=== video_capture_flat ===
video_capture_flat/io_placement.png
Pins as bars across the die edge, other pins in grey.
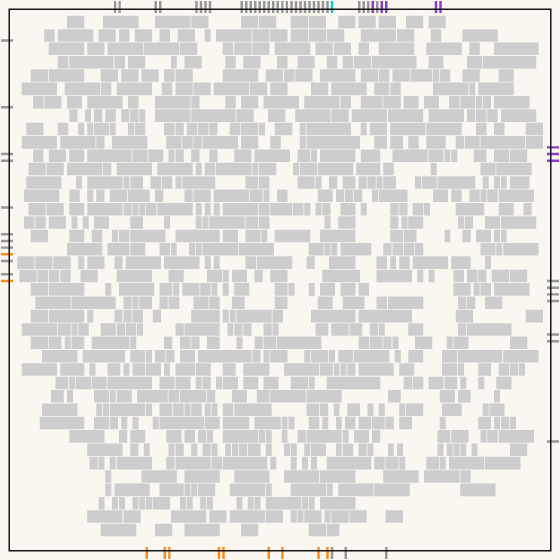

<file path="config.mk">
export PLATFORM = sky130hd
export DESIGN_NAME = video_capture_flat
export DESIGN_NICKNAME = d
export VERILOG_FILES = /design/src/rtl/video_capture_pkg.sv /design/src/rtl/video_capture_if.sv /design/src/rtl/video_capture_sync_edge_det.sv /design/src/rtl/video_capture.sv /design/src/flat_wrapper.sv
export SDC_FILE = /design/constraint.sdc
export NUM_CORES = 1
export LEC_CHECK = 0
export CORE_UTILIZATION = 50
export CTS_BUF_LIST = sky130_fd_sc_hd__clkbuf_8 sky130_fd_sc_hd__clkbuf_16
export DETAILED_ROUTE_END_ITERATION = 7
export GPL_TIMING_DRIVEN = 0
export HOLD_SLACK_MARGIN = 0.06
export PLACE_DENSITY = 0.75
export SYNTH_ARGS = -nofsm -noshare
export SYNTH_HDL_FRONTEND = slang
export SYNTH_SLANG_ARGS = --single-unit
export TNS_END_PERCENT = 1
</file>
<file path="constraint.sdc">
create_clock -name clock -period 2.7 [get_ports clock]
set_input_delay 0.405 -clock clock [delete_from_list [all_inputs] [get_ports clock]]
set_output_delay 0.405 -clock clock [all_outputs]
set_load 0.005 [all_outputs]
</file>
<file path="src/rtl/video_capture_pkg.sv">
// Shared capture types: timing-recovery states and the {G,R,B} pixel packing.
// Pure declarations, no latency.
// No flow control involved.
package vce_capture_pkg;

  typedef enum logic [1:0] {
    CAP_SEEK,
    CAP_MEASURE,
    CAP_LOCK
  } cap_state_t;

  typedef logic [2:0] color_t;
  typedef logic [8:0] grb_t;

  function automatic grb_t pack_grb(input color_t r, input color_t g, input color_t b);
    return {g, r, b};
  endfunction

endpackage

</file>
<file path="src/rtl/video_capture_if.sv">
// Video input bus (pixel strobe, RGB, syncs) plus frame-buffer write port.
// Wires only, no latency.
// No backpressure: the write port is fire-and-forget.
interface video_capture_if
  import vce_capture_pkg::*;
#(
  parameter int unsigned ADDR_W = 16
);
  logic              pix_en;
  color_t            VIDEO_R;
  color_t            VIDEO_G;
  color_t            VIDEO_B;
  logic              HSYNC_n;
  logic              VSYNC_n;
  logic              wr_en;
  logic [ADDR_W-1:0] wr_addr;
  grb_t              wr_data;

  modport master (
    output pix_en, VIDEO_R, VIDEO_G, VIDEO_B, HSYNC_n, VSYNC_n,
    input  wr_en, wr_addr, wr_data
  );

  modport slave (
    input  pix_en, VIDEO_R, VIDEO_G, VIDEO_B, HSYNC_n, VSYNC_n,
    output wr_en, wr_addr, wr_data
  );
endinterface

</file>
<file path="src/rtl/video_capture_sync_edge_det.sv">
// Falling-edge detector for an active-low sync, advancing only on pix_en.
// Fall is combinational in the sampling cycle; history updates at the edge.
// No backpressure; idle cycles (pix_en low) are simply ignored.
module sync_edge_det (
  input  logic clock,
  input  logic reset_N,
  input  logic pix_en,
  input  logic sync_n,
  output logic fall
);
  logic hist;

  always_ff @(posedge clock) begin
    if (!reset_N) begin
      hist <= 1'b1;
    end else if (pix_en) begin
      hist <= sync_n;
    end
  end

  assign fall = pix_en & hist & ~sync_n;
endmodule

</file>
<file path="src/rtl/video_capture.sv">
// Recovers line/frame timing from VCE syncs and writes active pixels to a frame buffer.
// Write port and measurements are registered one clock after the pix_en sample.
// No backpressure: the frame buffer must accept one write per enabled pixel.
module video_capture
  import vce_capture_pkg::*;
#(
  parameter int unsigned H_START = 16,
  parameter int unsigned H_LEN   = 256,
  parameter int unsigned V_START = 14,
  parameter int unsigned V_LEN   = 240,
  parameter int unsigned CNT_W   = 11,
  parameter int unsigned ADDR_W  = 16
) (
  input  logic               clock,
  input  logic               reset_N,
  video_capture_if.slave     vid,
  output logic [CNT_W-1:0]   line_len,
  output logic [CNT_W-1:0]   frame_lines,
  output logic               frame_done,
  output logic               locked,
  output logic [7:0]         frame_cnt
);
  localparam int unsigned       PIX_TOTAL = H_LEN * V_LEN;
  localparam logic [ADDR_W-1:0] ADDR_LAST = ADDR_W'(PIX_TOTAL - 1);
  localparam logic [CNT_W-1:0]  CNT_MAX   = '1;
  localparam logic [CNT_W-1:0]  CNT_ONE   = CNT_W'(1);
  localparam logic [CNT_W-1:0]  H_LO      = CNT_W'(H_START);
  localparam logic [CNT_W-1:0]  H_HI      = CNT_W'(H_START + H_LEN);
  localparam logic [CNT_W-1:0]  V_LO      = CNT_W'(V_START);
  localparam logic [CNT_W-1:0]  V_HI      = CNT_W'(V_START + V_LEN);

  cap_state_t        state, state_nxt;
  logic              h_fall, v_fall;
  logic [CNT_W-1:0]  hcnt, vcnt;
  logic [CNT_W-1:0]  line_len_nxt, frame_lines_nxt;
  logic [CNT_W-1:0]  prev_line_len, prev_frame_lines;
  logic              meas_match;
  logic [ADDR_W-1:0] wr_ptr;
  logic              ptr_done;
  logic              in_win, wr_qual;

  sync_edge_det u_h_edge (
    .clock   (clock),
    .reset_N (reset_N),
    .pix_en  (vid.pix_en),
    .sync_n  (vid.HSYNC_n),
    .fall    (h_fall)
  );

  sync_edge_det u_v_edge (
    .clock   (clock),
    .reset_N (reset_N),
    .pix_en  (vid.pix_en),
    .sync_n  (vid.VSYNC_n),
    .fall    (v_fall)
  );

  assign line_len_nxt    = h_fall ? hcnt + CNT_ONE : line_len;
  assign frame_lines_nxt = vcnt + CNT_ONE;
  assign meas_match      = (line_len_nxt == prev_line_len) &&
                           (frame_lines_nxt == prev_frame_lines);

  always_ff @(posedge clock) begin
    if (!reset_N) begin
      hcnt        <= '0;
      vcnt        <= '0;
      line_len    <= '0;
      frame_lines <= '0;
    end else if (vid.pix_en) begin
      if (h_fall) begin
        hcnt     <= '0;
        line_len <= line_len_nxt;
      end else if (hcnt != CNT_MAX) begin
        hcnt <= hcnt + CNT_ONE;
      end
      // A coincident V fall wins, so the first line of a frame is line 0.
      if (v_fall) begin
        vcnt        <= '0;
        frame_lines <= frame_lines_nxt;
      end else if (h_fall && vcnt != CNT_MAX) begin
        vcnt <= vcnt + CNT_ONE;
      end
    end
  end

  always_ff @(posedge clock) begin
    if (!reset_N) begin
      state <= CAP_SEEK;
    end else begin
      state <= state_nxt;
    end
  end

  always_comb begin
    state_nxt = state;
    if (v_fall) begin
      case (state)
        CAP_SEEK:    state_nxt = CAP_MEASURE;
        CAP_MEASURE: if (meas_match) state_nxt = CAP_LOCK;
        CAP_LOCK:    if (!meas_match) state_nxt = CAP_MEASURE;
        default:     state_nxt = CAP_SEEK;
      endcase
    end
  end

  assign locked = (state == CAP_LOCK);

  always_ff @(posedge clock) begin
    if (!reset_N) begin
      prev_line_len    <= '0;
      prev_frame_lines <= '0;
      frame_done       <= 1'b0;
      frame_cnt        <= '0;
    end else begin
      frame_done <= v_fall && (state != CAP_SEEK);
      if (v_fall) begin
        prev_line_len    <= line_len_nxt;
        prev_frame_lines <= frame_lines_nxt;
        if (state != CAP_SEEK) begin
          frame_cnt <= frame_cnt + 8'd1;
        end
      end
    end
  end

  // Sync-fall samples are blanking; the V-fall cycle also restarts the address.
  assign in_win  = (hcnt >= H_LO) && (hcnt < H_HI) && (vcnt >= V_LO) && (vcnt < V_HI);
  assign wr_qual = vid.pix_en && in_win && (state != CAP_SEEK) &&
                   !h_fall && !v_fall && !ptr_done;

  always_ff @(posedge clock) begin
    if (!reset_N) begin
      wr_ptr      <= '0;
      ptr_done    <= 1'b0;
      vid.wr_en   <= 1'b0;
      vid.wr_addr <= '0;
      vid.wr_data <= '0;
    end else begin
      vid.wr_en <= wr_qual;
      if (v_fall) begin
        wr_ptr   <= '0;
        ptr_done <= 1'b0;
      end else if (wr_qual) begin
        vid.wr_addr <= wr_ptr;
        vid.wr_data <= pack_grb(vid.VIDEO_R, vid.VIDEO_G, vid.VIDEO_B);
        if (wr_ptr == ADDR_LAST) begin
          ptr_done <= 1'b1;
        end else begin
          wr_ptr <= wr_ptr + ADDR_W'(1);
        end
      end
    end
  end
endmodule

</file>
<file path="src/flat_wrapper.sv">
// flat-port wrapper written by rule: the top's interface ports become plain ports
module video_capture_flat import vce_capture_pkg::*;
#(
  parameter int unsigned H_START = 16,
  parameter int unsigned H_LEN   = 256,
  parameter int unsigned V_START = 14,
  parameter int unsigned V_LEN   = 240,
  parameter int unsigned CNT_W   = 11,
  parameter int unsigned ADDR_W  = 16
)
  (clock, reset_N, line_len, frame_lines, frame_done, locked, frame_cnt, vid_pix_en, vid_VIDEO_R, vid_VIDEO_G, vid_VIDEO_B, vid_HSYNC_n, vid_VSYNC_n, vid_wr_en, vid_wr_addr, vid_wr_data);
  video_capture_if #(.ADDR_W(ADDR_W)) vid_i ();
  input  logic clock;
  input  logic reset_N;
  output logic [CNT_W-1:0] line_len;
  output logic [CNT_W-1:0] frame_lines;
  output logic frame_done;
  output logic locked;
  output logic [7:0] frame_cnt;
  input wire logic [$bits(vid_i.pix_en)-1:0] vid_pix_en;
  input wire logic [$bits(vid_i.VIDEO_R)-1:0] vid_VIDEO_R;
  input wire logic [$bits(vid_i.VIDEO_G)-1:0] vid_VIDEO_G;
  input wire logic [$bits(vid_i.VIDEO_B)-1:0] vid_VIDEO_B;
  input wire logic [$bits(vid_i.HSYNC_n)-1:0] vid_HSYNC_n;
  input wire logic [$bits(vid_i.VSYNC_n)-1:0] vid_VSYNC_n;
  output wire logic [$bits(vid_i.wr_en)-1:0] vid_wr_en;
  output wire logic [$bits(vid_i.wr_addr)-1:0] vid_wr_addr;
  output wire logic [$bits(vid_i.wr_data)-1:0] vid_wr_data;
  assign vid_i.pix_en = vid_pix_en;
  assign vid_i.VIDEO_R = vid_VIDEO_R;
  assign vid_i.VIDEO_G = vid_VIDEO_G;
  assign vid_i.VIDEO_B = vid_VIDEO_B;
  assign vid_i.HSYNC_n = vid_HSYNC_n;
  assign vid_i.VSYNC_n = vid_VSYNC_n;
  assign vid_wr_en = vid_i.wr_en;
  assign vid_wr_addr = vid_i.wr_addr;
  assign vid_wr_data = vid_i.wr_data;
  video_capture #(.H_START(H_START), .H_LEN(H_LEN), .V_START(V_START), .V_LEN(V_LEN), .CNT_W(CNT_W), .ADDR_W(ADDR_W)) u_core (.clock(clock), .reset_N(reset_N), .vid(vid_i), .line_len(line_len), .frame_lines(frame_lines), .frame_done(frame_done), .locked(locked), .frame_cnt(frame_cnt));
endmodule
</file>
=== irq_trap_seq ===
==> config.mk <==
export PLATFORM = sky130hd
export DESIGN_NAME = irq_trap_seq
export DESIGN_NICKNAME = d
export VERILOG_FILES = /design/src/rtl/irq_trap_seq_pkg.sv /design/src/rtl/irq_sync.sv /design/src/rtl/irq_trap_seq.sv
export SDC_FILE = /design/constraint.sdc
export NUM_CORES = 1
export LEC_CHECK = 0
export CAP_MARGIN = 20
export CORE_MARGIN = 4
export CORE_UTILIZATION = 40
export CTS_CLUSTER_DIAMETER = 50
export DETAILED_ROUTE_END_ITERATION = 8
export PLACE_DENSITY = 0.88
export SYNTH_ARGS = -nofsm -noshare
export SYNTH_HDL_FRONTEND = slang
export SYNTH_SLANG_ARGS = --single-unit
==> constraint.sdc <==
create_clock -name clk -period 4.24 [get_ports clk]
set_clock_uncertainty 0.05 [all_clocks]
set_input_delay 0.636 -clock clk [delete_from_list [all_inputs] [get_ports clk]]
set_output_delay 0.636 -clock clk [all_outputs]
set_load 0.005 [all_outputs]
==> src/rtl/irq_trap_seq_pkg.sv <==
// Shared definitions for the machine-level interrupt trap sequencer: cause codes,
// mtvec mode encodings, FSM state type and the source priority encoder.
package irq_trap_seq_pkg;

    localparam logic [3:0] CAUSE_MEI = 4'd11;
    localparam logic [3:0] CAUSE_MSI = 4'd3;
    localparam logic [3:0] CAUSE_MTI = 4'd7;

    localparam logic [1:0] MTVEC_DIRECT   = 2'd0;
    localparam logic [1:0] MTVEC_VECTORED = 2'd1;

    typedef enum logic [2:0] {
        StIdle,
        StWaitBnd,
        StRedir,
        StHandler,
        StRet
    } trap_state_e;

    // pend is {ext, timer, sw}; machine priority is external > software > timer.
    function automatic logic [3:0] pick_cause(input logic [2:0] pend);
        if (pend[2]) begin
            return CAUSE_MEI;
        end
        if (pend[0]) begin
            return CAUSE_MSI;
        end
        return CAUSE_MTI;
    endfunction

endpackage

==> src/rtl/irq_sync.sv <==
// Multi-stage level synchroniser for an asynchronous input, cleared by the
// synchronous active-low reset.
module irq_sync #(
    parameter int unsigned STAGES = 2
) (
    input  logic clk,
    input  logic rst_n,
    input  logic async_i,
    output logic sync_o
);

    logic [STAGES-1:0] sync_q;
    logic [STAGES-1:0] sync_d;

    always_comb begin
        sync_d = {sync_q[STAGES-2:0], async_i};
    end

    always_ff @(posedge clk) begin
        if (!rst_n) begin
            sync_q <= '0;
        end else begin
            sync_q <= sync_d;
        end
    end

    assign sync_o = sync_q[STAGES-1];

endmodule

==> src/rtl/irq_trap_seq.sv <==
// Interrupt trap sequencer: masks synchronised interrupt lines, enters the trap at an
// instruction boundary (CSR strobes + PC redirect) and sequences mret back to mepc.
module irq_trap_seq
    import irq_trap_seq_pkg::*;
#(
    parameter int unsigned XLEN        = 32,
    parameter int unsigned SYNC_STAGES = 2
) (
    input  logic            clk,
    input  logic            rst_n,
    input  logic            irq_ext,
    input  logic            irq_timer,
    input  logic            irq_sw,
    input  logic            mstatus_mie,
    input  logic [2:0]      mie_bits,
    input  logic [XLEN-1:0] mtvec,
    input  logic [XLEN-1:0] mepc,
    input  logic            commit_valid,
    input  logic [XLEN-1:0] commit_next_pc,
    input  logic            mret_valid,
    output logic            redir_valid,
    output logic [XLEN-1:0] redir_pc,
    input  logic            redir_ready,
    output logic            mepc_we,
    output logic [XLEN-1:0] mepc_wdata,
    output logic            mcause_we,
    output logic [XLEN-1:0] mcause_wdata,
    output logic            mstatus_trap,
    output logic            mstatus_ret,
    output logic            in_handler
);

    trap_state_e     state_q, state_d;
    logic [3:0]      cause_q, cause_d;
    logic [XLEN-1:0] ret_pc_q, ret_pc_d;
    logic            ext_s;
    logic [2:0]      pend;

    irq_sync #(
        .STAGES(SYNC_STAGES)
    ) u_ext_sync (
        .clk    (clk),
        .rst_n  (rst_n),
        .async_i(irq_ext),
        .sync_o (ext_s)
    );

    assign pend = {ext_s, irq_timer, irq_sw} & mie_bits & {3{mstatus_mie}};

    // Reserved mtvec modes fall back to direct.
    function automatic logic [XLEN-1:0] vec_target(input logic [XLEN-1:0] tvec,
                                                   input logic [3:0]      code);
        logic [XLEN-1:0] base;
        logic [XLEN-1:0] tgt;
        base = {tvec[XLEN-1:2], 2'b00};
        case (tvec[1:0])
            MTVEC_VECTORED: tgt = base + XLEN'({code, 2'b00});
            MTVEC_DIRECT:   tgt = base;
            default:        tgt = base;
        endcase
        return tgt;
    endfunction

    always_comb begin
        state_d      = state_q;
        cause_d      = cause_q;
        ret_pc_d     = ret_pc_q;
        redir_valid  = 1'b0;
        redir_pc     = '0;
        mepc_we      = 1'b0;
        mepc_wdata   = '0;
        mcause_we    = 1'b0;
        mcause_wdata = '0;
        mstatus_trap = 1'b0;
        mstatus_ret  = 1'b0;
        in_handler   = 1'b0;

        unique case (state_q)
            StIdle: begin
                if (|pend) begin
                    state_d = StWaitBnd;
                end
            end
            StWaitBnd: begin
                if (!(|pend)) begin
                    state_d = StIdle;
                end else if (commit_valid) begin
                    cause_d      = pick_cause(pend);
                    mepc_we      = 1'b1;
                    mepc_wdata   = commit_next_pc;
                    mcause_we    = 1'b1;
                    mcause_wdata = {1'b1, {(XLEN-5){1'b0}}, cause_d};
                    mstatus_trap = 1'b1;
                    state_d      = StRedir;
                end
            end
            StRedir: begin
                redir_valid = 1'b1;
                redir_pc    = vec_target(mtvec, cause_q);
                in_handler  = 1'b1;
                if (redir_ready) begin
                    state_d = StHandler;
                end
            end
            StHandler: begin
                in_handler = 1'b1;
                // commit_valid is deliberately ignored here, so mret wins on a shared cycle.
                if (mret_valid) begin
                    mstatus_ret = 1'b1;
                    ret_pc_d    = mepc;
                    state_d     = StRet;
                end
            end
            StRet: begin
                redir_valid = 1'b1;
                redir_pc    = ret_pc_q;
                in_handler  = 1'b1;
                if (redir_ready) begin
                    state_d = StIdle;
                end
            end
            default: begin
                state_d = StIdle;
            end
        endcase

        // No strobe or redirect may escape while reset is being applied.
        if (!rst_n) begin
            redir_valid  = 1'b0;
            redir_pc     = '0;
            mepc_we      = 1'b0;
            mepc_wdata   = '0;
            mcause_we    = 1'b0;
            mcause_wdata = '0;
            mstatus_trap = 1'b0;
            mstatus_ret  = 1'b0;
            in_handler   = 1'b0;
        end
    end

    always_ff @(posedge clk) begin
        if (!rst_n) begin
            state_q  <= StIdle;
            cause_q  <= '0;
            ret_pc_q <= '0;
        end else begin
            state_q  <= state_d;
            cause_q  <= cause_d;
            ret_pc_q <= ret_pc_d;
        end
    end

endmodule

=== procyon_rs_scheduler ===
### src/rtl/procyon_rs_scheduler.sv
`default_nettype none
// ============================================================================
//  Module   : procyon_rs_scheduler
//  Purpose  : Reservation-station control: entry allocation, dispatch steering,
//             oldest-ready issue selection, occupancy and backpressure.
//  Revision : 1.0
// ============================================================================
module procyon_rs_scheduler #(
  parameter int OPTN_RS_DEPTH = 16,
  parameter int RS_IDX_WIDTH  = $clog2(OPTN_RS_DEPTH),
  parameter int RS_CNT_WIDTH  = $clog2(OPTN_RS_DEPTH) + 1
) (
  input  logic                                       clk,
  input  logic                                       n_rst,

  input  logic                                       i_flush,

  input  logic [OPTN_RS_DEPTH-1:0]                   i_rs_entry_empty,
  input  logic [OPTN_RS_DEPTH-1:0]                   i_rs_entry_ready,
  input  logic [OPTN_RS_DEPTH-1:0][RS_IDX_WIDTH-1:0] i_rs_entry_age,

  input  logic                                       i_reserve_req,
  input  logic                                       i_dispatch_req,
  output logic                                       o_rs_stall,
  output logic                                       o_rs_full,
  output logic [RS_CNT_WIDTH-1:0]                    o_rs_occupancy,

  output logic [OPTN_RS_DEPTH-1:0]                   o_reserve_en,
  output logic [OPTN_RS_DEPTH-1:0]                   o_dispatch_en,
  output logic                                       o_dispatching,
  output logic [OPTN_RS_DEPTH-1:0]                   o_issue_en,
  output logic                                       o_issuing,
  output logic [RS_IDX_WIDTH-1:0]                    o_rs_issue_entry_age,

  input  logic                                       i_fu_stall,
  output logic                                       o_issue_valid,
  output logic [RS_IDX_WIDTH-1:0]                    o_issue_idx
);

  localparam logic [RS_CNT_WIDTH-1:0]  c_DEPTH_CNT = RS_CNT_WIDTH'(OPTN_RS_DEPTH);
  localparam logic [OPTN_RS_DEPTH-1:0] c_ONE_HOT0  = OPTN_RS_DEPTH'(1);

  logic                     r_pending;
  logic [RS_IDX_WIDTH-1:0]  r_pending_idx;
  logic [RS_CNT_WIDTH-1:0]  r_occupancy;
  logic                     r_issue_valid;
  logic [RS_IDX_WIDTH-1:0]  r_issue_idx;

  logic                     w_free_found;
  logic [RS_IDX_WIDTH-1:0]  w_free_idx;
  logic                     w_cand_found;
  logic [RS_IDX_WIDTH-1:0]  w_sel_idx;
  logic [RS_IDX_WIDTH-1:0]  w_sel_age;
  logic                     w_full;
  logic                     w_stall;
  logic                     w_reserve_accept;
  logic                     w_dispatch;
  logic                     w_issue;

  // Lowest-index empty entry is the allocation target.
  always_comb begin
    w_free_found = 1'b0;
    w_free_idx   = '0;
    for (int i = OPTN_RS_DEPTH - 1; i >= 0; i--) begin
      if (i_rs_entry_empty[i]) begin
        w_free_found = 1'b1;
        w_free_idx   = RS_IDX_WIDTH'(i);
      end
    end
  end

  // Strict greater-than keeps the lowest index among equally old candidates.
  always_comb begin
    w_cand_found = 1'b0;
    w_sel_idx    = '0;
    w_sel_age    = '0;
    for (int i = 0; i < OPTN_RS_DEPTH; i++) begin
      if (i_rs_entry_ready[i] && (!w_cand_found || (i_rs_entry_age[i] > w_sel_age))) begin
        w_cand_found = 1'b1;
        w_sel_idx    = RS_IDX_WIDTH'(i);
        w_sel_age    = i_rs_entry_age[i];
      end
    end
  end

  // Full is judged on the registered count, so a same-cycle issue cannot free a slot.
  assign w_full           = (r_occupancy == c_DEPTH_CNT);
  assign w_stall          = w_full | ~w_free_found | (r_pending & ~i_dispatch_req);
  assign w_reserve_accept = i_reserve_req & ~w_stall & ~i_flush;
  assign w_dispatch       = r_pending & i_dispatch_req & ~i_flush;
  assign w_issue          = w_cand_found & ~i_fu_stall & ~i_flush;

  assign o_rs_stall           = w_stall;
  assign o_rs_full            = w_full;
  assign o_rs_occupancy       = r_occupancy;

  assign o_reserve_en         = w_reserve_accept ? (c_ONE_HOT0 << w_free_idx) : '0;
  assign o_dispatch_en        = w_dispatch ? (c_ONE_HOT0 << r_pending_idx) : '0;
  assign o_dispatching        = w_dispatch;
  assign o_issue_en           = w_issue ? (c_ONE_HOT0 << w_sel_idx) : '0;
  assign o_issuing            = w_issue;
  assign o_rs_issue_entry_age = w_issue ? w_sel_age : '0;

  assign o_issue_valid        = r_issue_valid;
  assign o_issue_idx          = r_issue_idx;

  always_ff @(posedge clk or negedge n_rst) begin
    if (!n_rst) begin
      r_pending     <= 1'b0;
      r_pending_idx <= '0;
      r_occupancy   <= '0;
      r_issue_valid <= 1'b0;
      r_issue_idx   <= '0;
    end else begin
      r_issue_valid <= w_issue;
      if (w_issue) begin
        r_issue_idx <= w_sel_idx;
      end

      if (i_flush) begin
        r_pending   <= 1'b0;
        r_occupancy <= '0;
      end else begin
        // A new reservation in the dispatch cycle keeps the pending flag set.
        if (w_reserve_accept) begin
          r_pending     <= 1'b1;
          r_pending_idx <= w_free_idx;
        end else if (w_dispatch) begin
          r_pending <= 1'b0;
        end

        case ({w_reserve_accept, w_issue})
          2'b10:   r_occupancy <= r_occupancy + 1'b1;
          2'b01:   r_occupancy <= r_occupancy - 1'b1;
          default: r_occupancy <= r_occupancy;
        endcase
      end
    end
  end

endmodule
`default_nettype wire

### config.mk
export PLATFORM = sky130hd
export DESIGN_NAME = procyon_rs_scheduler
export DESIGN_NICKNAME = d
export VERILOG_FILES = /design/src/rtl/procyon_rs_scheduler.sv
export SDC_FILE = /design/constraint.sdc
export NUM_CORES = 1
export LEC_CHECK = 0
export ABC_AREA = 1
export CAP_MARGIN = 15
export CORE_UTILIZATION = 60
export CTS_CLUSTER_DIAMETER = 50
export DETAILED_ROUTE_END_ITERATION = 6
export DONT_BUFFER_PORTS = 1
export PLACE_DENSITY = 0.8
export SETUP_SLACK_MARGIN = 0.5
export SLEW_MARGIN = 20
export SYNTH_ARGS = -nofsm -noshare
export SYNTH_HDL_FRONTEND = slang
export SYNTH_SLANG_ARGS = --single-unit
### constraint.sdc
create_clock -name clk -period 59.1 [get_ports clk]
set_clock_uncertainty 0.15 [all_clocks]
set_input_delay 5.91 -clock clk [delete_from_list [all_inputs] [get_ports clk]]
set_output_delay 5.91 -clock clk [all_outputs]
set_load 0.02 [all_outputs]
=== pos_word_writer ===
**src/rtl/pos_pkg.sv**
```systemverilog
// rtl/pos_pkg.sv - shared position-RAM address map and writer FSM encoding
package pos_pkg;

    localparam logic [15:0] POS_BASE = 16'h0100;
    localparam logic [15:0] SCREEN_W = 16'd640;

    localparam logic [2:0] IDLE   = 3'd0;
    localparam logic [2:0] UPDATE = 3'd1;
    localparam logic [2:0] REQ    = 3'd2;
    localparam logic [2:0] WR_OBS = 3'd3;
    localparam logic [2:0] WR_PLY = 3'd4;

    function automatic logic owns_port(input logic [2:0] st);
        return (st == REQ) || (st == WR_OBS) || (st == WR_PLY);
    endfunction

    function automatic logic is_write(input logic [2:0] st);
        return (st == WR_OBS) || (st == WR_PLY);
    endfunction

endpackage

```
**src/rtl/pos_physics.sv**
```systemverilog
// rtl/pos_physics.sv - combinational per-frame obstacle scroll and player jump physics
module pos_physics
    import pos_pkg::*;
#(
    parameter logic [15:0] X_WRAP      = SCREEN_W,
    parameter logic [15:0] SCROLL_STEP = 16'd4,
    parameter logic [15:0] GROUND_Y    = 16'd200,
    parameter logic [7:0]  JUMP_V      = 8'd12,
    parameter logic [7:0]  GRAVITY     = 8'd1
) (
    input  logic [15:0]       obstacle_x,
    input  logic [15:0]       player_y,
    input  logic signed [8:0] vel,
    input  logic              jump_pend,
    output logic [15:0]       obstacle_x_nxt,
    output logic [15:0]       player_y_nxt,
    output logic signed [8:0] vel_nxt
);

    logic              on_ground;
    logic signed [8:0] v_launch;
    logic signed [8:0] v_grav;
    logic signed [17:0] ny;

    always_comb begin
        if (obstacle_x < SCROLL_STEP) begin
            obstacle_x_nxt = X_WRAP;
        end else begin
            obstacle_x_nxt = obstacle_x - SCROLL_STEP;
        end

        // A jump request only launches from rest; while airborne it is simply ignored.
        on_ground = (player_y == GROUND_Y) && (vel == 9'sd0);
        v_launch  = (on_ground && jump_pend) ? -$signed({1'b0, JUMP_V}) : vel;
        v_grav    = v_launch + $signed({1'b0, GRAVITY});
        ny        = $signed({2'b00, player_y}) + $signed({{9{v_launch[8]}}, v_launch});

        if (ny[17]) begin
            player_y_nxt = 16'd0;
            vel_nxt      = v_grav;
        end else if (ny >= $signed({2'b00, GROUND_Y})) begin
            player_y_nxt = GROUND_Y;
            vel_nxt      = 9'sd0;
        end else begin
            player_y_nxt = ny[15:0];
            vel_nxt      = v_grav;
        end
    end

endmodule

```
**src/rtl/pos_word_writer.sv**
```systemverilog
// rtl/pos_word_writer.sv - frame-rate game-state engine writing obstacle_x/player_y to position RAM
module pos_word_writer
    import pos_pkg::*;
#(
    parameter logic [15:0] X_RESET     = 16'd400,
    parameter logic [15:0] X_WRAP      = SCREEN_W,
    parameter logic [15:0] SCROLL_STEP = 16'd4,
    parameter logic [15:0] GROUND_Y    = 16'd200,
    parameter logic [7:0]  JUMP_V      = 8'd12,
    parameter logic [7:0]  GRAVITY     = 8'd1
) (
    input  logic        sys_clk,
    input  logic        rst_n,
    input  logic        frame_tick,
    input  logic        jump_btn,
    input  logic        ram_gnt,
    output logic        ram_req,
    output logic        ram_we,
    output logic [15:0] ram_addr,
    output logic [15:0] ram_d,
    output logic [15:0] obstacle_x,
    output logic [15:0] player_y,
    output logic        busy,
    output logic        overrun
);

    logic [2:0]        state_q, state_d;
    logic [15:0]       obs_q, obs_d;
    logic [15:0]       ply_q, ply_d;
    logic signed [8:0] vel_q, vel_d;
    logic              pend_q, pend_d;
    logic              req_q, req_d;
    logic              we_q, we_d;
    logic [15:0]       addr_q, addr_d;
    logic [15:0]       data_q, data_d;
    logic              ovr_q, ovr_d;

    logic [15:0]       obs_nxt;
    logic [15:0]       ply_nxt;
    logic signed [8:0] vel_nxt;

    pos_physics #(
        .X_WRAP      (X_WRAP),
        .SCROLL_STEP (SCROLL_STEP),
        .GROUND_Y    (GROUND_Y),
        .JUMP_V      (JUMP_V),
        .GRAVITY     (GRAVITY)
    ) u_physics (
        .obstacle_x     (obs_q),
        .player_y       (ply_q),
        .vel            (vel_q),
        .jump_pend      (pend_q),
        .obstacle_x_nxt (obs_nxt),
        .player_y_nxt   (ply_nxt),
        .vel_nxt        (vel_nxt)
    );

    always_comb begin
        state_d = state_q;
        obs_d   = obs_q;
        ply_d   = ply_q;
        vel_d   = vel_q;
        pend_d  = pend_q | jump_btn;
        ovr_d   = ovr_q | (frame_tick && (state_q != IDLE));
        addr_d  = addr_q;
        data_d  = data_q;

        case (state_q)
            IDLE: begin
                if (frame_tick) state_d = UPDATE;
            end
            UPDATE: begin
                obs_d   = obs_nxt;
                ply_d   = ply_nxt;
                vel_d   = vel_nxt;
                pend_d  = jump_btn;
                state_d = REQ;
            end
            REQ: begin
                if (ram_gnt) state_d = WR_OBS;
            end
            WR_OBS:  state_d = WR_PLY;
            WR_PLY:  state_d = IDLE;
            default: state_d = IDLE;
        endcase

        // Port outputs are registered from the next state so they align with the state itself.
        req_d = owns_port(state_d);
        we_d  = is_write(state_d);
        if (state_d == WR_OBS) begin
            addr_d = POS_BASE;
            data_d = obs_q;
        end else if (state_d == WR_PLY) begin
            addr_d = POS_BASE + 16'd1;
            data_d = ply_q;
        end
    end

    always_ff @(posedge sys_clk or negedge rst_n) begin
        if (!rst_n) begin
            state_q <= IDLE;
            obs_q   <= X_RESET;
            ply_q   <= GROUND_Y;
            vel_q   <= 9'sd0;
            pend_q  <= 1'b0;
            req_q   <= 1'b0;
            we_q    <= 1'b0;
            addr_q  <= 16'd0;
            data_q  <= 16'd0;
            ovr_q   <= 1'b0;
        end else begin
            state_q <= state_d;
            obs_q   <= obs_d;
            ply_q   <= ply_d;
            vel_q   <= vel_d;
            pend_q  <= pend_d;
            req_q   <= req_d;
            we_q    <= we_d;
            addr_q  <= addr_d;
            data_q  <= data_d;
            ovr_q   <= ovr_d;
        end
    end

    assign ram_req    = req_q;
    assign ram_we     = we_q;
    assign ram_addr   = addr_q;
    assign ram_d      = data_q;
    assign obstacle_x = obs_q;
    assign player_y   = ply_q;
    assign busy       = (state_q != IDLE);
    assign overrun    = ovr_q;

endmodule
```
**config.mk**
```make
export PLATFORM = sky130hd
export DESIGN_NAME = pos_word_writer
export DESIGN_NICKNAME = d
export VERILOG_FILES = /design/src/rtl/pos_pkg.sv /design/src/rtl/pos_physics.sv /design/src/rtl/pos_word_writer.sv
export SDC_FILE = /design/constraint.sdc
export NUM_CORES = 1
export LEC_CHECK = 0
export CAP_MARGIN = 15
export CORE_MARGIN = 2
export CORE_UTILIZATION = 54
export CTS_CLUSTER_SIZE = 20
export DETAILED_ROUTE_END_ITERATION = 8
export MAX_ROUTING_LAYER = met4
export PLACE_DENSITY = 0.81
export SLEW_MARGIN = 10
export SYNTH_ARGS = -nofsm -noshare
export SYNTH_HDL_FRONTEND = slang
export SYNTH_SLANG_ARGS = --single-unit
```
**constraint.sdc**
```tcl
create_clock -name sys_clk -period 4.8 [get_ports sys_clk]
set_clock_uncertainty 0.15 [all_clocks]
set_input_delay 0.72 -clock sys_clk [delete_from_list [all_inputs] [get_ports sys_clk]]
set_output_delay 0.72 -clock sys_clk [all_outputs]
set_load 0.02 [all_outputs]
```

==> layout pictures side by side <==
Cell density map.
image #1
10 x 10 tiles, from white (low) to dark blue (high), 0 to 100% covered.
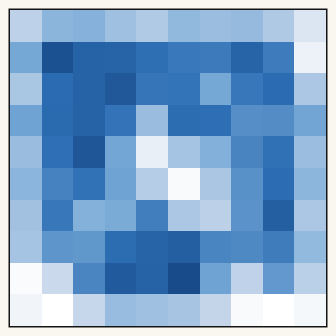
image #2
8 x 8 tiles, from white (low) to dark blue (high), 0 to 100% covered.
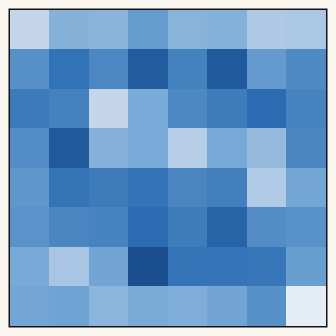
image #3
9 x 9 tiles, from white (low) to dark blue (high), 0 to 100% covered.
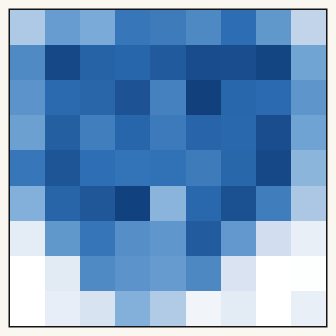
image #4
11 x 11 tiles, from white (low) to dark blue (high), 0 to 100% covered.
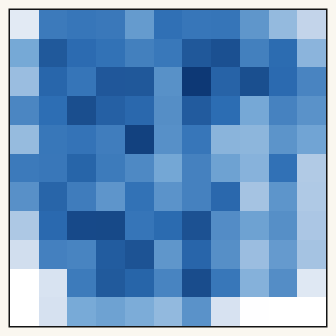
For procyon_rs_scheduler, see image #2.
For video_capture_flat, see image #4.
For pos_word_writer, see image #3.
For irq_trap_seq, see image #1.

procyon_rs_scheduler/io_placement.png
Pins as bars across the die edge, other pins in grey.
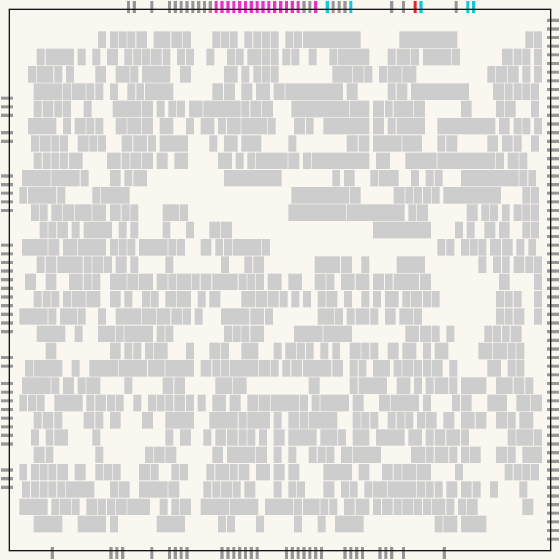
| port | colour | pins | direction | edge |
|---|---|---|---|---|
| o_issue_en | magenta | 16 | output | north |
| o_rs_occupancy | cyan | 5 | output | north |
| clk | red | 1 | input | north |
Port Buf Inserts: 0
Chip Height: 84.9 um
horizontal die dimension: 84.9 um

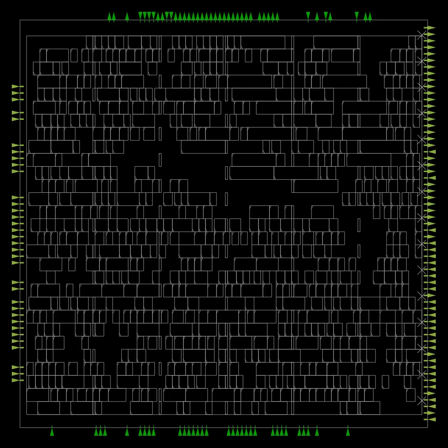
procyon_rs_scheduler/placement.png
number of tapcells: 77
core footprint: 6490 um2

==> impl_metrics.csv, procyon_rs_scheduler <==
group,metric,value,unit
floorplan,io_pins,168,
clocking,ctsRootBufferMaster,"clkbuf_8",
yosys,top_count_cell_post_synth,"nand2_1",
clocking,cts.htree.levels,1,
finish,n_sequential_cell,15,
finish,seq_share,8.82,%
setup_path,timing.critical_path.buf_inv,19,
setup_path,critical_path.startpoint_type,"input port",
placed_design,placedCellCount,801,
global_routing,grt_pass1_wl,16800,um
global_routing,grt_start_max_net_pins,16,
yosys,topCellsByArea,"ha_1 17%, nand2_1 15%, inv_1 12%",
routing,routed-via-count,4523,
yosys,synthAdderAreaFrac,17.5,%
outcome,status,"finished, violations left",
finish,clk_cell_area_share,1.09,%
routing,met2_wl_post_dr,4970,um
yosys,synth-area-yosys,4130,um2
outcome,failed_checks,"design-rule violations",
final_timing,smallest_setup_slack_after_layout,29.23,ns
yosys,post_synth_mux_area_share,0,%
yosys,yosys_cells,726,
clocking,tritoncts_num_sinks,15,
setup_path,critPathCaptureType,"output port",
yosys,yosysTopAreaCellShare,17.0,%
routing,detail_route.wirelength.met1,4180,um
routing,post_route_drc_violation_count,15,
routing,postRouteAntennaNets,0,
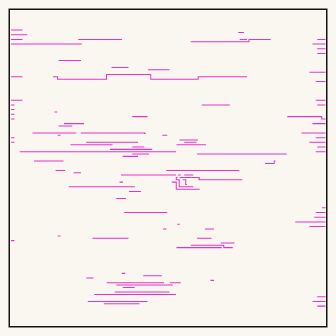
pos_word_writer/layer_met3.png
share of all routed wire: 6.6%
main direction: horizontal
wire length on this layer: 722 um
longest straight run: 45.1 um
final wirelength: 11000 um
GR Layer Usage met3: 5.42%
vias after detailed routing: 3834

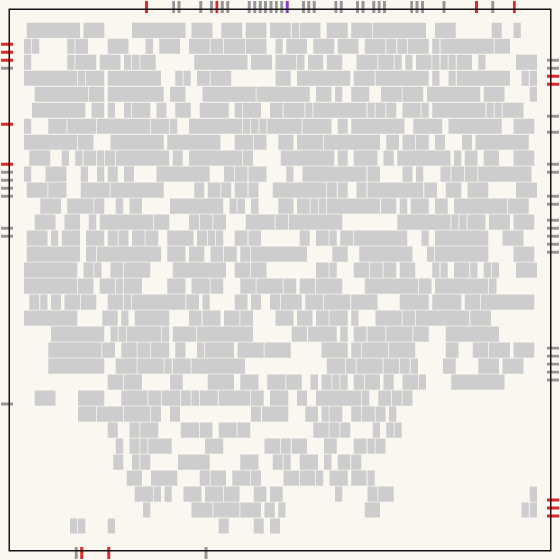
pos_word_writer/io_placement.png
Pins as bars across the die edge, other pins in grey.
| port | colour | pins | direction | edge |
|---|---|---|---|---|
| ram_addr | red | 16 | output | 5 east, 5 west, 4 north, 2 south |
| ram_gnt | purple | 1 | input | north |
all pins by edge: 33 north, 23 east, 13 west, 4 south
Port Buf Inserts: 56
Chip Height: 91.9 um
horizontal die dimension: 91.9 um

==> impl_metrics.csv, pos_word_writer <==
group,metric,value,unit
clocking,numCtsBuffers,9,
clocking,cts_tree,"done",
clocking,cts_buffer_depth,2,
routing,met2_wl_post_dr,5300,um
yosys,yosysTopAreaCellShare,34.8,%
global_routing,use_met1,36.6,%
global_routing,grt.overflow.total,0,
floorplan,fp_util,54.8,%
yosys,topCellsByArea,"dfrtp_1 35%, ha_1 5.1%, nand2_1 5.0%",
finish,area_growth,19.5,%
clocking,ctsRootBufferMaster,"clkbuf_8",
final_timing,setup-violations-final,0,
outcome,status,"finished, final reports clean",
clocking,clk_latency,0.35,ns
clocking,worst_setup_hold_path_clk_slew,0.07,ns
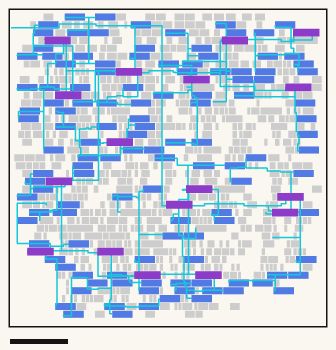
video_capture_flat/clk_routes.png
Bar = 20 um.
[clock drivers] purple | count: 17
[flip-flops] blue | count: 122
[clock wires] cyan | length: 1700 um
flops lie: all over the die
routed clock nets: 18
Max Clock Skew: 0.00974 ns
insertion delay at the late pin of the worst-skew pair: 0.43 ns

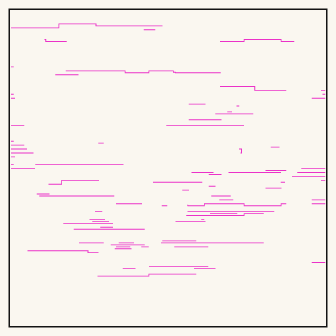
video_capture_flat/layer_met3.png
main direction: horizontal
nets with wire on the layer: 65

About video_capture_flat/io_placement.png:
| port | colour | pins | direction | edge |
|---|---|---|---|---|
| frame_lines | orange | 11 | output | 9 south, 2 west |
| vid_VSYNC_n | cyan | 1 | input | north |
| frame_cnt | purple | 8 | output | 5 north, 3 east |

==> impl_metrics.csv, video_capture_flat <==
group,metric,value,unit
finish,number_of_nets_in_the_final_layout,781,
yosys,largest_area_cell,"dfxtp_1",
setup_path,slowest_cp_cell,"clkdlybuf4s50_1",
final_timing,max_clock_freq,371,MHz
setup_path,arrival,3.01,ns
finish,most-common-layout-cells,"119 x dfxtp_1, 83 x nand2_1, 78 x nor2_1",
yosys,syn_area_per_cell,8.69,um2
clocking,worst_setup_hold_path_clk_slew,0.06,ns
yosys,synth.distinct_cells,70,
finish,nonClockBufferCount,112,
setup_path,timing.critical_path.buf_inv,2,
setup_path,startpoint,"vid_HSYNC_n",
outcome,status,"finished, final reports clean",
yosys,synth_nets,688,
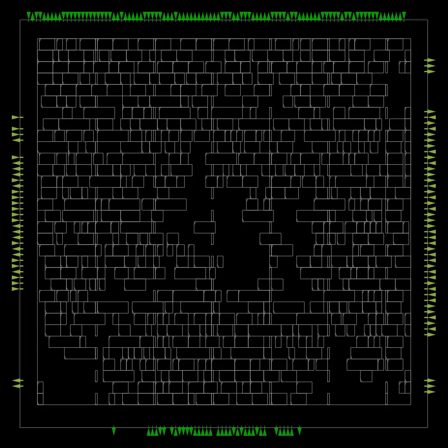
irq_trap_seq/placement.png
number of cell rows: 32
Finished Layout Cells: 693

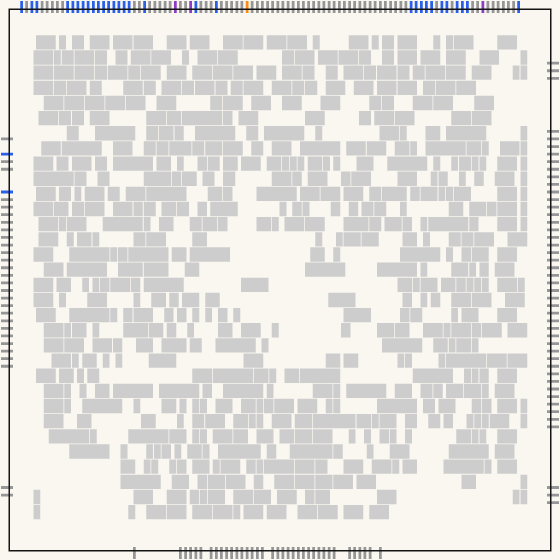
irq_trap_seq/io_placement.png
Pins as bars across the die edge, other pins in grey.
| port | colour | pins | direction | edge |
|---|---|---|---|---|
| commit_next_pc | blue | 32 | input | 30 north, 2 west |
| mcause_we | orange | 1 | output | north |
| mie_bits | purple | 3 | input | north |
all pins by edge: 98 north, 46 east, 36 south, 30 west

==> impl_metrics.csv, irq_trap_seq <==
group,metric,value,unit
routing,met2_wl_post_dr,5510,um
yosys,synthAdderAreaFrac,2.22,%
yosys,postSynthSeqShare,25.3,%
setup_path,cpPeakStageDelay,0.57,ns
finish,layout.core_utilization,64.4,%
finish,inv_count,1,
yosys,aoi_share,16.6,%
clocking,post-cts-setup-buffer-count,0,
routing,via_per_inst,5.05,
routing,postRouteAntennaNets,0,
finish,largest_register_ff_count,32,
yosys,synthesis.area,3160,um2
finish,layout.cells.largest_class,"logic gates",
outcome,status,"finished, final reports clean",
yosys,edf_count,0,
finish,layout.area.seq,801,um2
hold_path,min-delay-path-class,"reg2reg",
setup_path,path_cells,"clkdlybuf4s50_1 > ha_1 > fa_1 > nand3_1 > and2_1 > nor3b_1 > xnor2_1 > o21ai_0 > clkdlybuf4s50_1",

=== decoder_n2m_seq ===
decoder_n2m_seq/clk_routes.png
Bar = 20 um.
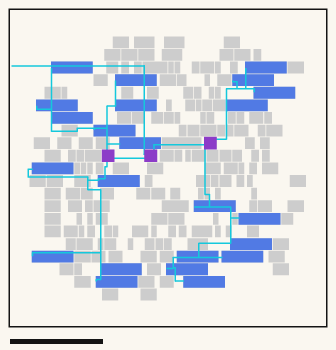

[src/rtl/decoder_pkg.sv]
// rtl/decoder_pkg.sv - shared types and helpers for the sequenced N-to-2^N decoder
// Purpose: FSM state encoding, output-width computation and the one-hot helper.
// Ports:   none (package).
package decoder_pkg;

    typedef enum logic [1:0] {
        IDLE = 2'd0,
        HOLD = 2'd1,
        SCAN = 2'd2
    } state_t;

    // Largest select width the one-hot helper can produce; wider decoders need a wider helper.
    localparam int unsigned MAX_N     = 8;
    localparam int unsigned MAX_OUT_W = 32'd1 << MAX_N;

    // OUT_W = 2**n, written as a shift so the result stays unsigned.
    function automatic int unsigned out_w(input int unsigned n);
        return 32'd1 << n;
    endfunction

    // 1 << value, limited to the 2**n low bits; callers size-cast to their own OUT_W.
    function automatic logic [MAX_OUT_W-1:0] onehot(input int unsigned n, input int unsigned value);
        logic [MAX_OUT_W-1:0] mask;
        mask = (MAX_OUT_W'(1) << out_w(n)) - MAX_OUT_W'(1);
        return (MAX_OUT_W'(1) << value) & mask;
    endfunction

endpackage

[src/rtl/decoder_n2m_seq_dwell_timer.sv]
// rtl/decoder_n2m_seq_dwell_timer.sv - loadable down-counter timing each SCAN position
// Purpose: holds the remaining dwell cycles of the current SCAN position.
// Ports:   clk, rst (async, active-high); i_clear (force 0, highest priority);
//          i_load/i_load_val (reload); i_dec (count down, saturates at 0);
//          o_zero (counter reads 0).
module dwell_timer #(
    parameter int unsigned DW = 8
) (
    input  logic          clk,
    input  logic          rst,
    input  logic          i_clear,
    input  logic          i_load,
    input  logic [DW-1:0] i_load_val,
    input  logic          i_dec,
    output logic          o_zero
);

    logic [DW-1:0] r_count;

    always_ff @(posedge clk or posedge rst) begin
        if (rst) begin
            r_count <= '0;
        end else if (i_clear) begin
            r_count <= '0;
        end else if (i_load) begin
            r_count <= i_load_val;
        end else if (i_dec && (r_count != '0)) begin
            r_count <= r_count - DW'(1);
        end
    end

    assign o_zero = (r_count == '0);

endmodule

[src/rtl/decoder_n2m_seq.sv]
// rtl/decoder_n2m_seq.sv - registered N-to-2^N one-hot decoder with handshake and SCAN mode
// Purpose: DECODE mode latches 1<<sel on each accepted transfer and holds it;
//          SCAN mode walks a single one through all outputs, dwell+1 cycles per position.
// Ports:   clk, rst (async, active-high); en (0 forces IDLE); mode (0 DECODE, 1 SCAN);
//          in_valid/in_ready/sel (select handshake, in_ready combinational);
//          dwell (extra cycles per SCAN position); out_valid/d/idx (registered one-hot
//          code and its index); wrap (pulse on the SCAN step from OUT_W-1 to 0).
module decoder_n2m_seq
    import decoder_pkg::*;
#(
    parameter  int unsigned N     = 3,
    parameter  int unsigned DW    = 8,
    localparam int unsigned OUT_W = out_w(N)
) (
    input  logic             clk,
    input  logic             rst,
    input  logic             en,
    input  logic             mode,
    input  logic             in_valid,
    output logic             in_ready,
    input  logic [N-1:0]     sel,
    input  logic [DW-1:0]    dwell,
    output logic             out_valid,
    output logic [OUT_W-1:0] d,
    output logic [N-1:0]     idx,
    output logic             wrap
);

    state_t             r_state;
    logic [OUT_W-1:0]   r_d;
    logic [N-1:0]       r_idx;
    logic               r_out_valid;
    logic               r_wrap;

    state_t             w_state_nxt;
    logic [OUT_W-1:0]   w_d_nxt;
    logic [N-1:0]       w_idx_nxt;
    logic               w_valid_nxt;
    logic               w_wrap_nxt;
    logic               w_t_clear;
    logic               w_t_load;
    logic               w_t_dec;
    logic               w_t_zero;
    logic               w_in_ready;
    logic               w_accept;
    logic [OUT_W-1:0]   w_sel_onehot;
    logic [OUT_W-1:0]   w_first_onehot;

    assign w_in_ready     = en & ~mode;
    assign w_accept       = in_valid & w_in_ready;
    assign w_sel_onehot   = OUT_W'(onehot(N, 32'(sel)));
    assign w_first_onehot = OUT_W'(onehot(N, 32'd0));

    dwell_timer #(
        .DW (DW)
    ) u_dwell_timer (
        .clk        (clk),
        .rst        (rst),
        .i_clear    (w_t_clear),
        .i_load     (w_t_load),
        .i_load_val (dwell),
        .i_dec      (w_t_dec),
        .o_zero     (w_t_zero)
    );

    always_ff @(posedge clk or posedge rst) begin
        if (rst) begin
            r_state     <= IDLE;
            r_d         <= '0;
            r_idx       <= '0;
            r_out_valid <= 1'b0;
            r_wrap      <= 1'b0;
        end else begin
            r_state     <= w_state_nxt;
            r_d         <= w_d_nxt;
            r_idx       <= w_idx_nxt;
            r_out_valid <= w_valid_nxt;
            r_wrap      <= w_wrap_nxt;
        end
    end

    always_comb begin
        w_state_nxt = r_state;
        w_d_nxt     = r_d;
        w_idx_nxt   = r_idx;
        w_valid_nxt = r_out_valid;
        w_wrap_nxt  = 1'b0;
        w_t_clear   = 1'b0;
        w_t_load    = 1'b0;
        w_t_dec     = 1'b0;

        if (!en) begin
            // Disable wins over every other event.
            w_state_nxt = IDLE;
            w_d_nxt     = '0;
            w_idx_nxt   = '0;
            w_valid_nxt = 1'b0;
            w_t_clear   = 1'b1;
        end else begin
            unique case (r_state)
                IDLE, HOLD: begin
                    if (mode) begin
                        w_state_nxt = SCAN;
                        w_d_nxt     = w_first_onehot;
                        w_idx_nxt   = '0;
                        w_valid_nxt = 1'b1;
                        w_t_load    = 1'b1;
                    end else if (w_accept) begin
                        w_state_nxt = HOLD;
                        w_d_nxt     = w_sel_onehot;
                        w_idx_nxt   = sel;
                        w_valid_nxt = 1'b1;
                    end
                end
                SCAN: begin
                    if (!mode) begin
                        // Leaving SCAN keeps the current position unless a transfer lands now.
                        w_state_nxt = HOLD;
                        w_valid_nxt = 1'b1;
                        w_t_clear   = 1'b1;
                        if (w_accept) begin
                            w_d_nxt   = w_sel_onehot;
                            w_idx_nxt = sel;
                        end
                    end else if (w_t_zero) begin
                        w_d_nxt    = {r_d[OUT_W-2:0], r_d[OUT_W-1]};
                        w_idx_nxt  = r_idx + N'(1);
                        w_wrap_nxt = &r_idx;
                        w_t_load   = 1'b1;
                    end else begin
                        w_t_dec = 1'b1;
                    end
                end
                default: begin
                    w_state_nxt = IDLE;
                    w_d_nxt     = '0;
                    w_idx_nxt   = '0;
                    w_valid_nxt = 1'b0;
                    w_t_clear   = 1'b1;
                end
            endcase
        end
    end

    assign in_ready  = w_in_ready;
    assign out_valid = r_out_valid;
    assign d         = r_d;
    assign idx       = r_idx;
    assign wrap      = r_wrap;

endmodule

[config.mk]
export PLATFORM = sky130hd
export DESIGN_NAME = decoder_n2m_seq
export DESIGN_NICKNAME = d
export VERILOG_FILES = /design/src/rtl/decoder_pkg.sv /design/src/rtl/decoder_n2m_seq_dwell_timer.sv /design/src/rtl/decoder_n2m_seq.sv
export SDC_FILE = /design/constraint.sdc
export NUM_CORES = 1
export LEC_CHECK = 0
export CORE_MARGIN = 4
export CORE_UTILIZATION = 43
export DETAILED_ROUTE_END_ITERATION = 10
export PLACE_DENSITY = 0.69
export SLEW_MARGIN = 20
export SYNTH_ARGS = -nofsm -noshare
export SYNTH_HDL_FRONTEND = slang
export SYNTH_SLANG_ARGS = --single-unit
[constraint.sdc]
create_clock -name clk -period 4.77 [get_ports clk]
set_input_delay 1.1925 -clock clk [delete_from_list [all_inputs] [get_ports clk]]
set_output_delay 1.1925 -clock clk [all_outputs]
set_load 0.02 [all_outputs]
=== first_system_sequencer ===
$ cat src/rtl/first_system_sequencer.sv
// first_system_sequencer
// Round-robin sharing of one external two-input gate datapath between two
// requesters. The winner's operands are latched, held on the datapath for
// EXEC_CYCLES cycles, and the datapath results are returned tagged with the
// requester ID.
// Optional macro FS_CHECK_EN: adds a sticky dp_err flag that checks the
// captured datapath results against the expected gate function.
module first_system_sequencer #(
   parameter int EXEC_CYCLES = 2,
   parameter int CNT_W       = 4
) (
   input  logic clk,
   input  logic rst_n,
   input  logic req0,
   input  logic a0,
   input  logic b0,
   input  logic req1,
   input  logic a1,
   input  logic b1,
   output logic gnt0,
   output logic gnt1,
   output logic busy,
   output logic dp_in1,
   output logic dp_in2,
   input  logic dp_out1,
   input  logic dp_out2,
   output logic rsp_valid,
   output logic rsp_id,
   output logic rsp_out1,
   output logic rsp_out2,
   output logic dp_err
);

   typedef enum logic [1:0] {
      ST_IDLE = 2'b00,
      ST_EXEC = 2'b01,
      ST_RESP = 2'b10
   } state_t;

   localparam logic [CNT_W-1:0] CNT_LAST = CNT_W'(EXEC_CYCLES - 1);

   state_t           state_q, state_d;
   logic             last_gnt_q, last_gnt_d;
   logic             sel_q, sel_d;
   logic [CNT_W-1:0] cnt_q, cnt_d;
   logic             op1_q, op1_d;
   logic             op2_q, op2_d;
   logic             gnt0_q, gnt0_d;
   logic             gnt1_q, gnt1_d;
   logic             busy_q, busy_d;
   logic             rsp_valid_q, rsp_valid_d;
   logic             rsp_id_q, rsp_id_d;
   logic             rsp_out1_q, rsp_out1_d;
   logic             rsp_out2_q, rsp_out2_d;
   logic             win_s;
   logic             capture_s;
   logic             dp_in1_s, dp_in2_s;

   // State and output registers with synchronous active-low reset
   always_ff @(posedge clk) begin
      if (!rst_n) begin
         state_q     <= ST_IDLE;
         last_gnt_q  <= 1'b1;
         sel_q       <= 1'b0;
         cnt_q       <= '0;
         op1_q       <= 1'b0;
         op2_q       <= 1'b0;
         gnt0_q      <= 1'b0;
         gnt1_q      <= 1'b0;
         busy_q      <= 1'b0;
         rsp_valid_q <= 1'b0;
         rsp_id_q    <= 1'b0;
         rsp_out1_q  <= 1'b0;
         rsp_out2_q  <= 1'b0;
      end else begin
         state_q     <= state_d;
         last_gnt_q  <= last_gnt_d;
         sel_q       <= sel_d;
         cnt_q       <= cnt_d;
         op1_q       <= op1_d;
         op2_q       <= op2_d;
         gnt0_q      <= gnt0_d;
         gnt1_q      <= gnt1_d;
         busy_q      <= busy_d;
         rsp_valid_q <= rsp_valid_d;
         rsp_id_q    <= rsp_id_d;
         rsp_out1_q  <= rsp_out1_d;
         rsp_out2_q  <= rsp_out2_d;
      end
   end

   // Next-state logic: arbitration, operand latch, settle count and capture
   always_comb begin
      state_d     = state_q;
      last_gnt_d  = last_gnt_q;
      sel_d       = sel_q;
      cnt_d       = cnt_q;
      op1_d       = op1_q;
      op2_d       = op2_q;
      gnt0_d      = 1'b0;
      gnt1_d      = 1'b0;
      rsp_valid_d = 1'b0;
      rsp_id_d    = rsp_id_q;
      rsp_out1_d  = rsp_out1_q;
      rsp_out2_d  = rsp_out2_q;
      capture_s   = 1'b0;
      // With both requesting, the one not granted last time wins
      win_s       = (req0 && req1) ? ~last_gnt_q : req1;
      case (state_q)
         ST_IDLE: begin
            if (req0 || req1) begin
               op1_d      = win_s ? a1 : a0;
               op2_d      = win_s ? b1 : b0;
               sel_d      = win_s;
               last_gnt_d = win_s;
               cnt_d      = '0;
               gnt0_d     = ~win_s;
               gnt1_d     = win_s;
               state_d    = ST_EXEC;
            end else begin
               state_d    = ST_IDLE;
            end
         end
         ST_EXEC: begin
            cnt_d = cnt_q + {{(CNT_W-1){1'b0}}, 1'b1};
            if (cnt_q == CNT_LAST) begin
               capture_s   = 1'b1;
               rsp_out1_d  = dp_out1;
               rsp_out2_d  = dp_out2;
               rsp_id_d    = sel_q;
               rsp_valid_d = 1'b1;
               state_d     = ST_RESP;
            end else begin
               state_d     = ST_EXEC;
            end
         end
         ST_RESP: begin
            state_d = ST_IDLE;
         end
         default: begin
            state_d = ST_IDLE;
         end
      endcase
      busy_d = (state_d != ST_IDLE);
   end

   // Datapath drive: operands only while executing, otherwise quiet
   always_comb begin
      dp_in1_s = 1'b0;
      dp_in2_s = 1'b0;
      if (state_q == ST_EXEC) begin
         dp_in1_s = op1_q;
         dp_in2_s = op2_q;
      end else begin
         dp_in1_s = 1'b0;
         dp_in2_s = 1'b0;
      end
   end

   assign gnt0      = gnt0_q;
   assign gnt1      = gnt1_q;
   assign busy      = busy_q;
   assign rsp_valid = rsp_valid_q;
   assign rsp_id    = rsp_id_q;
   assign rsp_out1  = rsp_out1_q;
   assign rsp_out2  = rsp_out2_q;
   assign dp_in1    = dp_in1_s;
   assign dp_in2    = dp_in2_s;

`ifdef FS_CHECK_EN
   logic dp_err_q, dp_err_d;

   // Sticky error: datapath out1 must be op1^op2 and out2 must be ~op2
   always_comb begin
      dp_err_d = dp_err_q;
      if (capture_s && ((dp_out1 != (op1_q ^ op2_q)) || (dp_out2 != ~op2_q))) begin
         dp_err_d = 1'b1;
      end else begin
         dp_err_d = dp_err_q;
      end
   end

   // Error flag register, cleared only by reset
   always_ff @(posedge clk) begin
      if (!rst_n) begin
         dp_err_q <= 1'b0;
      end else begin
         dp_err_q <= dp_err_d;
      end
   end

   assign dp_err = dp_err_q;
`else
   assign dp_err = 1'b0;
`endif

endmodule

$ cat config.mk
export PLATFORM = sky130hd
export DESIGN_NAME = first_system_sequencer
export DESIGN_NICKNAME = d
export VERILOG_FILES = /design/src/rtl/first_system_sequencer.sv
export SDC_FILE = /design/constraint.sdc
export NUM_CORES = 1
export LEC_CHECK = 0
export CAP_MARGIN = 20
export CORE_MARGIN = 8
export CORE_UTILIZATION = 30
export CTS_BUF_LIST = sky130_fd_sc_hd__clkbuf_16
export DETAILED_ROUTE_END_ITERATION = 7
export GPL_TIMING_DRIVEN = 1
export MAX_ROUTING_LAYER = met4
export PLACE_DENSITY_LB_ADDON = 0.3
export REMOVE_ABC_BUFFERS = 1
export SYNTH_ARGS = -nofsm -noshare
export SYNTH_HDL_FRONTEND = slang
export SYNTH_SLANG_ARGS = --single-unit
$ cat constraint.sdc
create_clock -name clk -period 2.5 [get_ports clk]
set_input_delay 0.375 -clock clk [delete_from_list [all_inputs] [get_ports clk]]
set_output_delay 0.375 -clock clk [all_outputs]
set_load 0.01 [all_outputs]
=== dot_matrix_scan_ctrl_flat ===
## config.mk

```make
export PLATFORM = sky130hd
export DESIGN_NAME = dot_matrix_scan_ctrl_flat
export DESIGN_NICKNAME = d
export VERILOG_FILES = /design/src/rtl/dm_pkg.sv /design/src/rtl/dot_matrix_scan_ctrl_if.sv /design/src/rtl/dm_btn_sync.sv /design/src/rtl/dot_matrix_scan_ctrl.sv /design/src/flat_wrapper.sv
export SDC_FILE = /design/constraint.sdc
export NUM_CORES = 1
export LEC_CHECK = 0
export ABC_AREA = 1
export CORE_ASPECT_RATIO = 1.75
export CORE_MARGIN = 2
export CORE_UTILIZATION = 30
export CTS_CLUSTER_DIAMETER = 150
export CTS_CLUSTER_SIZE = 28
export DETAILED_ROUTE_END_ITERATION = 8
export GPL_TIMING_DRIVEN = 0
export PLACE_DENSITY_LB_ADDON = 0.12
export SLEW_MARGIN = 20
export SYNTH_ARGS = -nofsm -noshare
export SYNTH_HDL_FRONTEND = slang
export SYNTH_HIERARCHICAL = 1
export SYNTH_SLANG_ARGS = --single-unit
```

## constraint.sdc

```tcl
create_clock -name clk -period 3.2 [get_ports clk]
set_input_delay 0.64 -clock clk [delete_from_list [all_inputs] [get_ports clk]]
set_output_delay 0.64 -clock clk [all_outputs]
set_load 0.005 [all_outputs]
```

## src/rtl/dm_pkg.sv

```systemverilog
// Shared types and helpers for the 16x16 dot-matrix row-scan controller.
package dm_pkg;

  localparam int ROWS  = 16;
  localparam int COLS  = 16;
  localparam int ROW_W = 4;

  typedef enum logic [1:0] {
    ST_BLANK = 2'd0,
    ST_LOAD  = 2'd1,
    ST_SCAN  = 2'd2
  } dm_state_e;

  // Active-low one-hot drive for a single row.
  function automatic logic [ROWS-1:0] row_onehot_n(input logic [ROW_W-1:0] r);
    return ~(16'h0001 << r);
  endfunction

  // Rotate a column word left; the doubled word keeps the wrap-around bits.
  function automatic logic [COLS-1:0] rotl_cols(input logic [COLS-1:0] v,
                                                input logic [3:0]      sh);
    logic [2*COLS-1:0] d;
    d = {v, v} << sh;
    return d[2*COLS-1:COLS];
  endfunction

endpackage

```

## src/rtl/dot_matrix_scan_ctrl_if.sv

```systemverilog
// Pattern-ROM and matrix-drive bundle between the scan controller and its surroundings.
interface dot_matrix_scan_ctrl_if #(
  parameter int PAT_W = 2
);
  import dm_pkg::*;

  logic [ROW_W-1:0] row_bin;
  logic [PAT_W-1:0] pat_sel;
  logic [COLS-1:0]  col_in;
  logic [ROWS-1:0]  row_n;
  logic [COLS-1:0]  col_out;
  logic             frame_pulse;

  modport master (
    output row_bin, pat_sel, row_n, col_out, frame_pulse,
    input  col_in
  );

  modport slave (
    input  row_bin, pat_sel, row_n, col_out, frame_pulse,
    output col_in
  );

endinterface

```

## src/rtl/dm_btn_sync.sv

```systemverilog
// Two-flop synchronizer for the raw push button with a registered rising-edge pulse.
module dm_btn_sync (
  input  logic clk,
  input  logic rst_n,
  input  logic btn,
  output logic rise
);

  logic sync1_r;
  logic sync2_r;
  logic prev_r;
  logic rise_r;

  // Synchronize and edge-detect the button.
  always_ff @(posedge clk or negedge rst_n) begin
    if (!rst_n) begin
      sync1_r <= 1'b0;
      sync2_r <= 1'b0;
      prev_r  <= 1'b0;
      rise_r  <= 1'b0;
    end else begin
      sync1_r <= btn;
      sync2_r <= sync1_r;
      prev_r  <= sync2_r;
      rise_r  <= sync2_r & ~prev_r;
    end
  end

  assign rise = rise_r;

endmodule

```

## src/rtl/dot_matrix_scan_ctrl.sv

```systemverilog
// Row-scan sequencer for 16x16 LED pattern ROMs with blanking and frame-aligned pattern advance.
// Optional SCROLL_EN build adds a per-frame rotating column offset.
module dot_matrix_scan_ctrl
  import dm_pkg::*;
#(
  parameter int DIV         = 50000,
  parameter int BLANK_CYC   = 8,
  parameter int NUM_PAT     = 4,
  parameter int HOLD_FRAMES = 64
) (
  input  logic                    clk,
  input  logic                    rst_n,
  input  logic                    en,
  input  logic                    btn_next,
  input  logic                    auto_en,
  dot_matrix_scan_ctrl_if.master  mx
);

  localparam int PAT_W  = (NUM_PAT > 1) ? $clog2(NUM_PAT) : 1;
  localparam int DIV_W  = $clog2(DIV + 1);
  localparam int BLK_W  = $clog2(BLANK_CYC + 1);
  localparam int HOLD_W = $clog2(HOLD_FRAMES + 1);

  dm_state_e        state_r;
  logic [BLK_W-1:0] blank_cnt_r;
  logic [DIV_W-1:0] scan_cnt_r;
  logic [ROW_W-1:0] row_bin_r;
  logic [PAT_W-1:0] pat_sel_r;
  logic [ROWS-1:0]  row_n_r;
  logic [COLS-1:0]  col_out_r;
  logic             frame_pulse_r;
  logic [HOLD_W-1:0] frame_cnt_r;
  logic             pending_r;

  logic             btn_rise_s;
  logic             scan_last_s;
  logic             boundary_s;
  logic             hold_wrap_s;
  logic             advance_s;
  logic [PAT_W-1:0] next_pat_s;
  logic [COLS-1:0]  cap_s;

  dm_btn_sync u_btn_sync (
    .clk   (clk),
    .rst_n (rst_n),
    .btn   (btn_next),
    .rise  (btn_rise_s)
  );

  assign scan_last_s = (scan_cnt_r == DIV_W'(DIV - 1));
  assign boundary_s  = en && (state_r == ST_SCAN) && scan_last_s && (row_bin_r == 4'd15);
  assign hold_wrap_s = (frame_cnt_r == HOLD_W'(HOLD_FRAMES - 1));
  assign advance_s   = pending_r || (hold_wrap_s && auto_en);
  assign next_pat_s  = (pat_sel_r == PAT_W'(NUM_PAT - 1)) ? {PAT_W{1'b0}} : pat_sel_r + PAT_W'(1);

`ifdef SCROLL_EN
  logic [3:0] offset_r;
  assign cap_s = rotl_cols(mx.col_in, offset_r);
`else
  assign cap_s = mx.col_in;
`endif

  // Scan FSM: blanking, column capture and row on-time, with registered matrix drive.
  always_ff @(posedge clk or negedge rst_n) begin
    if (!rst_n) begin
      state_r       <= ST_BLANK;
      blank_cnt_r   <= {BLK_W{1'b0}};
      scan_cnt_r    <= {DIV_W{1'b0}};
      row_bin_r     <= 4'd0;
      row_n_r       <= 16'hFFFF;
      col_out_r     <= 16'h0000;
      frame_pulse_r <= 1'b0;
    end else begin
      frame_pulse_r <= 1'b0;
      if (!en) begin
        state_r     <= ST_BLANK;
        blank_cnt_r <= {BLK_W{1'b0}};
        scan_cnt_r  <= {DIV_W{1'b0}};
        row_n_r     <= 16'hFFFF;
        col_out_r   <= 16'h0000;
      end else begin
        case (state_r)
          ST_BLANK: begin
            if (blank_cnt_r == BLK_W'(BLANK_CYC - 1)) begin
              state_r     <= ST_LOAD;
              blank_cnt_r <= {BLK_W{1'b0}};
            end else begin
              blank_cnt_r <= blank_cnt_r + BLK_W'(1);
            end
          end
          ST_LOAD: begin
            state_r    <= ST_SCAN;
            scan_cnt_r <= {DIV_W{1'b0}};
            row_n_r    <= row_onehot_n(row_bin_r);
            col_out_r  <= cap_s;
          end
          ST_SCAN: begin
            if (scan_last_s) begin
              state_r       <= ST_BLANK;
              scan_cnt_r    <= {DIV_W{1'b0}};
              row_n_r       <= 16'hFFFF;
              col_out_r     <= 16'h0000;
              row_bin_r     <= row_bin_r + 4'd1;
              frame_pulse_r <= (row_bin_r == 4'd15);
            end else begin
              scan_cnt_r <= scan_cnt_r + DIV_W'(1);
            end
          end
          default: begin
            state_r     <= ST_BLANK;
            blank_cnt_r <= {BLK_W{1'b0}};
            scan_cnt_r  <= {DIV_W{1'b0}};
            row_n_r     <= 16'hFFFF;
            col_out_r   <= 16'h0000;
          end
        endcase
      end
    end
  end

  // Frame-aligned pattern advance: a press on the boundary cycle itself is kept for the next frame.
  always_ff @(posedge clk or negedge rst_n) begin
    if (!rst_n) begin
      pat_sel_r   <= {PAT_W{1'b0}};
      frame_cnt_r <= {HOLD_W{1'b0}};
      pending_r   <= 1'b0;
`ifdef SCROLL_EN
      offset_r    <= 4'd0;
`endif
    end else if (boundary_s) begin
      pending_r <= btn_rise_s;
      if (advance_s) begin
        pat_sel_r   <= next_pat_s;
        frame_cnt_r <= {HOLD_W{1'b0}};
`ifdef SCROLL_EN
        offset_r    <= 4'd0;
`endif
      end else begin
        frame_cnt_r <= hold_wrap_s ? {HOLD_W{1'b0}} : frame_cnt_r + HOLD_W'(1);
`ifdef SCROLL_EN
        offset_r    <= offset_r + 4'd1;
`endif
      end
    end else if (btn_rise_s) begin
      pending_r <= 1'b1;
    end
  end

  assign mx.row_bin     = row_bin_r;
  assign mx.pat_sel     = pat_sel_r;
  assign mx.row_n       = row_n_r;
  assign mx.col_out     = col_out_r;
  assign mx.frame_pulse = frame_pulse_r;

endmodule

```

## src/flat_wrapper.sv

```systemverilog
// flat-port wrapper written by rule: the top's interface ports become plain ports
module dot_matrix_scan_ctrl_flat import dm_pkg::*;
#(
  parameter int DIV         = 50000,
  parameter int BLANK_CYC   = 8,
  parameter int NUM_PAT     = 4,
  parameter int HOLD_FRAMES = 64
)
  (clk, rst_n, en, btn_next, auto_en, mx_row_bin, mx_pat_sel, mx_row_n, mx_col_out, mx_frame_pulse, mx_col_in);
  dot_matrix_scan_ctrl_if #(.PAT_W(2)) mx_i ();
  input  logic clk;
  input  logic rst_n;
  input  logic en;
  input  logic btn_next;
  input  logic auto_en;
  output wire logic [$bits(mx_i.row_bin)-1:0] mx_row_bin;
  output wire logic [$bits(mx_i.pat_sel)-1:0] mx_pat_sel;
  output wire logic [$bits(mx_i.row_n)-1:0] mx_row_n;
  output wire logic [$bits(mx_i.col_out)-1:0] mx_col_out;
  output wire logic [$bits(mx_i.frame_pulse)-1:0] mx_frame_pulse;
  input wire logic [$bits(mx_i.col_in)-1:0] mx_col_in;
  assign mx_row_bin = mx_i.row_bin;
  assign mx_pat_sel = mx_i.pat_sel;
  assign mx_row_n = mx_i.row_n;
  assign mx_col_out = mx_i.col_out;
  assign mx_frame_pulse = mx_i.frame_pulse;
  assign mx_i.col_in = mx_col_in;
  dot_matrix_scan_ctrl #(.DIV(DIV), .BLANK_CYC(BLANK_CYC), .NUM_PAT(NUM_PAT), .HOLD_FRAMES(HOLD_FRAMES)) u_core (.clk(clk), .rst_n(rst_n), .en(en), .btn_next(btn_next), .auto_en(auto_en), .mx(mx_i));
endmodule
```

=== fault_recovery_ctrl_flat ===
`config.mk`:
```
export PLATFORM = sky130hd
export DESIGN_NAME = fault_recovery_ctrl_flat
export DESIGN_NICKNAME = d
export VERILOG_FILES = /design/src/rtl/fault_recovery_ctrl_if.sv /design/src/rtl/fault_recovery_ctrl.sv /design/src/flat_wrapper.sv
export SDC_FILE = /design/constraint.sdc
export NUM_CORES = 1
export LEC_CHECK = 0
export ABC_AREA = 1
export CAP_MARGIN = 20
export CORE_ASPECT_RATIO = 2
export CORE_MARGIN = 2
export CORE_UTILIZATION = 53
export CTS_BUF_LIST = sky130_fd_sc_hd__clkbuf_4
export DETAILED_ROUTE_END_ITERATION = 12
export GPL_TIMING_DRIVEN = 0
export PLACE_DENSITY = 0.82
export SLEW_MARGIN = 25
export SYNTH_ARGS = -nofsm -noshare
export SYNTH_HDL_FRONTEND = slang
export SYNTH_SLANG_ARGS = --single-unit
```
`constraint.sdc`:
```
create_clock -name clk -period 2.22 [get_ports clk]
set_clock_uncertainty 0.2 [all_clocks]
set_input_delay 0.333 -clock clk [delete_from_list [all_inputs] [get_ports clk]]
set_output_delay 0.333 -clock clk [all_outputs]
set_load 0.01 [all_outputs]
```
`src/rtl/fault_recovery_ctrl_if.sv`:
```
// Fault recovery controller bus: fault detector inputs plus CPU pipeline control outputs.
// master = detector/CPU side driving faults and handshakes, slave = the controller.
interface fault_recovery_ctrl_if #(
  parameter int N_SRC     = 4,
  parameter int MAX_RETRY = 2,
  parameter int CNT_W     = 8
);
  localparam int RW = (MAX_RETRY > 0) ? $clog2(MAX_RETRY + 1) : 1;

  logic [N_SRC-1:0] fault_vec;
  logic [N_SRC-1:0] critical_mask;
  logic             recovery_done;
  logic             clear_halt;

  logic             freeze_cpu;
  logic             recover_cpu;
  logic             rollback_req;
  logic             resume_cpu;
  logic             halt_cpu;
  logic [N_SRC-1:0] fault_src;
  logic [RW-1:0]    retry_cnt;
  logic [CNT_W-1:0] fault_count;
  logic [2:0]       state;

  modport master (
    output fault_vec, critical_mask, recovery_done, clear_halt,
    input  freeze_cpu, recover_cpu, rollback_req, resume_cpu, halt_cpu,
    input  fault_src, retry_cnt, fault_count, state
  );

  modport slave (
    input  fault_vec, critical_mask, recovery_done, clear_halt,
    output freeze_cpu, recover_cpu, rollback_req, resume_cpu, halt_cpu,
    output fault_src, retry_cnt, fault_count, state
  );
endinterface

```
`src/rtl/fault_recovery_ctrl.sv`:
```
// Multi-source fault recovery sequencer: NORMAL -> FREEZE -> RECOVER -> RESUME,
// with recovery timeout, bounded retries and escalation to a sticky HALT.
// All outputs are a Moore decode of registered state, so no input reaches an output
// combinationally.
module fault_recovery_ctrl #(
  parameter int N_SRC      = 4,
  parameter int FREEZE_CYC = 2,
  parameter int TIMEOUT    = 16,
  parameter int MAX_RETRY  = 2,
  parameter int CNT_W      = 8
) (
  input  logic                  clk,
  input  logic                  reset_n,
  fault_recovery_ctrl_if.slave  bus
);

  localparam int RW   = (MAX_RETRY > 0)  ? $clog2(MAX_RETRY + 1) : 1;
  localparam int FT_W = (FREEZE_CYC > 1) ? $clog2(FREEZE_CYC)    : 1;
  localparam int TO_W = (TIMEOUT > 1)    ? $clog2(TIMEOUT)       : 1;

  typedef enum logic [2:0] {
    S_NORMAL  = 3'd0,
    S_FREEZE  = 3'd1,
    S_RECOVER = 3'd2,
    S_RESUME  = 3'd3,
    S_HALT    = 3'd4
  } state_t;

  state_t           r_state;
  logic [N_SRC-1:0] r_src;
  logic [N_SRC-1:0] r_pend;
  logic             r_crit;
  logic [RW-1:0]    r_retry;
  logic [CNT_W-1:0] r_count;
  logic [FT_W-1:0]  r_ftmr;
  logic [TO_W-1:0]  r_rtmr;

  logic [N_SRC-1:0] w_chain_vec;
  logic             w_fault_any;
  logic             w_fault_crit;
  logic [CNT_W-1:0] w_count_inc;

  assign w_chain_vec  = r_pend | bus.fault_vec;
  assign w_fault_any  = |bus.fault_vec;
  assign w_fault_crit = |(bus.fault_vec & bus.critical_mask);
  assign w_count_inc  = (r_count == '1) ? r_count : r_count + CNT_W'(1);

  // Episode sequencer: state, timers, fault capture, retry and episode counters.
  always_ff @(posedge clk or negedge reset_n) begin
    if (!reset_n) begin
      r_state <= S_NORMAL;
      r_src   <= '0;
      r_pend  <= '0;
      r_crit  <= 1'b0;
      r_retry <= '0;
      r_count <= '0;
      r_ftmr  <= '0;
      r_rtmr  <= '0;
    end else begin
      case (r_state)
        S_NORMAL: begin
          if (w_fault_any) begin
            r_state <= S_FREEZE;
            r_src   <= bus.fault_vec;
            r_crit  <= w_fault_crit;
            r_retry <= '0;
            r_count <= w_count_inc;
            r_ftmr  <= FT_W'(FREEZE_CYC - 1);
          end
        end
        S_FREEZE: begin
          r_src  <= r_src | bus.fault_vec;
          r_pend <= r_pend | bus.fault_vec;
          r_crit <= r_crit | w_fault_crit;
          if (r_ftmr == '0) begin
            r_state <= S_RECOVER;
            r_rtmr  <= TO_W'(TIMEOUT - 1);
          end else begin
            r_ftmr <= r_ftmr - FT_W'(1);
          end
        end
        S_RECOVER: begin
          r_src  <= r_src | bus.fault_vec;
          r_pend <= r_pend | bus.fault_vec;
          r_crit <= r_crit | w_fault_crit;
          // Completion takes priority over a timeout expiring in the same cycle.
          if (bus.recovery_done) begin
            r_state <= S_RESUME;
          end else if (r_rtmr == '0) begin
            if (r_retry == RW'(MAX_RETRY)) begin
              r_state <= S_HALT;
            end else begin
              r_state <= S_FREEZE;
              r_retry <= r_retry + RW'(1);
              r_ftmr  <= FT_W'(FREEZE_CYC - 1);
            end
          end else begin
            r_rtmr <= r_rtmr - TO_W'(1);
          end
        end
        S_RESUME: begin
          r_pend <= '0;
          // Faults that arrived during the episode (or right now) start a new one
          // immediately instead of returning to NORMAL.
          if (|w_chain_vec) begin
            r_state <= S_FREEZE;
            r_src   <= w_chain_vec;
            r_crit  <= |(w_chain_vec & bus.critical_mask);
            r_retry <= '0;
            r_count <= w_count_inc;
            r_ftmr  <= FT_W'(FREEZE_CYC - 1);
          end else begin
            r_state <= S_NORMAL;
          end
        end
        S_HALT: begin
          // Pending faults belong to the abandoned episode and are dropped on release.
          if (bus.clear_halt) begin
            r_state <= S_NORMAL;
            r_src   <= '0;
            r_pend  <= '0;
            r_retry <= '0;
            r_crit  <= 1'b0;
          end
        end
        default: r_state <= S_NORMAL;
      endcase
    end
  end

  assign bus.freeze_cpu   = (r_state == S_FREEZE) || (r_state == S_HALT);
  assign bus.recover_cpu  = (r_state == S_RECOVER);
  assign bus.resume_cpu   = (r_state == S_RESUME);
  assign bus.halt_cpu     = (r_state == S_HALT);
  assign bus.rollback_req = (r_state == S_RECOVER) && r_crit;
  assign bus.fault_src    = r_src;
  assign bus.retry_cnt    = r_retry;
  assign bus.fault_count  = r_count;
  assign bus.state        = r_state;

endmodule

```
`src/flat_wrapper.sv`:
```
// flat-port wrapper written by rule: the top's interface ports become plain ports
module fault_recovery_ctrl_flat 
#(
  parameter int N_SRC      = 4,
  parameter int FREEZE_CYC = 2,
  parameter int TIMEOUT    = 16,
  parameter int MAX_RETRY  = 2,
  parameter int CNT_W      = 8
)
  (clk, reset_n, bus_fault_vec, bus_critical_mask, bus_recovery_done, bus_clear_halt, bus_freeze_cpu, bus_recover_cpu, bus_rollback_req, bus_resume_cpu, bus_halt_cpu, bus_fault_src, bus_retry_cnt, bus_fault_count, bus_state);
  fault_recovery_ctrl_if #(.N_SRC(N_SRC), .MAX_RETRY(MAX_RETRY), .CNT_W(CNT_W)) bus_i ();
  input  logic clk;
  input  logic reset_n;
  input wire logic [$bits(bus_i.fault_vec)-1:0] bus_fault_vec;
  input wire logic [$bits(bus_i.critical_mask)-1:0] bus_critical_mask;
  input wire logic [$bits(bus_i.recovery_done)-1:0] bus_recovery_done;
  input wire logic [$bits(bus_i.clear_halt)-1:0] bus_clear_halt;
  output wire logic [$bits(bus_i.freeze_cpu)-1:0] bus_freeze_cpu;
  output wire logic [$bits(bus_i.recover_cpu)-1:0] bus_recover_cpu;
  output wire logic [$bits(bus_i.rollback_req)-1:0] bus_rollback_req;
  output wire logic [$bits(bus_i.resume_cpu)-1:0] bus_resume_cpu;
  output wire logic [$bits(bus_i.halt_cpu)-1:0] bus_halt_cpu;
  output wire logic [$bits(bus_i.fault_src)-1:0] bus_fault_src;
  output wire logic [$bits(bus_i.retry_cnt)-1:0] bus_retry_cnt;
  output wire logic [$bits(bus_i.fault_count)-1:0] bus_fault_count;
  output wire logic [$bits(bus_i.state)-1:0] bus_state;
  assign bus_i.fault_vec = bus_fault_vec;
  assign bus_i.critical_mask = bus_critical_mask;
  assign bus_i.recovery_done = bus_recovery_done;
  assign bus_i.clear_halt = bus_clear_halt;
  assign bus_freeze_cpu = bus_i.freeze_cpu;
  assign bus_recover_cpu = bus_i.recover_cpu;
  assign bus_rollback_req = bus_i.rollback_req;
  assign bus_resume_cpu = bus_i.resume_cpu;
  assign bus_halt_cpu = bus_i.halt_cpu;
  assign bus_fault_src = bus_i.fault_src;
  assign bus_retry_cnt = bus_i.retry_cnt;
  assign bus_fault_count = bus_i.fault_count;
  assign bus_state = bus_i.state;
  fault_recovery_ctrl #(.N_SRC(N_SRC), .FREEZE_CYC(FREEZE_CYC), .TIMEOUT(TIMEOUT), .MAX_RETRY(MAX_RETRY), .CNT_W(CNT_W)) u_core (.clk(clk), .reset_n(reset_n), .bus(bus_i));
endmodule
```
fault_recovery_ctrl_flat/clk_routes.png
Bar = 10 um.
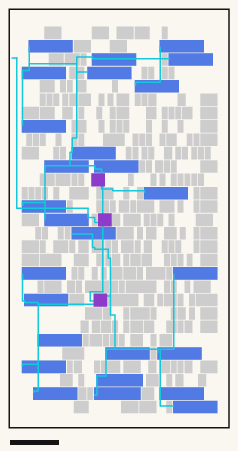
[flip-flops] blue | count: 27
[clock wires] cyan | length: 346 um
[clock drivers] purple | count: 3
flops lie: all over the die
routed clock nets: 4
insertion delay at the late pin of the worst-skew pair: 0.33 ns
power in the clock group: 0.231 mW
share of total power in the clock network: 8.1%

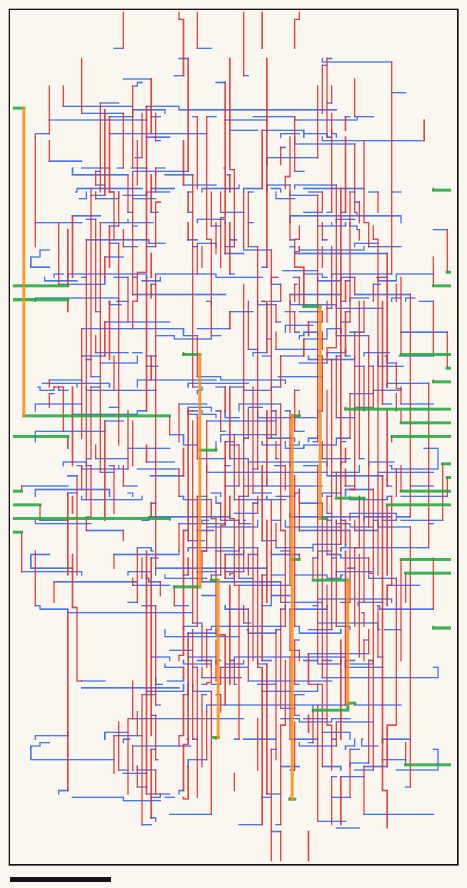
fault_recovery_ctrl_flat/wires.png
Bar = 10 um.
| layer | colour | wire length |
|---|---|---|
| metal 3 | green | 130 um |
| metal 2 | red | 2360 um |
| metal 1 | blue | 1500 um |
| metal 4 | orange | 141 um |
routed len/inst: 12.9 um
All-Layer GR Usage: 23.8%
final wirelength: 4130 um
vias after detailed routing: 1671

==> impl_metrics.csv, fault_recovery_ctrl_flat <==
group,metric,value,unit
final_timing,final_sum_of_negative_setup_slack,0,ns
clocking,post-cts-setup-buffer-count,4,
finish,finalNonFillerCells,321,
global_routing,grt.overflow.total,0,
setup_path,critical_path_cell_count,4,
yosys,syn_area_per_cell,7.11,um2
routing,detail_route.wirelength.met1,1500,um
yosys,top_count_cell_post_synth,"nand2_1",
power_and_ir_drop,switching_power,1.31,mW
setup_path,path_class,"reg2out",
yosys,edf_count,0,
global_routing,grt_antenna_before_repair,0,
hold_path,min-delay-path-class,"reg2reg",
yosys,aoi_share,9.09,%
placed_design,placedInstanceArea,2100,um2
hold_path,min_delay_path_depth,2,
floorplan,num_rows,29,
hold_path,min-delay-start,"u_core.r_crit$_DFFE_PN0P_",
outcome,status,"finished, final reports clean",
yosys,synth-area-yosys,1730,um2
global_routing,grt_pass1_wl,6830,um
clocking,cts.htree.levels,1,
final_timing,final.period_utilization,96.3,%
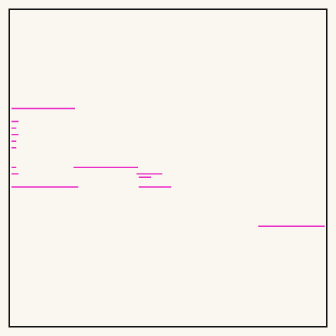
first_system_sequencer/layer_met3.png
longest straight run: 13.6 um
share of all routed wire: 4.8%
nets with wire on the layer: 13
wire length on this layer: 73.1 um
main direction: horizontal
GR Layer Usage met3: 2.55%
final wirelength: 1510 um

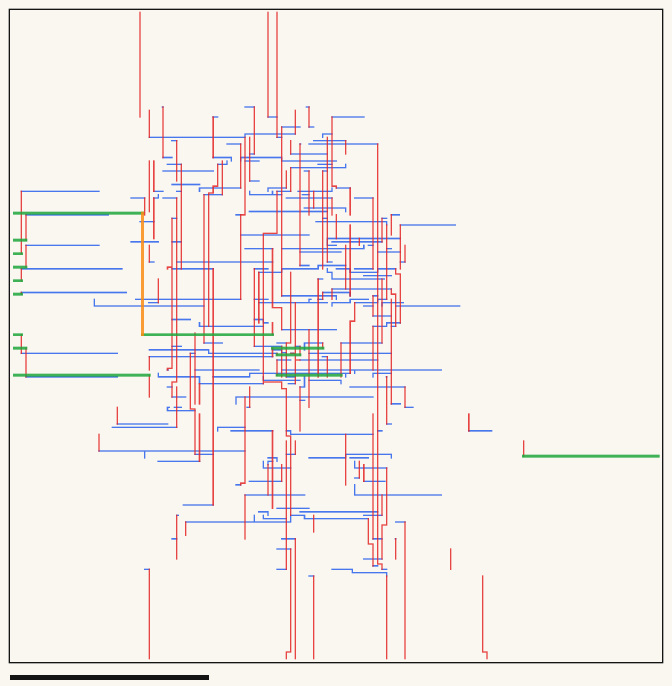
first_system_sequencer/wires.png
Bar = 20 um.
| layer | colour | wire length |
|---|---|---|
| metal 2 | red | 753 um |
| metal 1 | blue | 675 um |
| metal 4 | orange | 12.2 um |
| metal 3 | green | 73.1 um |
All-Layer GR Usage: 7.91%
vias after detailed routing: 602

==> impl_metrics.csv, first_system_sequencer <==
group,metric,value,unit
outcome,status,"finished, final reports clean",
hold_path,holdPathEnd,"rsp_id$_SDFFE_PN0P_",
final_timing,fin_skew,0.00290,ns
routing,postRouteAntennaNets,0,
setup_path,worst_path_dominant_cell_family,"buffers and inverters",
finish,proportion_of_layout_cells_with_a_drive_suffix_above_1,10.3,%
final_timing,setup-violations-final,0,
routing,route.top_layer_used,"met4",
finish,most-common-layout-cells,"18 x clkdlybuf4s50_1, 17 x dfxtp_1, 6 x nand2_1",
floorplan,tapCellCount,30,
yosys,largest_area_cell,"dfxtp_1",
setup_path,path_cells,"nor2b_4 > and2_2 > clkdlybuf4s50_1",
finish,combGateArea,357,um2
power_and_ir_drop,cellPowerDensity,706,nW/um2
yosys,synth.distinct_cells,30,
global_routing,top_usage_layer,"met2",
setup_path,reg2reg_depth,3,
clocking,cts_tree,"done",
clocking,ctsRootBufferMaster,"clkbuf_16",
routing,met2_wl_post_dr,753,um
yosys,edf_count,0,
finish,sh_comb_area,35.1,%
final_timing,maxSlewViolCount,0,
setup_path,worstSetupEndpoint,"dp_in2",
placed_design,finalWeightedCongestion,0.707,
finish,layout.cells.most_common,"clkdlybuf4s50_1",
finish,fin_area,1020,um2
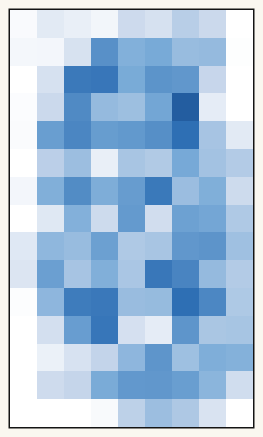
dot_matrix_scan_ctrl_flat/cell_density.png
9 x 15 tiles, from white (low) to dark blue (high), 0 to 100% covered.
tiles over 75% full: 0.70%
emptiest ninth of the die: south-west
mean over tiles: 35%

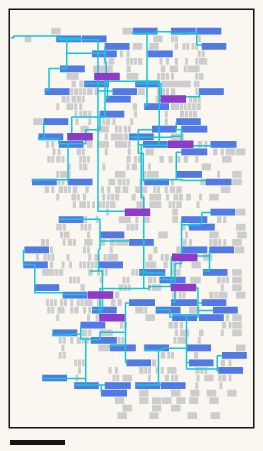
dot_matrix_scan_ctrl_flat/clk_routes.png
Bar = 20 um.
[flip-flops] blue | count: 73
[clock wires] cyan | length: 1080 um
[clock drivers] purple | count: 9
flops lie: all over the die
power in the clock group: 1.03 mW
Max Clock Skew: 0.00599 ns
insertion delay at the late pin of the worst-skew pair: 0.33 ns
share of total power in the clock network: 32.0%

==> impl_metrics.csv, dot_matrix_scan_ctrl_flat <==
group,metric,value,unit
outcome,status,"finished, final reports clean",
routing,post_route_drc_violation_count,0,
finish,finalNonFillerCells,699,
final_timing,maxSlewHeadroom,66.1,%
final_timing,fin_crit,2.18,ns
yosys,postSynthSeqShare,50.2,%
routing,met3RoutedLength,257,um
routing,detail_route.wirelength,9160,um
setup_path,timing.critical_path.buf_inv,3,
clocking,ctsRootBufferMaster,"clkbuf_16",
clocking,total_of_cells_resized_after_clock_tree_synthesis,0,
final_timing,setup-violations-final,0,
clocking,cts_tree,"done",
yosys,synth.distinct_cells,30,
global_routing,grt_pass1_vias,3231,
setup_path,startpoint,"en",
placed_design,port_buffers,59,
finish,seq_share,38.5,%
finish,layout.area.seq,1850,um2
yosys,ff_type,"dfrtp_1",
global_routing,all_layer_gr_usage,15.1,%
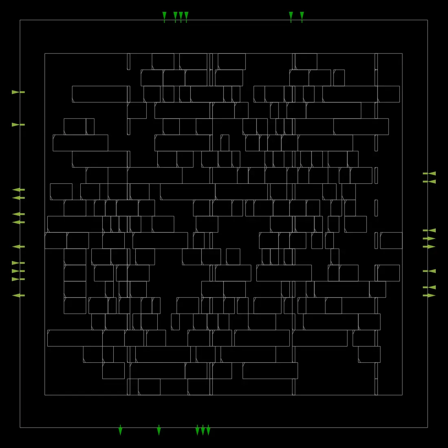
decoder_n2m_seq/placement.png
number of cell rows: 21
filler cell count: 327
Flops: 23
core footprint: 3420 um2

Notes on decoder_n2m_seq/clk_routes.png above:
[clock drivers] purple | count: 3
[flip-flops] blue | count: 23
[clock wires] cyan | length: 282 um
routed clock nets: 4

==> impl_metrics.csv, decoder_n2m_seq <==
group,metric,value,unit
outcome,status,"finished, final reports clean",
setup_path,worstPathMaxFanout,12,
finish,number_of_nets_in_the_final_layout,215,
setup_path,critical-path-top-cell-by-count,"clkdlybuf4s50_1",
final_timing,fin_skew,0.00837,ns
yosys,ff_type,"dfrtp_1",
routing,route.top_layer_used,"met4",
global_routing,grt.overflow.total,0,
final_timing,worst_hold_slack,0.591,ns
job,warnings,27,
placed_design,placedCellCount,236,
setup_path,reg2reg_setup_slack,2.53,ns
floorplan,fp.dieH,68.2,um
finish,proportion_of_layout_cells_with_a_drive_suffix_above_1,5.67,%
routing,via_per_inst,5.78,
power_and_ir_drop,power.combinational.fraction,29.6,%
global_routing,top_usage_layer,"met2",
setup_path,path_cells,"clkdlybuf4s50_1 > nand2b_1 > inv_1 > clkdlybuf4s50_1",
global_routing,routing_usage_on_met2,27.2,%
placed_design,finalWeightedCongestion,0.853,
routing,post_route_drc_violation_count,0,
setup_path,cp.required,3.58,ns
floorplan,die_area,4650,um2
yosys,synth-seq-cells,23,
floorplan,io_pins,30,
power_and_ir_drop,top_power_group,"registers",
routing,first_drt_pass_iteration_count,4,
yosys,top_count_cell_post_synth,"dfrtp_1",
yosys,simple_gate_share,22.8,%
final_timing,finalHoldViolations,0,

=== cm0_dap_cdc_rx_hs ===
cm0_dap_cdc_rx_hs/placement.png
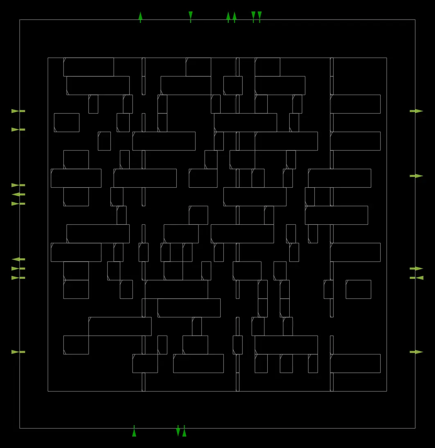

File: src/rtl/cm0_dap_cdc_defs.sv
// Shared CDC handshake definitions for the DAP transmit and receive sides.
package cm0_dap_cdc_defs;
  localparam logic [1:0] ST_IDLE = 2'b00;
  localparam logic [1:0] ST_HOLD = 2'b01;
  localparam logic [1:0] ST_ACK  = 2'b10;
endpackage

File: src/rtl/cm0_dap_cdc_sync.sv
// Plain flop-chain synchronizer; kept as its own module so CDC constraints can target it.
module cm0_dap_cdc_sync #(
  parameter int SYNC_STAGES = 2
) (
  input  logic CLK,
  input  logic RESET,
  input  logic D,
  output logic Q
);
  logic [SYNC_STAGES-1:0] sync_q, sync_d;

  always_comb sync_d = {sync_q[SYNC_STAGES-2:0], D};

  always_ff @(posedge CLK or posedge RESET) begin
    if (RESET) sync_q <= '0;
    else       sync_q <= sync_d;
  end

  assign Q = sync_q[SYNC_STAGES-1];
endmodule

File: src/rtl/cm0_dap_cdc_rx_hs.sv
// Receive side of a four-phase req/ack CDC handshake: captures unsynchronized
// data once the synchronized request is seen, hands it to a valid/ready consumer.
module cm0_dap_cdc_rx_hs
  import cm0_dap_cdc_defs::*;
#(
  parameter int PRESENT     = 1,
  parameter int WIDTH       = 8,
  parameter int SYNC_STAGES = 2
) (
  input  logic             CLK,
  input  logic             RESET,
  input  logic             REQASYNC,
  input  logic [WIDTH-1:0] DATAASYNC,
  input  logic             ENABLE,
  input  logic             READY,
  output logic             VALID,
  output logic [WIDTH-1:0] DATAOUT,
  output logic             ACKOUT
);
  generate
    if (PRESENT != 0) begin : g_rx
      logic             req_s;
      logic [1:0]       state_q, state_d;
      logic             valid_q, valid_d;
      logic             ack_q, ack_d;
      logic [WIDTH-1:0] data_q, data_d;

      cm0_dap_cdc_sync #(.SYNC_STAGES(SYNC_STAGES)) u_sync (
        .CLK   (CLK),
        .RESET (RESET),
        .D     (REQASYNC),
        .Q     (req_s)
      );

      // DATAASYNC is stable while the request is up, so it is only sampled on IDLE exit.
      always_comb begin
        state_d = state_q;
        valid_d = valid_q;
        ack_d   = ack_q;
        data_d  = data_q;
        case (state_q)
          ST_IDLE: if (req_s && ENABLE) begin
            data_d  = DATAASYNC;
            valid_d = 1'b1;
            state_d = ST_HOLD;
          end
          ST_HOLD: if (valid_q && READY) begin
            valid_d = 1'b0;
            ack_d   = 1'b1;
            state_d = ST_ACK;
          end
          ST_ACK: if (!req_s) begin
            ack_d   = 1'b0;
            state_d = ST_IDLE;
          end
          default: begin
            valid_d = 1'b0;
            ack_d   = 1'b0;
            state_d = ST_IDLE;
          end
        endcase
      end

      always_ff @(posedge CLK or posedge RESET) begin
        if (RESET) begin
          state_q <= ST_IDLE;
          valid_q <= 1'b0;
          ack_q   <= 1'b0;
          data_q  <= '0;
        end else begin
          state_q <= state_d;
          valid_q <= valid_d;
          ack_q   <= ack_d;
          data_q  <= data_d;
        end
      end

      assign VALID   = valid_q;
      assign DATAOUT = data_q;
      assign ACKOUT  = ack_q;
    end else begin : g_absent
      logic unused_in;
      assign unused_in = ^{CLK, RESET, REQASYNC, DATAASYNC, ENABLE, READY};
      assign VALID   = 1'b0;
      assign DATAOUT = '0;
      assign ACKOUT  = 1'b0;
    end
  endgenerate
endmodule

File: config.mk
export PLATFORM = sky130hd
export DESIGN_NAME = cm0_dap_cdc_rx_hs
export DESIGN_NICKNAME = d
export VERILOG_FILES = /design/src/rtl/cm0_dap_cdc_defs.sv /design/src/rtl/cm0_dap_cdc_sync.sv /design/src/rtl/cm0_dap_cdc_rx_hs.sv
export SDC_FILE = /design/constraint.sdc
export NUM_CORES = 1
export LEC_CHECK = 0
export ABC_AREA = 1
export CAP_MARGIN = 20
export CELL_PAD_IN_SITES_DETAIL_PLACEMENT = 2
export CELL_PAD_IN_SITES_GLOBAL_PLACEMENT = 2
export CORE_AREA = 4 4 54 56
export CTS_CLUSTER_DIAMETER = 80
export DETAILED_ROUTE_END_ITERATION = 8
export DIE_AREA = 0 0 58 60
export PLACE_DENSITY_LB_ADDON = 0.1
export SLEW_MARGIN = 20
export SYNTH_ARGS = -nofsm -noshare
export SYNTH_HDL_FRONTEND = slang
export SYNTH_SLANG_ARGS = --single-unit
export TNS_END_PERCENT = 10
File: constraint.sdc
create_clock -name CLK -period 1.4 [get_ports CLK]
set_input_delay 0.21 -clock CLK [delete_from_list [all_inputs] [get_ports CLK]]
set_output_delay 0.21 -clock CLK [all_outputs]
set_load 0.05 [all_outputs]
=== rc4_ksa_core ===
<file path="config.mk">
export PLATFORM = sky130hd
export DESIGN_NAME = rc4_ksa_core
export DESIGN_NICKNAME = d
export VERILOG_FILES = /design/src/rtl/rc4_ksa_core.sv
export SDC_FILE = /design/constraint.sdc
export NUM_CORES = 1
export LEC_CHECK = 0
export CORE_MARGIN = 1.5
export CORE_UTILIZATION = 50
export CTS_CLUSTER_DIAMETER = 40
export CTS_CLUSTER_SIZE = 8
export DETAILED_ROUTE_END_ITERATION = 10
export MAX_ROUTING_LAYER = met4
export PLACE_DENSITY = 0.76
export SKIP_CTS_REPAIR_TIMING = 1
export SLEW_MARGIN = 15
export SYNTH_ARGS = -nofsm -noshare
export SYNTH_HDL_FRONTEND = slang
export SYNTH_SLANG_ARGS = --single-unit
export TNS_END_PERCENT = 50
</file>
<file path="constraint.sdc">
create_clock -name clk -period 4.5 [get_ports clk]
set_input_delay 0.9 -clock clk [delete_from_list [all_inputs] [get_ports clk]]
set_output_delay 0.9 -clock clk [all_outputs]
set_load 0.1 [all_outputs]
</file>
<file path="src/rtl/rc4_ksa_core.sv">
// RC4 key-scheduling engine: identity-fills an external single-port S memory,
// then runs the KSA shuffle with a latched key of KEY_LEN elements.
module rc4_ksa_core #(
  parameter int AW      = 8,
  parameter int KEY_LEN = 3
) (
  input  logic                  clk,
  input  logic                  reset,
  input  logic                  start,
  input  logic                  init_only,
  input  logic [AW*KEY_LEN-1:0] secret_key,
  output logic                  busy,
  output logic                  done,
  output logic [AW-1:0]         mem_address,
  output logic [AW-1:0]         mem_data,
  output logic                  mem_wren,
  input  logic [AW-1:0]         mem_q
);

  localparam int            KW   = (KEY_LEN > 1) ? $clog2(KEY_LEN) : 1;
  localparam logic [KW-1:0] KMAX = KW'(KEY_LEN - 1);
  localparam logic [AW-1:0] IMAX = '1;

  typedef enum logic [2:0] {
    S_IDLE, S_INIT, S_RD_I, S_RD_J, S_WR_J, S_WR_I, S_DONE
  } state_t;

  state_t                state_q, state_d;
  logic [AW-1:0]         i_q, i_d;
  logic [AW-1:0]         j_q, j_d;
  logic [AW-1:0]         si_q, si_d;
  logic [AW-1:0]         sj_q, sj_d;
  logic [KW-1:0]         kidx_q, kidx_d;
  logic [AW*KEY_LEN-1:0] key_q, key_d;
  logic                  init_only_q, init_only_d;
  logic [AW-1:0]         key_el;
  logic [AW-1:0]         jn;

  // Element 0 of the key is the most-significant slice.
  always_comb begin
    key_el = '0;
    for (int k = 0; k < KEY_LEN; k++) begin
      if (kidx_q == KW'(k)) key_el = key_q[AW*(KEY_LEN-k)-1 -: AW];
    end
  end

  assign jn = j_q + mem_q + key_el;

  always_ff @(posedge clk or posedge reset) begin
    if (reset) state_q <= S_IDLE;
    else       state_q <= state_d;
  end

  // Datapath registers are always reloaded on start, so they carry no reset.
  always_ff @(posedge clk) begin
    i_q         <= i_d;
    j_q         <= j_d;
    si_q        <= si_d;
    sj_q        <= sj_d;
    kidx_q      <= kidx_d;
    key_q       <= key_d;
    init_only_q <= init_only_d;
  end

  always_comb begin
    state_d     = state_q;
    i_d         = i_q;
    j_d         = j_q;
    si_d        = si_q;
    sj_d        = sj_q;
    kidx_d      = kidx_q;
    key_d       = key_q;
    init_only_d = init_only_q;
    unique case (state_q)
      S_IDLE: begin
        if (start) begin
          key_d       = secret_key;
          init_only_d = init_only;
          i_d         = '0;
          j_d         = '0;
          kidx_d      = '0;
          state_d     = S_INIT;
        end
      end
      S_INIT: begin
        if (i_q == IMAX) begin
          i_d     = '0;
          state_d = init_only_q ? S_DONE : S_RD_I;
        end else begin
          i_d = i_q + AW'(1);
        end
      end
      S_RD_I: state_d = S_RD_J;
      S_RD_J: begin
        si_d    = mem_q;
        j_d     = jn;
        state_d = S_WR_J;
      end
      S_WR_J: begin
        sj_d    = mem_q;
        state_d = S_WR_I;
      end
      S_WR_I: begin
        if (i_q == IMAX) begin
          state_d = S_DONE;
        end else begin
          i_d     = i_q + AW'(1);
          kidx_d  = (kidx_q == KMAX) ? '0 : kidx_q + KW'(1);
          state_d = S_RD_I;
        end
      end
      S_DONE:  state_d = S_IDLE;
      default: state_d = S_IDLE;
    endcase
  end

  // S[i] and S[j] are both read before either swap write, so i==j needs no bypass.
  always_comb begin
    busy        = 1'b0;
    done        = 1'b0;
    mem_address = '0;
    mem_data    = '0;
    mem_wren    = 1'b0;
    unique case (state_q)
      S_INIT: begin
        busy        = 1'b1;
        mem_address = i_q;
        mem_data    = i_q;
        mem_wren    = 1'b1;
      end
      S_RD_I: begin
        busy        = 1'b1;
        mem_address = i_q;
      end
      S_RD_J: begin
        busy        = 1'b1;
        mem_address = jn;
      end
      S_WR_J: begin
        busy        = 1'b1;
        mem_address = j_q;
        mem_data    = si_q;
        mem_wren    = 1'b1;
      end
      S_WR_I: begin
        busy        = 1'b1;
        mem_address = i_q;
        mem_data    = sj_q;
        mem_wren    = 1'b1;
      end
      S_DONE:  done = 1'b1;
      default: ;
    endcase
  end

endmodule

</file>
=== fwd_hazard_unit_flat ===
### config.mk
export PLATFORM = sky130hd
export DESIGN_NAME = fwd_hazard_unit_flat
export DESIGN_NICKNAME = d
export VERILOG_FILES = /design/src/rtl/fwd_hazard_unit_pkg.sv /design/src/rtl/fwd_hazard_unit_if.sv /design/src/rtl/fwd_hazard_unit_src_mux.sv /design/src/rtl/fwd_hazard_unit.sv /design/src/flat_wrapper.sv
export SDC_FILE = /design/constraint.sdc
export NUM_CORES = 1
export LEC_CHECK = 0
export CAP_MARGIN = 20
export CORE_MARGIN = 4
export CORE_UTILIZATION = 32
export CTS_CLUSTER_SIZE = 16
export DETAILED_ROUTE_END_ITERATION = 7
export PLACE_DENSITY = 0.89
export SKIP_CTS_REPAIR_TIMING = 1
export SYNTH_ARGS = -nofsm -noshare
export SYNTH_HDL_FRONTEND = slang
export SYNTH_SLANG_ARGS = --single-unit
### constraint.sdc
create_clock -name clk -period 4.15 [get_ports clk]
set_input_delay 0.6225 -clock clk [delete_from_list [all_inputs] [get_ports clk]]
set_output_delay 0.6225 -clock clk [all_outputs]
set_load 0.01 [all_outputs]
### src/rtl/fwd_hazard_unit_pkg.sv
// Shared constants for the execute-stage forwarding / load-use hazard unit.
// Forward-select codes, hazard FSM state encoding and default widths.
package fwd_pkg;

  localparam int DEF_DATA_W = 16;
  localparam int DEF_REG_AW = 3;

  localparam logic [1:0] FWD_SEL_RF = 2'b00;
  localparam logic [1:0] FWD_SEL_P1 = 2'b01;
  localparam logic [1:0] FWD_SEL_P2 = 2'b10;

  localparam logic [0:0] ST_IDLE = 1'b0;
  localparam logic [0:0] ST_WAIT = 1'b1;

  // Saturating 16-bit increment used by the optional statistics counters.
  function automatic logic [15:0] sat_inc(input logic [15:0] v);
    return (v == 16'hFFFF) ? v : v + 16'd1;
  endfunction

endpackage

### src/rtl/fwd_hazard_unit_if.sv
// Operand/producer bundle between the pipeline and fwd_hazard_unit.
// Statistics signals exist only when FWD_STATS_EN is defined.
interface fwd_hazard_unit_if #(
  parameter int DATA_W  = 16,
  parameter int REG_AW  = 3,
  parameter int NUM_SRC = 2
);
  logic [NUM_SRC*REG_AW-1:0] src_num;
  logic [NUM_SRC-1:0]        src_used;
  logic [NUM_SRC*DATA_W-1:0] src_rf_val;
  logic                      p1_valid;
  logic [REG_AW-1:0]         p1_num;
  logic [DATA_W-1:0]         p1_val;
  logic                      p1_m2r;
  logic                      p2_valid;
  logic [REG_AW-1:0]         p2_num;
  logic [DATA_W-1:0]         p2_val;
  logic                      flush;
  logic [NUM_SRC*DATA_W-1:0] src_val;
  logic [NUM_SRC*2-1:0]      fwd_sel;
  logic                      stall;
  logic                      bubble;
`ifdef FWD_STATS_EN
  logic [15:0]               stat_fwd1;
  logic [15:0]               stat_fwd2;
  logic [15:0]               stat_stall;

  modport master (
    output src_num, src_used, src_rf_val, p1_valid, p1_num, p1_val, p1_m2r,
           p2_valid, p2_num, p2_val, flush,
    input  src_val, fwd_sel, stall, bubble, stat_fwd1, stat_fwd2, stat_stall
  );
  modport slave (
    input  src_num, src_used, src_rf_val, p1_valid, p1_num, p1_val, p1_m2r,
           p2_valid, p2_num, p2_val, flush,
    output src_val, fwd_sel, stall, bubble, stat_fwd1, stat_fwd2, stat_stall
  );
`else
  modport master (
    output src_num, src_used, src_rf_val, p1_valid, p1_num, p1_val, p1_m2r,
           p2_valid, p2_num, p2_val, flush,
    input  src_val, fwd_sel, stall, bubble
  );
  modport slave (
    input  src_num, src_used, src_rf_val, p1_valid, p1_num, p1_val, p1_m2r,
           p2_valid, p2_num, p2_val, flush,
    output src_val, fwd_sel, stall, bubble
  );
`endif
endinterface

### src/rtl/fwd_hazard_unit_src_mux.sv
// One source operand: producer match, youngest-first priority mux and
// load-use hazard flag. Purely combinational.
module fwd_src_mux
  import fwd_pkg::*;
#(
  parameter int DATA_W = DEF_DATA_W,
  parameter int REG_AW = DEF_REG_AW
) (
  input  logic              i_used,
  input  logic [REG_AW-1:0] i_num,
  input  logic [DATA_W-1:0] i_rf_val,
  input  logic              i_p1_valid,
  input  logic [REG_AW-1:0] i_p1_num,
  input  logic [DATA_W-1:0] i_p1_val,
  input  logic              i_p1_m2r,
  input  logic              i_p2_valid,
  input  logic [REG_AW-1:0] i_p2_num,
  input  logic [DATA_W-1:0] i_p2_val,
  output logic [DATA_W-1:0] o_val,
  output logic [1:0]        o_sel,
  output logic              o_haz
);
  logic w_m1;
  logic w_m2;

  assign w_m1  = i_used & i_p1_valid & (i_p1_num == i_num);
  assign w_m2  = i_used & i_p2_valid & (i_p2_num == i_num);
  assign o_haz = w_m1 & i_p1_m2r;

  // A pending load in stage 1 is skipped, so the stalled cycle still
  // resolves deterministically to stage 2 or the register file.
  always_comb begin
    o_val = i_rf_val;
    o_sel = FWD_SEL_RF;
    if (w_m1 && !i_p1_m2r) begin
      o_val = i_p1_val;
      o_sel = FWD_SEL_P1;
    end else if (w_m2) begin
      o_val = i_p2_val;
      o_sel = FWD_SEL_P2;
    end
  end
endmodule

### src/rtl/fwd_hazard_unit.sv
// Execute-stage operand forwarding with a load-use stall FSM.
// Define FWD_STATS_EN to add saturating forward/stall statistics counters.
module fwd_hazard_unit
  import fwd_pkg::*;
#(
  parameter int DATA_W   = DEF_DATA_W,
  parameter int REG_AW   = DEF_REG_AW,
  parameter int NUM_SRC  = 2,
  parameter int LOAD_LAT = 1
) (
  input logic         clk,
  input logic         rst,
  fwd_hazard_unit_if.slave bus
);
  localparam logic [2:0] CNT_LOAD = 3'(LOAD_LAT - 1);

  logic [NUM_SRC-1:0] w_haz_vec;
  logic [NUM_SRC-1:0] w_is_p1;
  logic [NUM_SRC-1:0] w_is_p2;
  logic [NUM_SRC*DATA_W-1:0] w_src_val;
  logic [NUM_SRC*2-1:0]      w_fwd_sel;
  logic w_haz;
  logic w_stall;
  logic [0:0] r_state;
  logic [2:0] r_cnt;

  generate
    for (genvar gi = 0; gi < NUM_SRC; gi++) begin : g_src
      fwd_src_mux #(.DATA_W(DATA_W), .REG_AW(REG_AW)) u_mux (
        .i_used     (bus.src_used[gi]),
        .i_num      (bus.src_num[gi*REG_AW +: REG_AW]),
        .i_rf_val   (bus.src_rf_val[gi*DATA_W +: DATA_W]),
        .i_p1_valid (bus.p1_valid),
        .i_p1_num   (bus.p1_num),
        .i_p1_val   (bus.p1_val),
        .i_p1_m2r   (bus.p1_m2r),
        .i_p2_valid (bus.p2_valid),
        .i_p2_num   (bus.p2_num),
        .i_p2_val   (bus.p2_val),
        .o_val      (w_src_val[gi*DATA_W +: DATA_W]),
        .o_sel      (w_fwd_sel[gi*2 +: 2]),
        .o_haz      (w_haz_vec[gi])
      );
      assign w_is_p1[gi] = (w_fwd_sel[gi*2 +: 2] == FWD_SEL_P1);
      assign w_is_p2[gi] = (w_fwd_sel[gi*2 +: 2] == FWD_SEL_P2);
    end
  endgenerate

  assign w_haz   = |w_haz_vec;
  assign w_stall = !rst && !bus.flush && ((r_state == ST_WAIT) || w_haz);

  assign bus.src_val = w_src_val;
  assign bus.fwd_sel = w_fwd_sel;
  assign bus.stall   = w_stall;
  assign bus.bubble  = w_stall;

  // The IDLE cycle that detects the hazard is the first stall cycle; r_cnt
  // then holds the WAIT cycles still to go, including the current one.
  always_ff @(posedge clk) begin
    if (rst || bus.flush) begin
      r_state <= ST_IDLE;
      r_cnt   <= 3'd0;
    end else if (r_state == ST_IDLE) begin
      if (w_haz && (LOAD_LAT > 1)) begin
        r_state <= ST_WAIT;
        r_cnt   <= CNT_LOAD;
      end
    end else if (r_cnt <= 3'd1) begin
      r_state <= ST_IDLE;
      r_cnt   <= 3'd0;
    end else begin
      r_cnt <= r_cnt - 3'd1;
    end
  end

`ifdef FWD_STATS_EN
  logic [15:0] r_stat_fwd1;
  logic [15:0] r_stat_fwd2;
  logic [15:0] r_stat_stall;

  always_ff @(posedge clk) begin
    if (rst) begin
      r_stat_fwd1  <= 16'd0;
      r_stat_fwd2  <= 16'd0;
      r_stat_stall <= 16'd0;
    end else begin
      if (|w_is_p1) r_stat_fwd1  <= sat_inc(r_stat_fwd1);
      if (|w_is_p2) r_stat_fwd2  <= sat_inc(r_stat_fwd2);
      if (w_stall)  r_stat_stall <= sat_inc(r_stat_stall);
    end
  end

  assign bus.stat_fwd1  = r_stat_fwd1;
  assign bus.stat_fwd2  = r_stat_fwd2;
  assign bus.stat_stall = r_stat_stall;
`endif
endmodule
### src/flat_wrapper.sv
// flat-port wrapper written by rule: the top's interface ports become plain ports
module fwd_hazard_unit_flat import fwd_pkg::*;
#(
  parameter int DATA_W   = DEF_DATA_W,
  parameter int REG_AW   = DEF_REG_AW,
  parameter int NUM_SRC  = 2,
  parameter int LOAD_LAT = 1
)
  (clk, rst, bus_src_num, bus_src_used, bus_src_rf_val, bus_p1_valid, bus_p1_num, bus_p1_val, bus_p1_m2r, bus_p2_valid, bus_p2_num, bus_p2_val, bus_flush, bus_src_val, bus_fwd_sel, bus_stall, bus_bubble);
  fwd_hazard_unit_if #(.DATA_W(DATA_W), .REG_AW(REG_AW), .NUM_SRC(NUM_SRC)) bus_i ();
  input logic clk;
  input logic rst;
  input wire logic [$bits(bus_i.src_num)-1:0] bus_src_num;
  input wire logic [$bits(bus_i.src_used)-1:0] bus_src_used;
  input wire logic [$bits(bus_i.src_rf_val)-1:0] bus_src_rf_val;
  input wire logic [$bits(bus_i.p1_valid)-1:0] bus_p1_valid;
  input wire logic [$bits(bus_i.p1_num)-1:0] bus_p1_num;
  input wire logic [$bits(bus_i.p1_val)-1:0] bus_p1_val;
  input wire logic [$bits(bus_i.p1_m2r)-1:0] bus_p1_m2r;
  input wire logic [$bits(bus_i.p2_valid)-1:0] bus_p2_valid;
  input wire logic [$bits(bus_i.p2_num)-1:0] bus_p2_num;
  input wire logic [$bits(bus_i.p2_val)-1:0] bus_p2_val;
  input wire logic [$bits(bus_i.flush)-1:0] bus_flush;
  output wire logic [$bits(bus_i.src_val)-1:0] bus_src_val;
  output wire logic [$bits(bus_i.fwd_sel)-1:0] bus_fwd_sel;
  output wire logic [$bits(bus_i.stall)-1:0] bus_stall;
  output wire logic [$bits(bus_i.bubble)-1:0] bus_bubble;
  assign bus_i.src_num = bus_src_num;
  assign bus_i.src_used = bus_src_used;
  assign bus_i.src_rf_val = bus_src_rf_val;
  assign bus_i.p1_valid = bus_p1_valid;
  assign bus_i.p1_num = bus_p1_num;
  assign bus_i.p1_val = bus_p1_val;
  assign bus_i.p1_m2r = bus_p1_m2r;
  assign bus_i.p2_valid = bus_p2_valid;
  assign bus_i.p2_num = bus_p2_num;
  assign bus_i.p2_val = bus_p2_val;
  assign bus_i.flush = bus_flush;
  assign bus_src_val = bus_i.src_val;
  assign bus_fwd_sel = bus_i.fwd_sel;
  assign bus_stall = bus_i.stall;
  assign bus_bubble = bus_i.bubble;
  fwd_hazard_unit #(.DATA_W(DATA_W), .REG_AW(REG_AW), .NUM_SRC(NUM_SRC), .LOAD_LAT(LOAD_LAT)) u_core (.clk(clk), .rst(rst), .bus(bus_i));
endmodule
cm0_dap_cdc_rx_hs/layer_met3.png
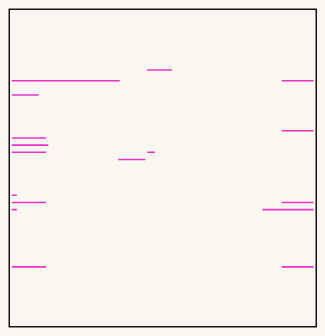
nets with wire on the layer: 15
longest straight run: 20.2 um
main direction: horizontal
vias after detailed routing: 487
GR Layer Usage met3: 3.02%
final wirelength: 1420 um

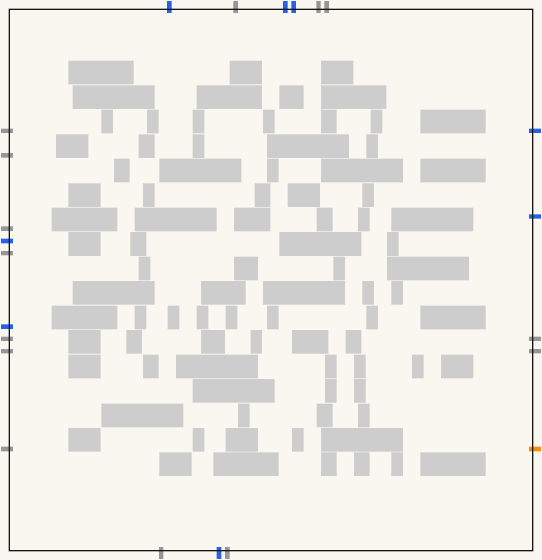
cm0_dap_cdc_rx_hs/io_placement.png
Pins as bars across the die edge, other pins in grey.
| port | colour | pins | direction | edge |
|---|---|---|---|---|
| ACKOUT | orange | 1 | output | east |
| DATAOUT | blue | 8 | output | 3 north, 2 east, 2 west, 1 south |
Port Buf Inserts: 22
horizontal die dimension: 58 um
Chip Height: 60 um

Notes on cm0_dap_cdc_rx_hs/placement.png above:
Finished Layout Cells: 117
Flops: 14
number of cell rows: 18
number of tapcells: 30
core footprint: 2430 um2

==> impl_metrics.csv, cm0_dap_cdc_rx_hs <==
group,metric,value,unit
finish,most-common-layout-cells,"24 x nand2_1, 14 x dfrtp_1, 12 x clkdlybuf4s50_1",
job,warnings,26,
global_routing,grt.overflow.total,0,
yosys,ys_warn_count,0,
setup_path,slowest_cp_cell,"dfrtp_1",
outcome,status,"finished, final reports clean",
routing,via_per_inst,4.16,
finish,clk_cell_area_share,3.82,%
finish,ant_diodes,0,
final_timing,worst_hold_slack,0.265,ns
clocking,ctsRootBufferMaster,"clkbuf_4",
job,drv.max_cap_violation_count,0,
yosys,aoi_share,1.80,%
yosys,simple_gate_share,29.9,%
yosys,synth_xor_xnor_area_share,0,%
setup_path,critical-path-top-cell-by-count,"nand2_1",
clocking,cts_buffer_depth,2,
finish,area_growth,70.8,%
setup_path,cpPeakStageDelay,0.45,ns
global_routing,use_met1,10.7,%
yosys,yosysTopAreaCellShare,62.9,%
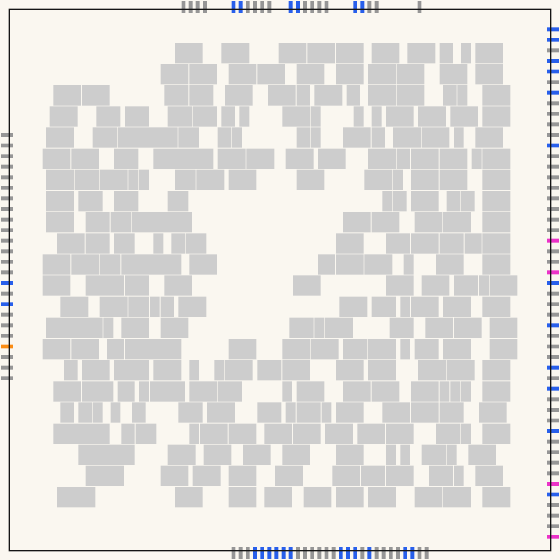
fwd_hazard_unit_flat/io_placement.png
Pins as bars across the die edge, other pins in grey.
| port | colour | pins | direction | edge |
|---|---|---|---|---|
| bus_fwd_sel | magenta | 4 | output | east |
| bus_src_rf_val | blue | 32 | input | 12 south, 12 east, 6 north, 2 west |
| rst | orange | 1 | input | west |
all pins by edge: 49 east, 28 south, 24 west, 21 north

==> impl_metrics.csv, fwd_hazard_unit_flat <==
group,metric,value,unit
setup_path,reg2reg_setup_slack,2.77,ns
power_and_ir_drop,total_power,0.335,mW
final_timing,fin_crit,3.41,ns
outcome,status,"finished, final reports clean",
finish,ant_diodes,0,
hold_path,min_delay_path_depth,2,
setup_path,critical-path-top-cell-by-count,"clkdlybuf4s50_1",
setup_path,worst_path_dominant_cell_family,"buffers and inverters",
global_routing,use_met1,21.2,%
yosys,postSynthSeqShare,6.63,%
finish,clk_cell_area_share,1.68,%
power_and_ir_drop,cell_internal_pwr,0.237,mW
hold_path,min-delay-path-class,"reg2reg",
placed_design,placedInstanceArea,2420,um2
yosys,synthTopLogicFamily,"multiplexers",
floorplan,die_area,4820,um2
final_timing,max_clock_freq,293,MHz
yosys,synth.top_cells.by_count,"35 x nand2_1, 32 x mux2i_1, 18 x o21ai_2",
global_routing,top_usage_layer,"met2",
routing,detail_route.wirelength.met1,1840,um
final_timing,final_sum_of_negative_setup_slack,0,ns
power_and_ir_drop,cellPowerDensity,136,nW/um2
clocking,cts.htree.levels,1,
finish,logic_gate_count,136,
final_timing,unrepaired_setup_endpoints_after_global_routing,"no",
finish,area_share_nonclk_buffers,50.5,%
power_and_ir_drop,sw_frac_of_total,29.3,%
finish,max_flop_register,"u_core.r_cnt",
finish,clock_buffers,3,
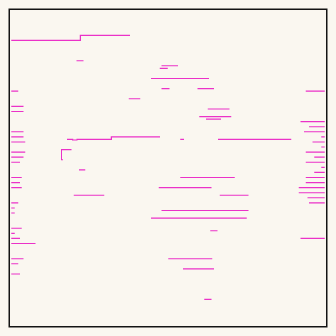
rc4_ksa_core/layer_met3.png
share of all routed wire: 5.4%
longest straight run: 25.3 um

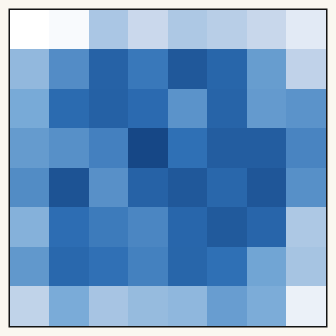
rc4_ksa_core/cell_density.png
8 x 8 tiles, from white (low) to dark blue (high), 0 to 100% covered.
tiles over 75% full: 33%
fullest tile: 91%
mean over tiles: 58%
nearly empty tiles: 1.6%
Initial Util: 52.2%
core footprint: 6390 um2
final core area utilization: 66.9%

==> impl_metrics.csv, rc4_ksa_core <==
group,metric,value,unit
clocking,tritoncts_num_sinks,62,
yosys,synthAdderAreaFrac,8.56,%
hold_path,holdPathEnd,"state_q[2]$_DFFE_PP0P_",
placed_design,port_buffers,54,
global_routing,grt_pass1_wl,11500,um
setup_path,arrival,3.68,ns
outcome,status,"finished, violations left",
routing,routed-via-count,2426,
clocking,clk_latency,0.35,ns
floorplan,fp.dieH,84.6,um
global_routing,grt_antenna_before_repair,0,
global_routing,routing_usage_on_met2,32.3,%
placed_design,placedCellCount,420,
clocking,worst_setup_hold_path_clk_slew,0.06,ns
outcome,failed_checks,"negative setup slack",
final_timing,setup-violations-final,3,
yosys,ys_warn_count,0,
yosys,postSynthSeqShare,55.4,%
yosys,synth_nets,349,
routing,met3RoutedLength,380,um
yosys,topCellsByArea,"edfxtp_1 53%, fa_1 4.8%, nor2_1 4.1%",
final_timing,smallest_setup_slack_after_layout,-0.0815,ns


==> notes/layouts.md <==
Pictures saved along the way, in no particular order.

Placed standard cells.
shot_01.png
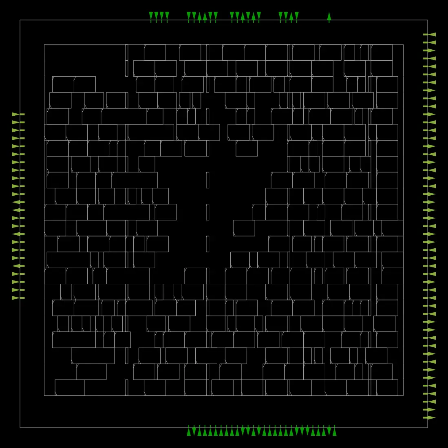
shot_02.png
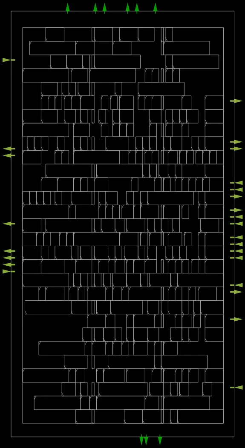
shot_03.png
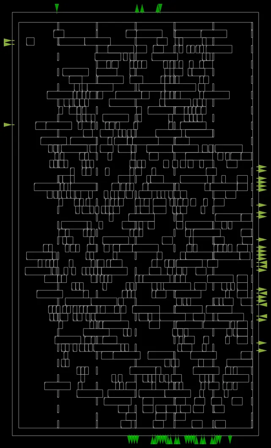
shot_04.png
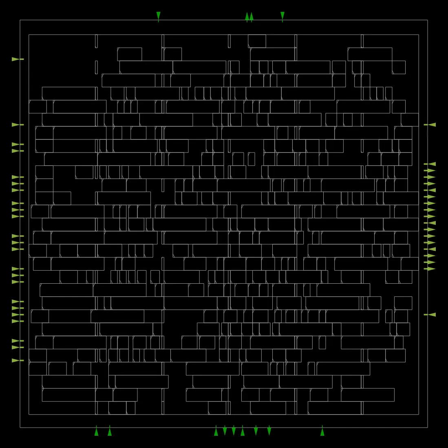
shot_05.png
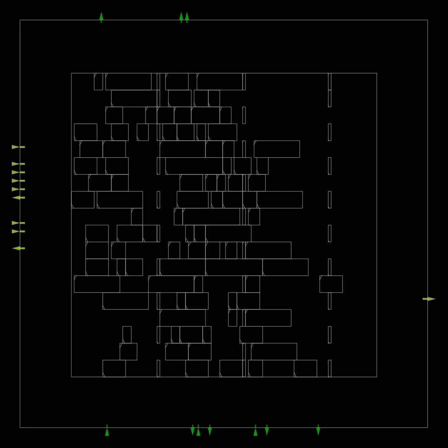
shot_06.png
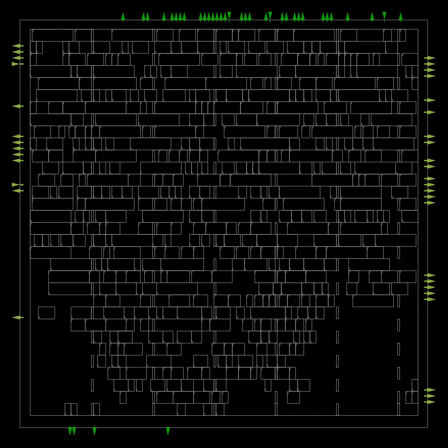
- shot_01.png = fwd_hazard_unit_flat
- shot_03.png = dot_matrix_scan_ctrl_flat
- shot_02.png = fault_recovery_ctrl_flat
- shot_06.png = pos_word_writer
- shot_05.png = first_system_sequencer
- shot_04.png = rc4_ksa_core
- fewest sequential cells: shot_01.png
- fewest cells: shot_05.png


==> screenshots <==
Clock network drawn from the DEF.
Bar = 20 um.
Plate I
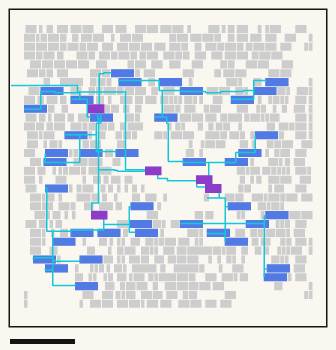
Plate II
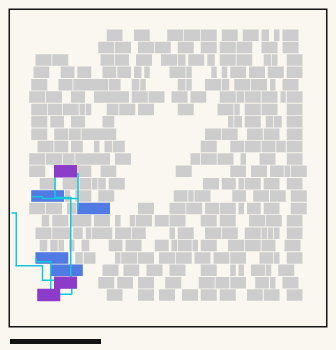
Plate III
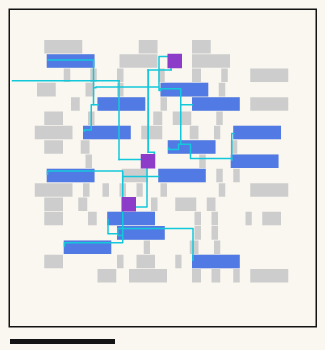
Plate IV
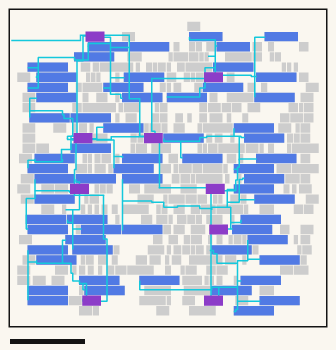
Plate V
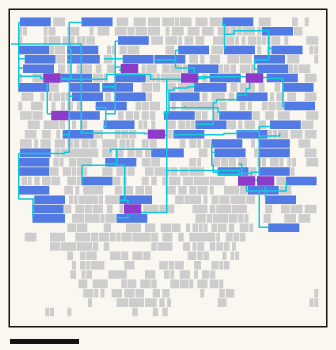
Plate VI
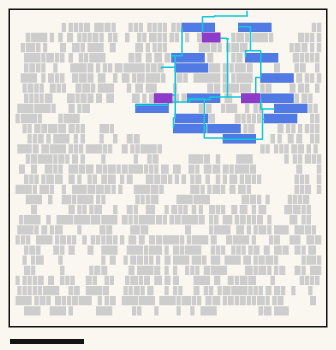
rc4_ksa_core: Plate IV
irq_trap_seq: Plate I
cm0_dap_cdc_rx_hs: Plate III
procyon_rs_scheduler: Plate VI
fwd_hazard_unit_flat: Plate II
pos_word_writer: Plate V
The one with the smallest die is Plate III.

Power and IR drop assume default switching activity.
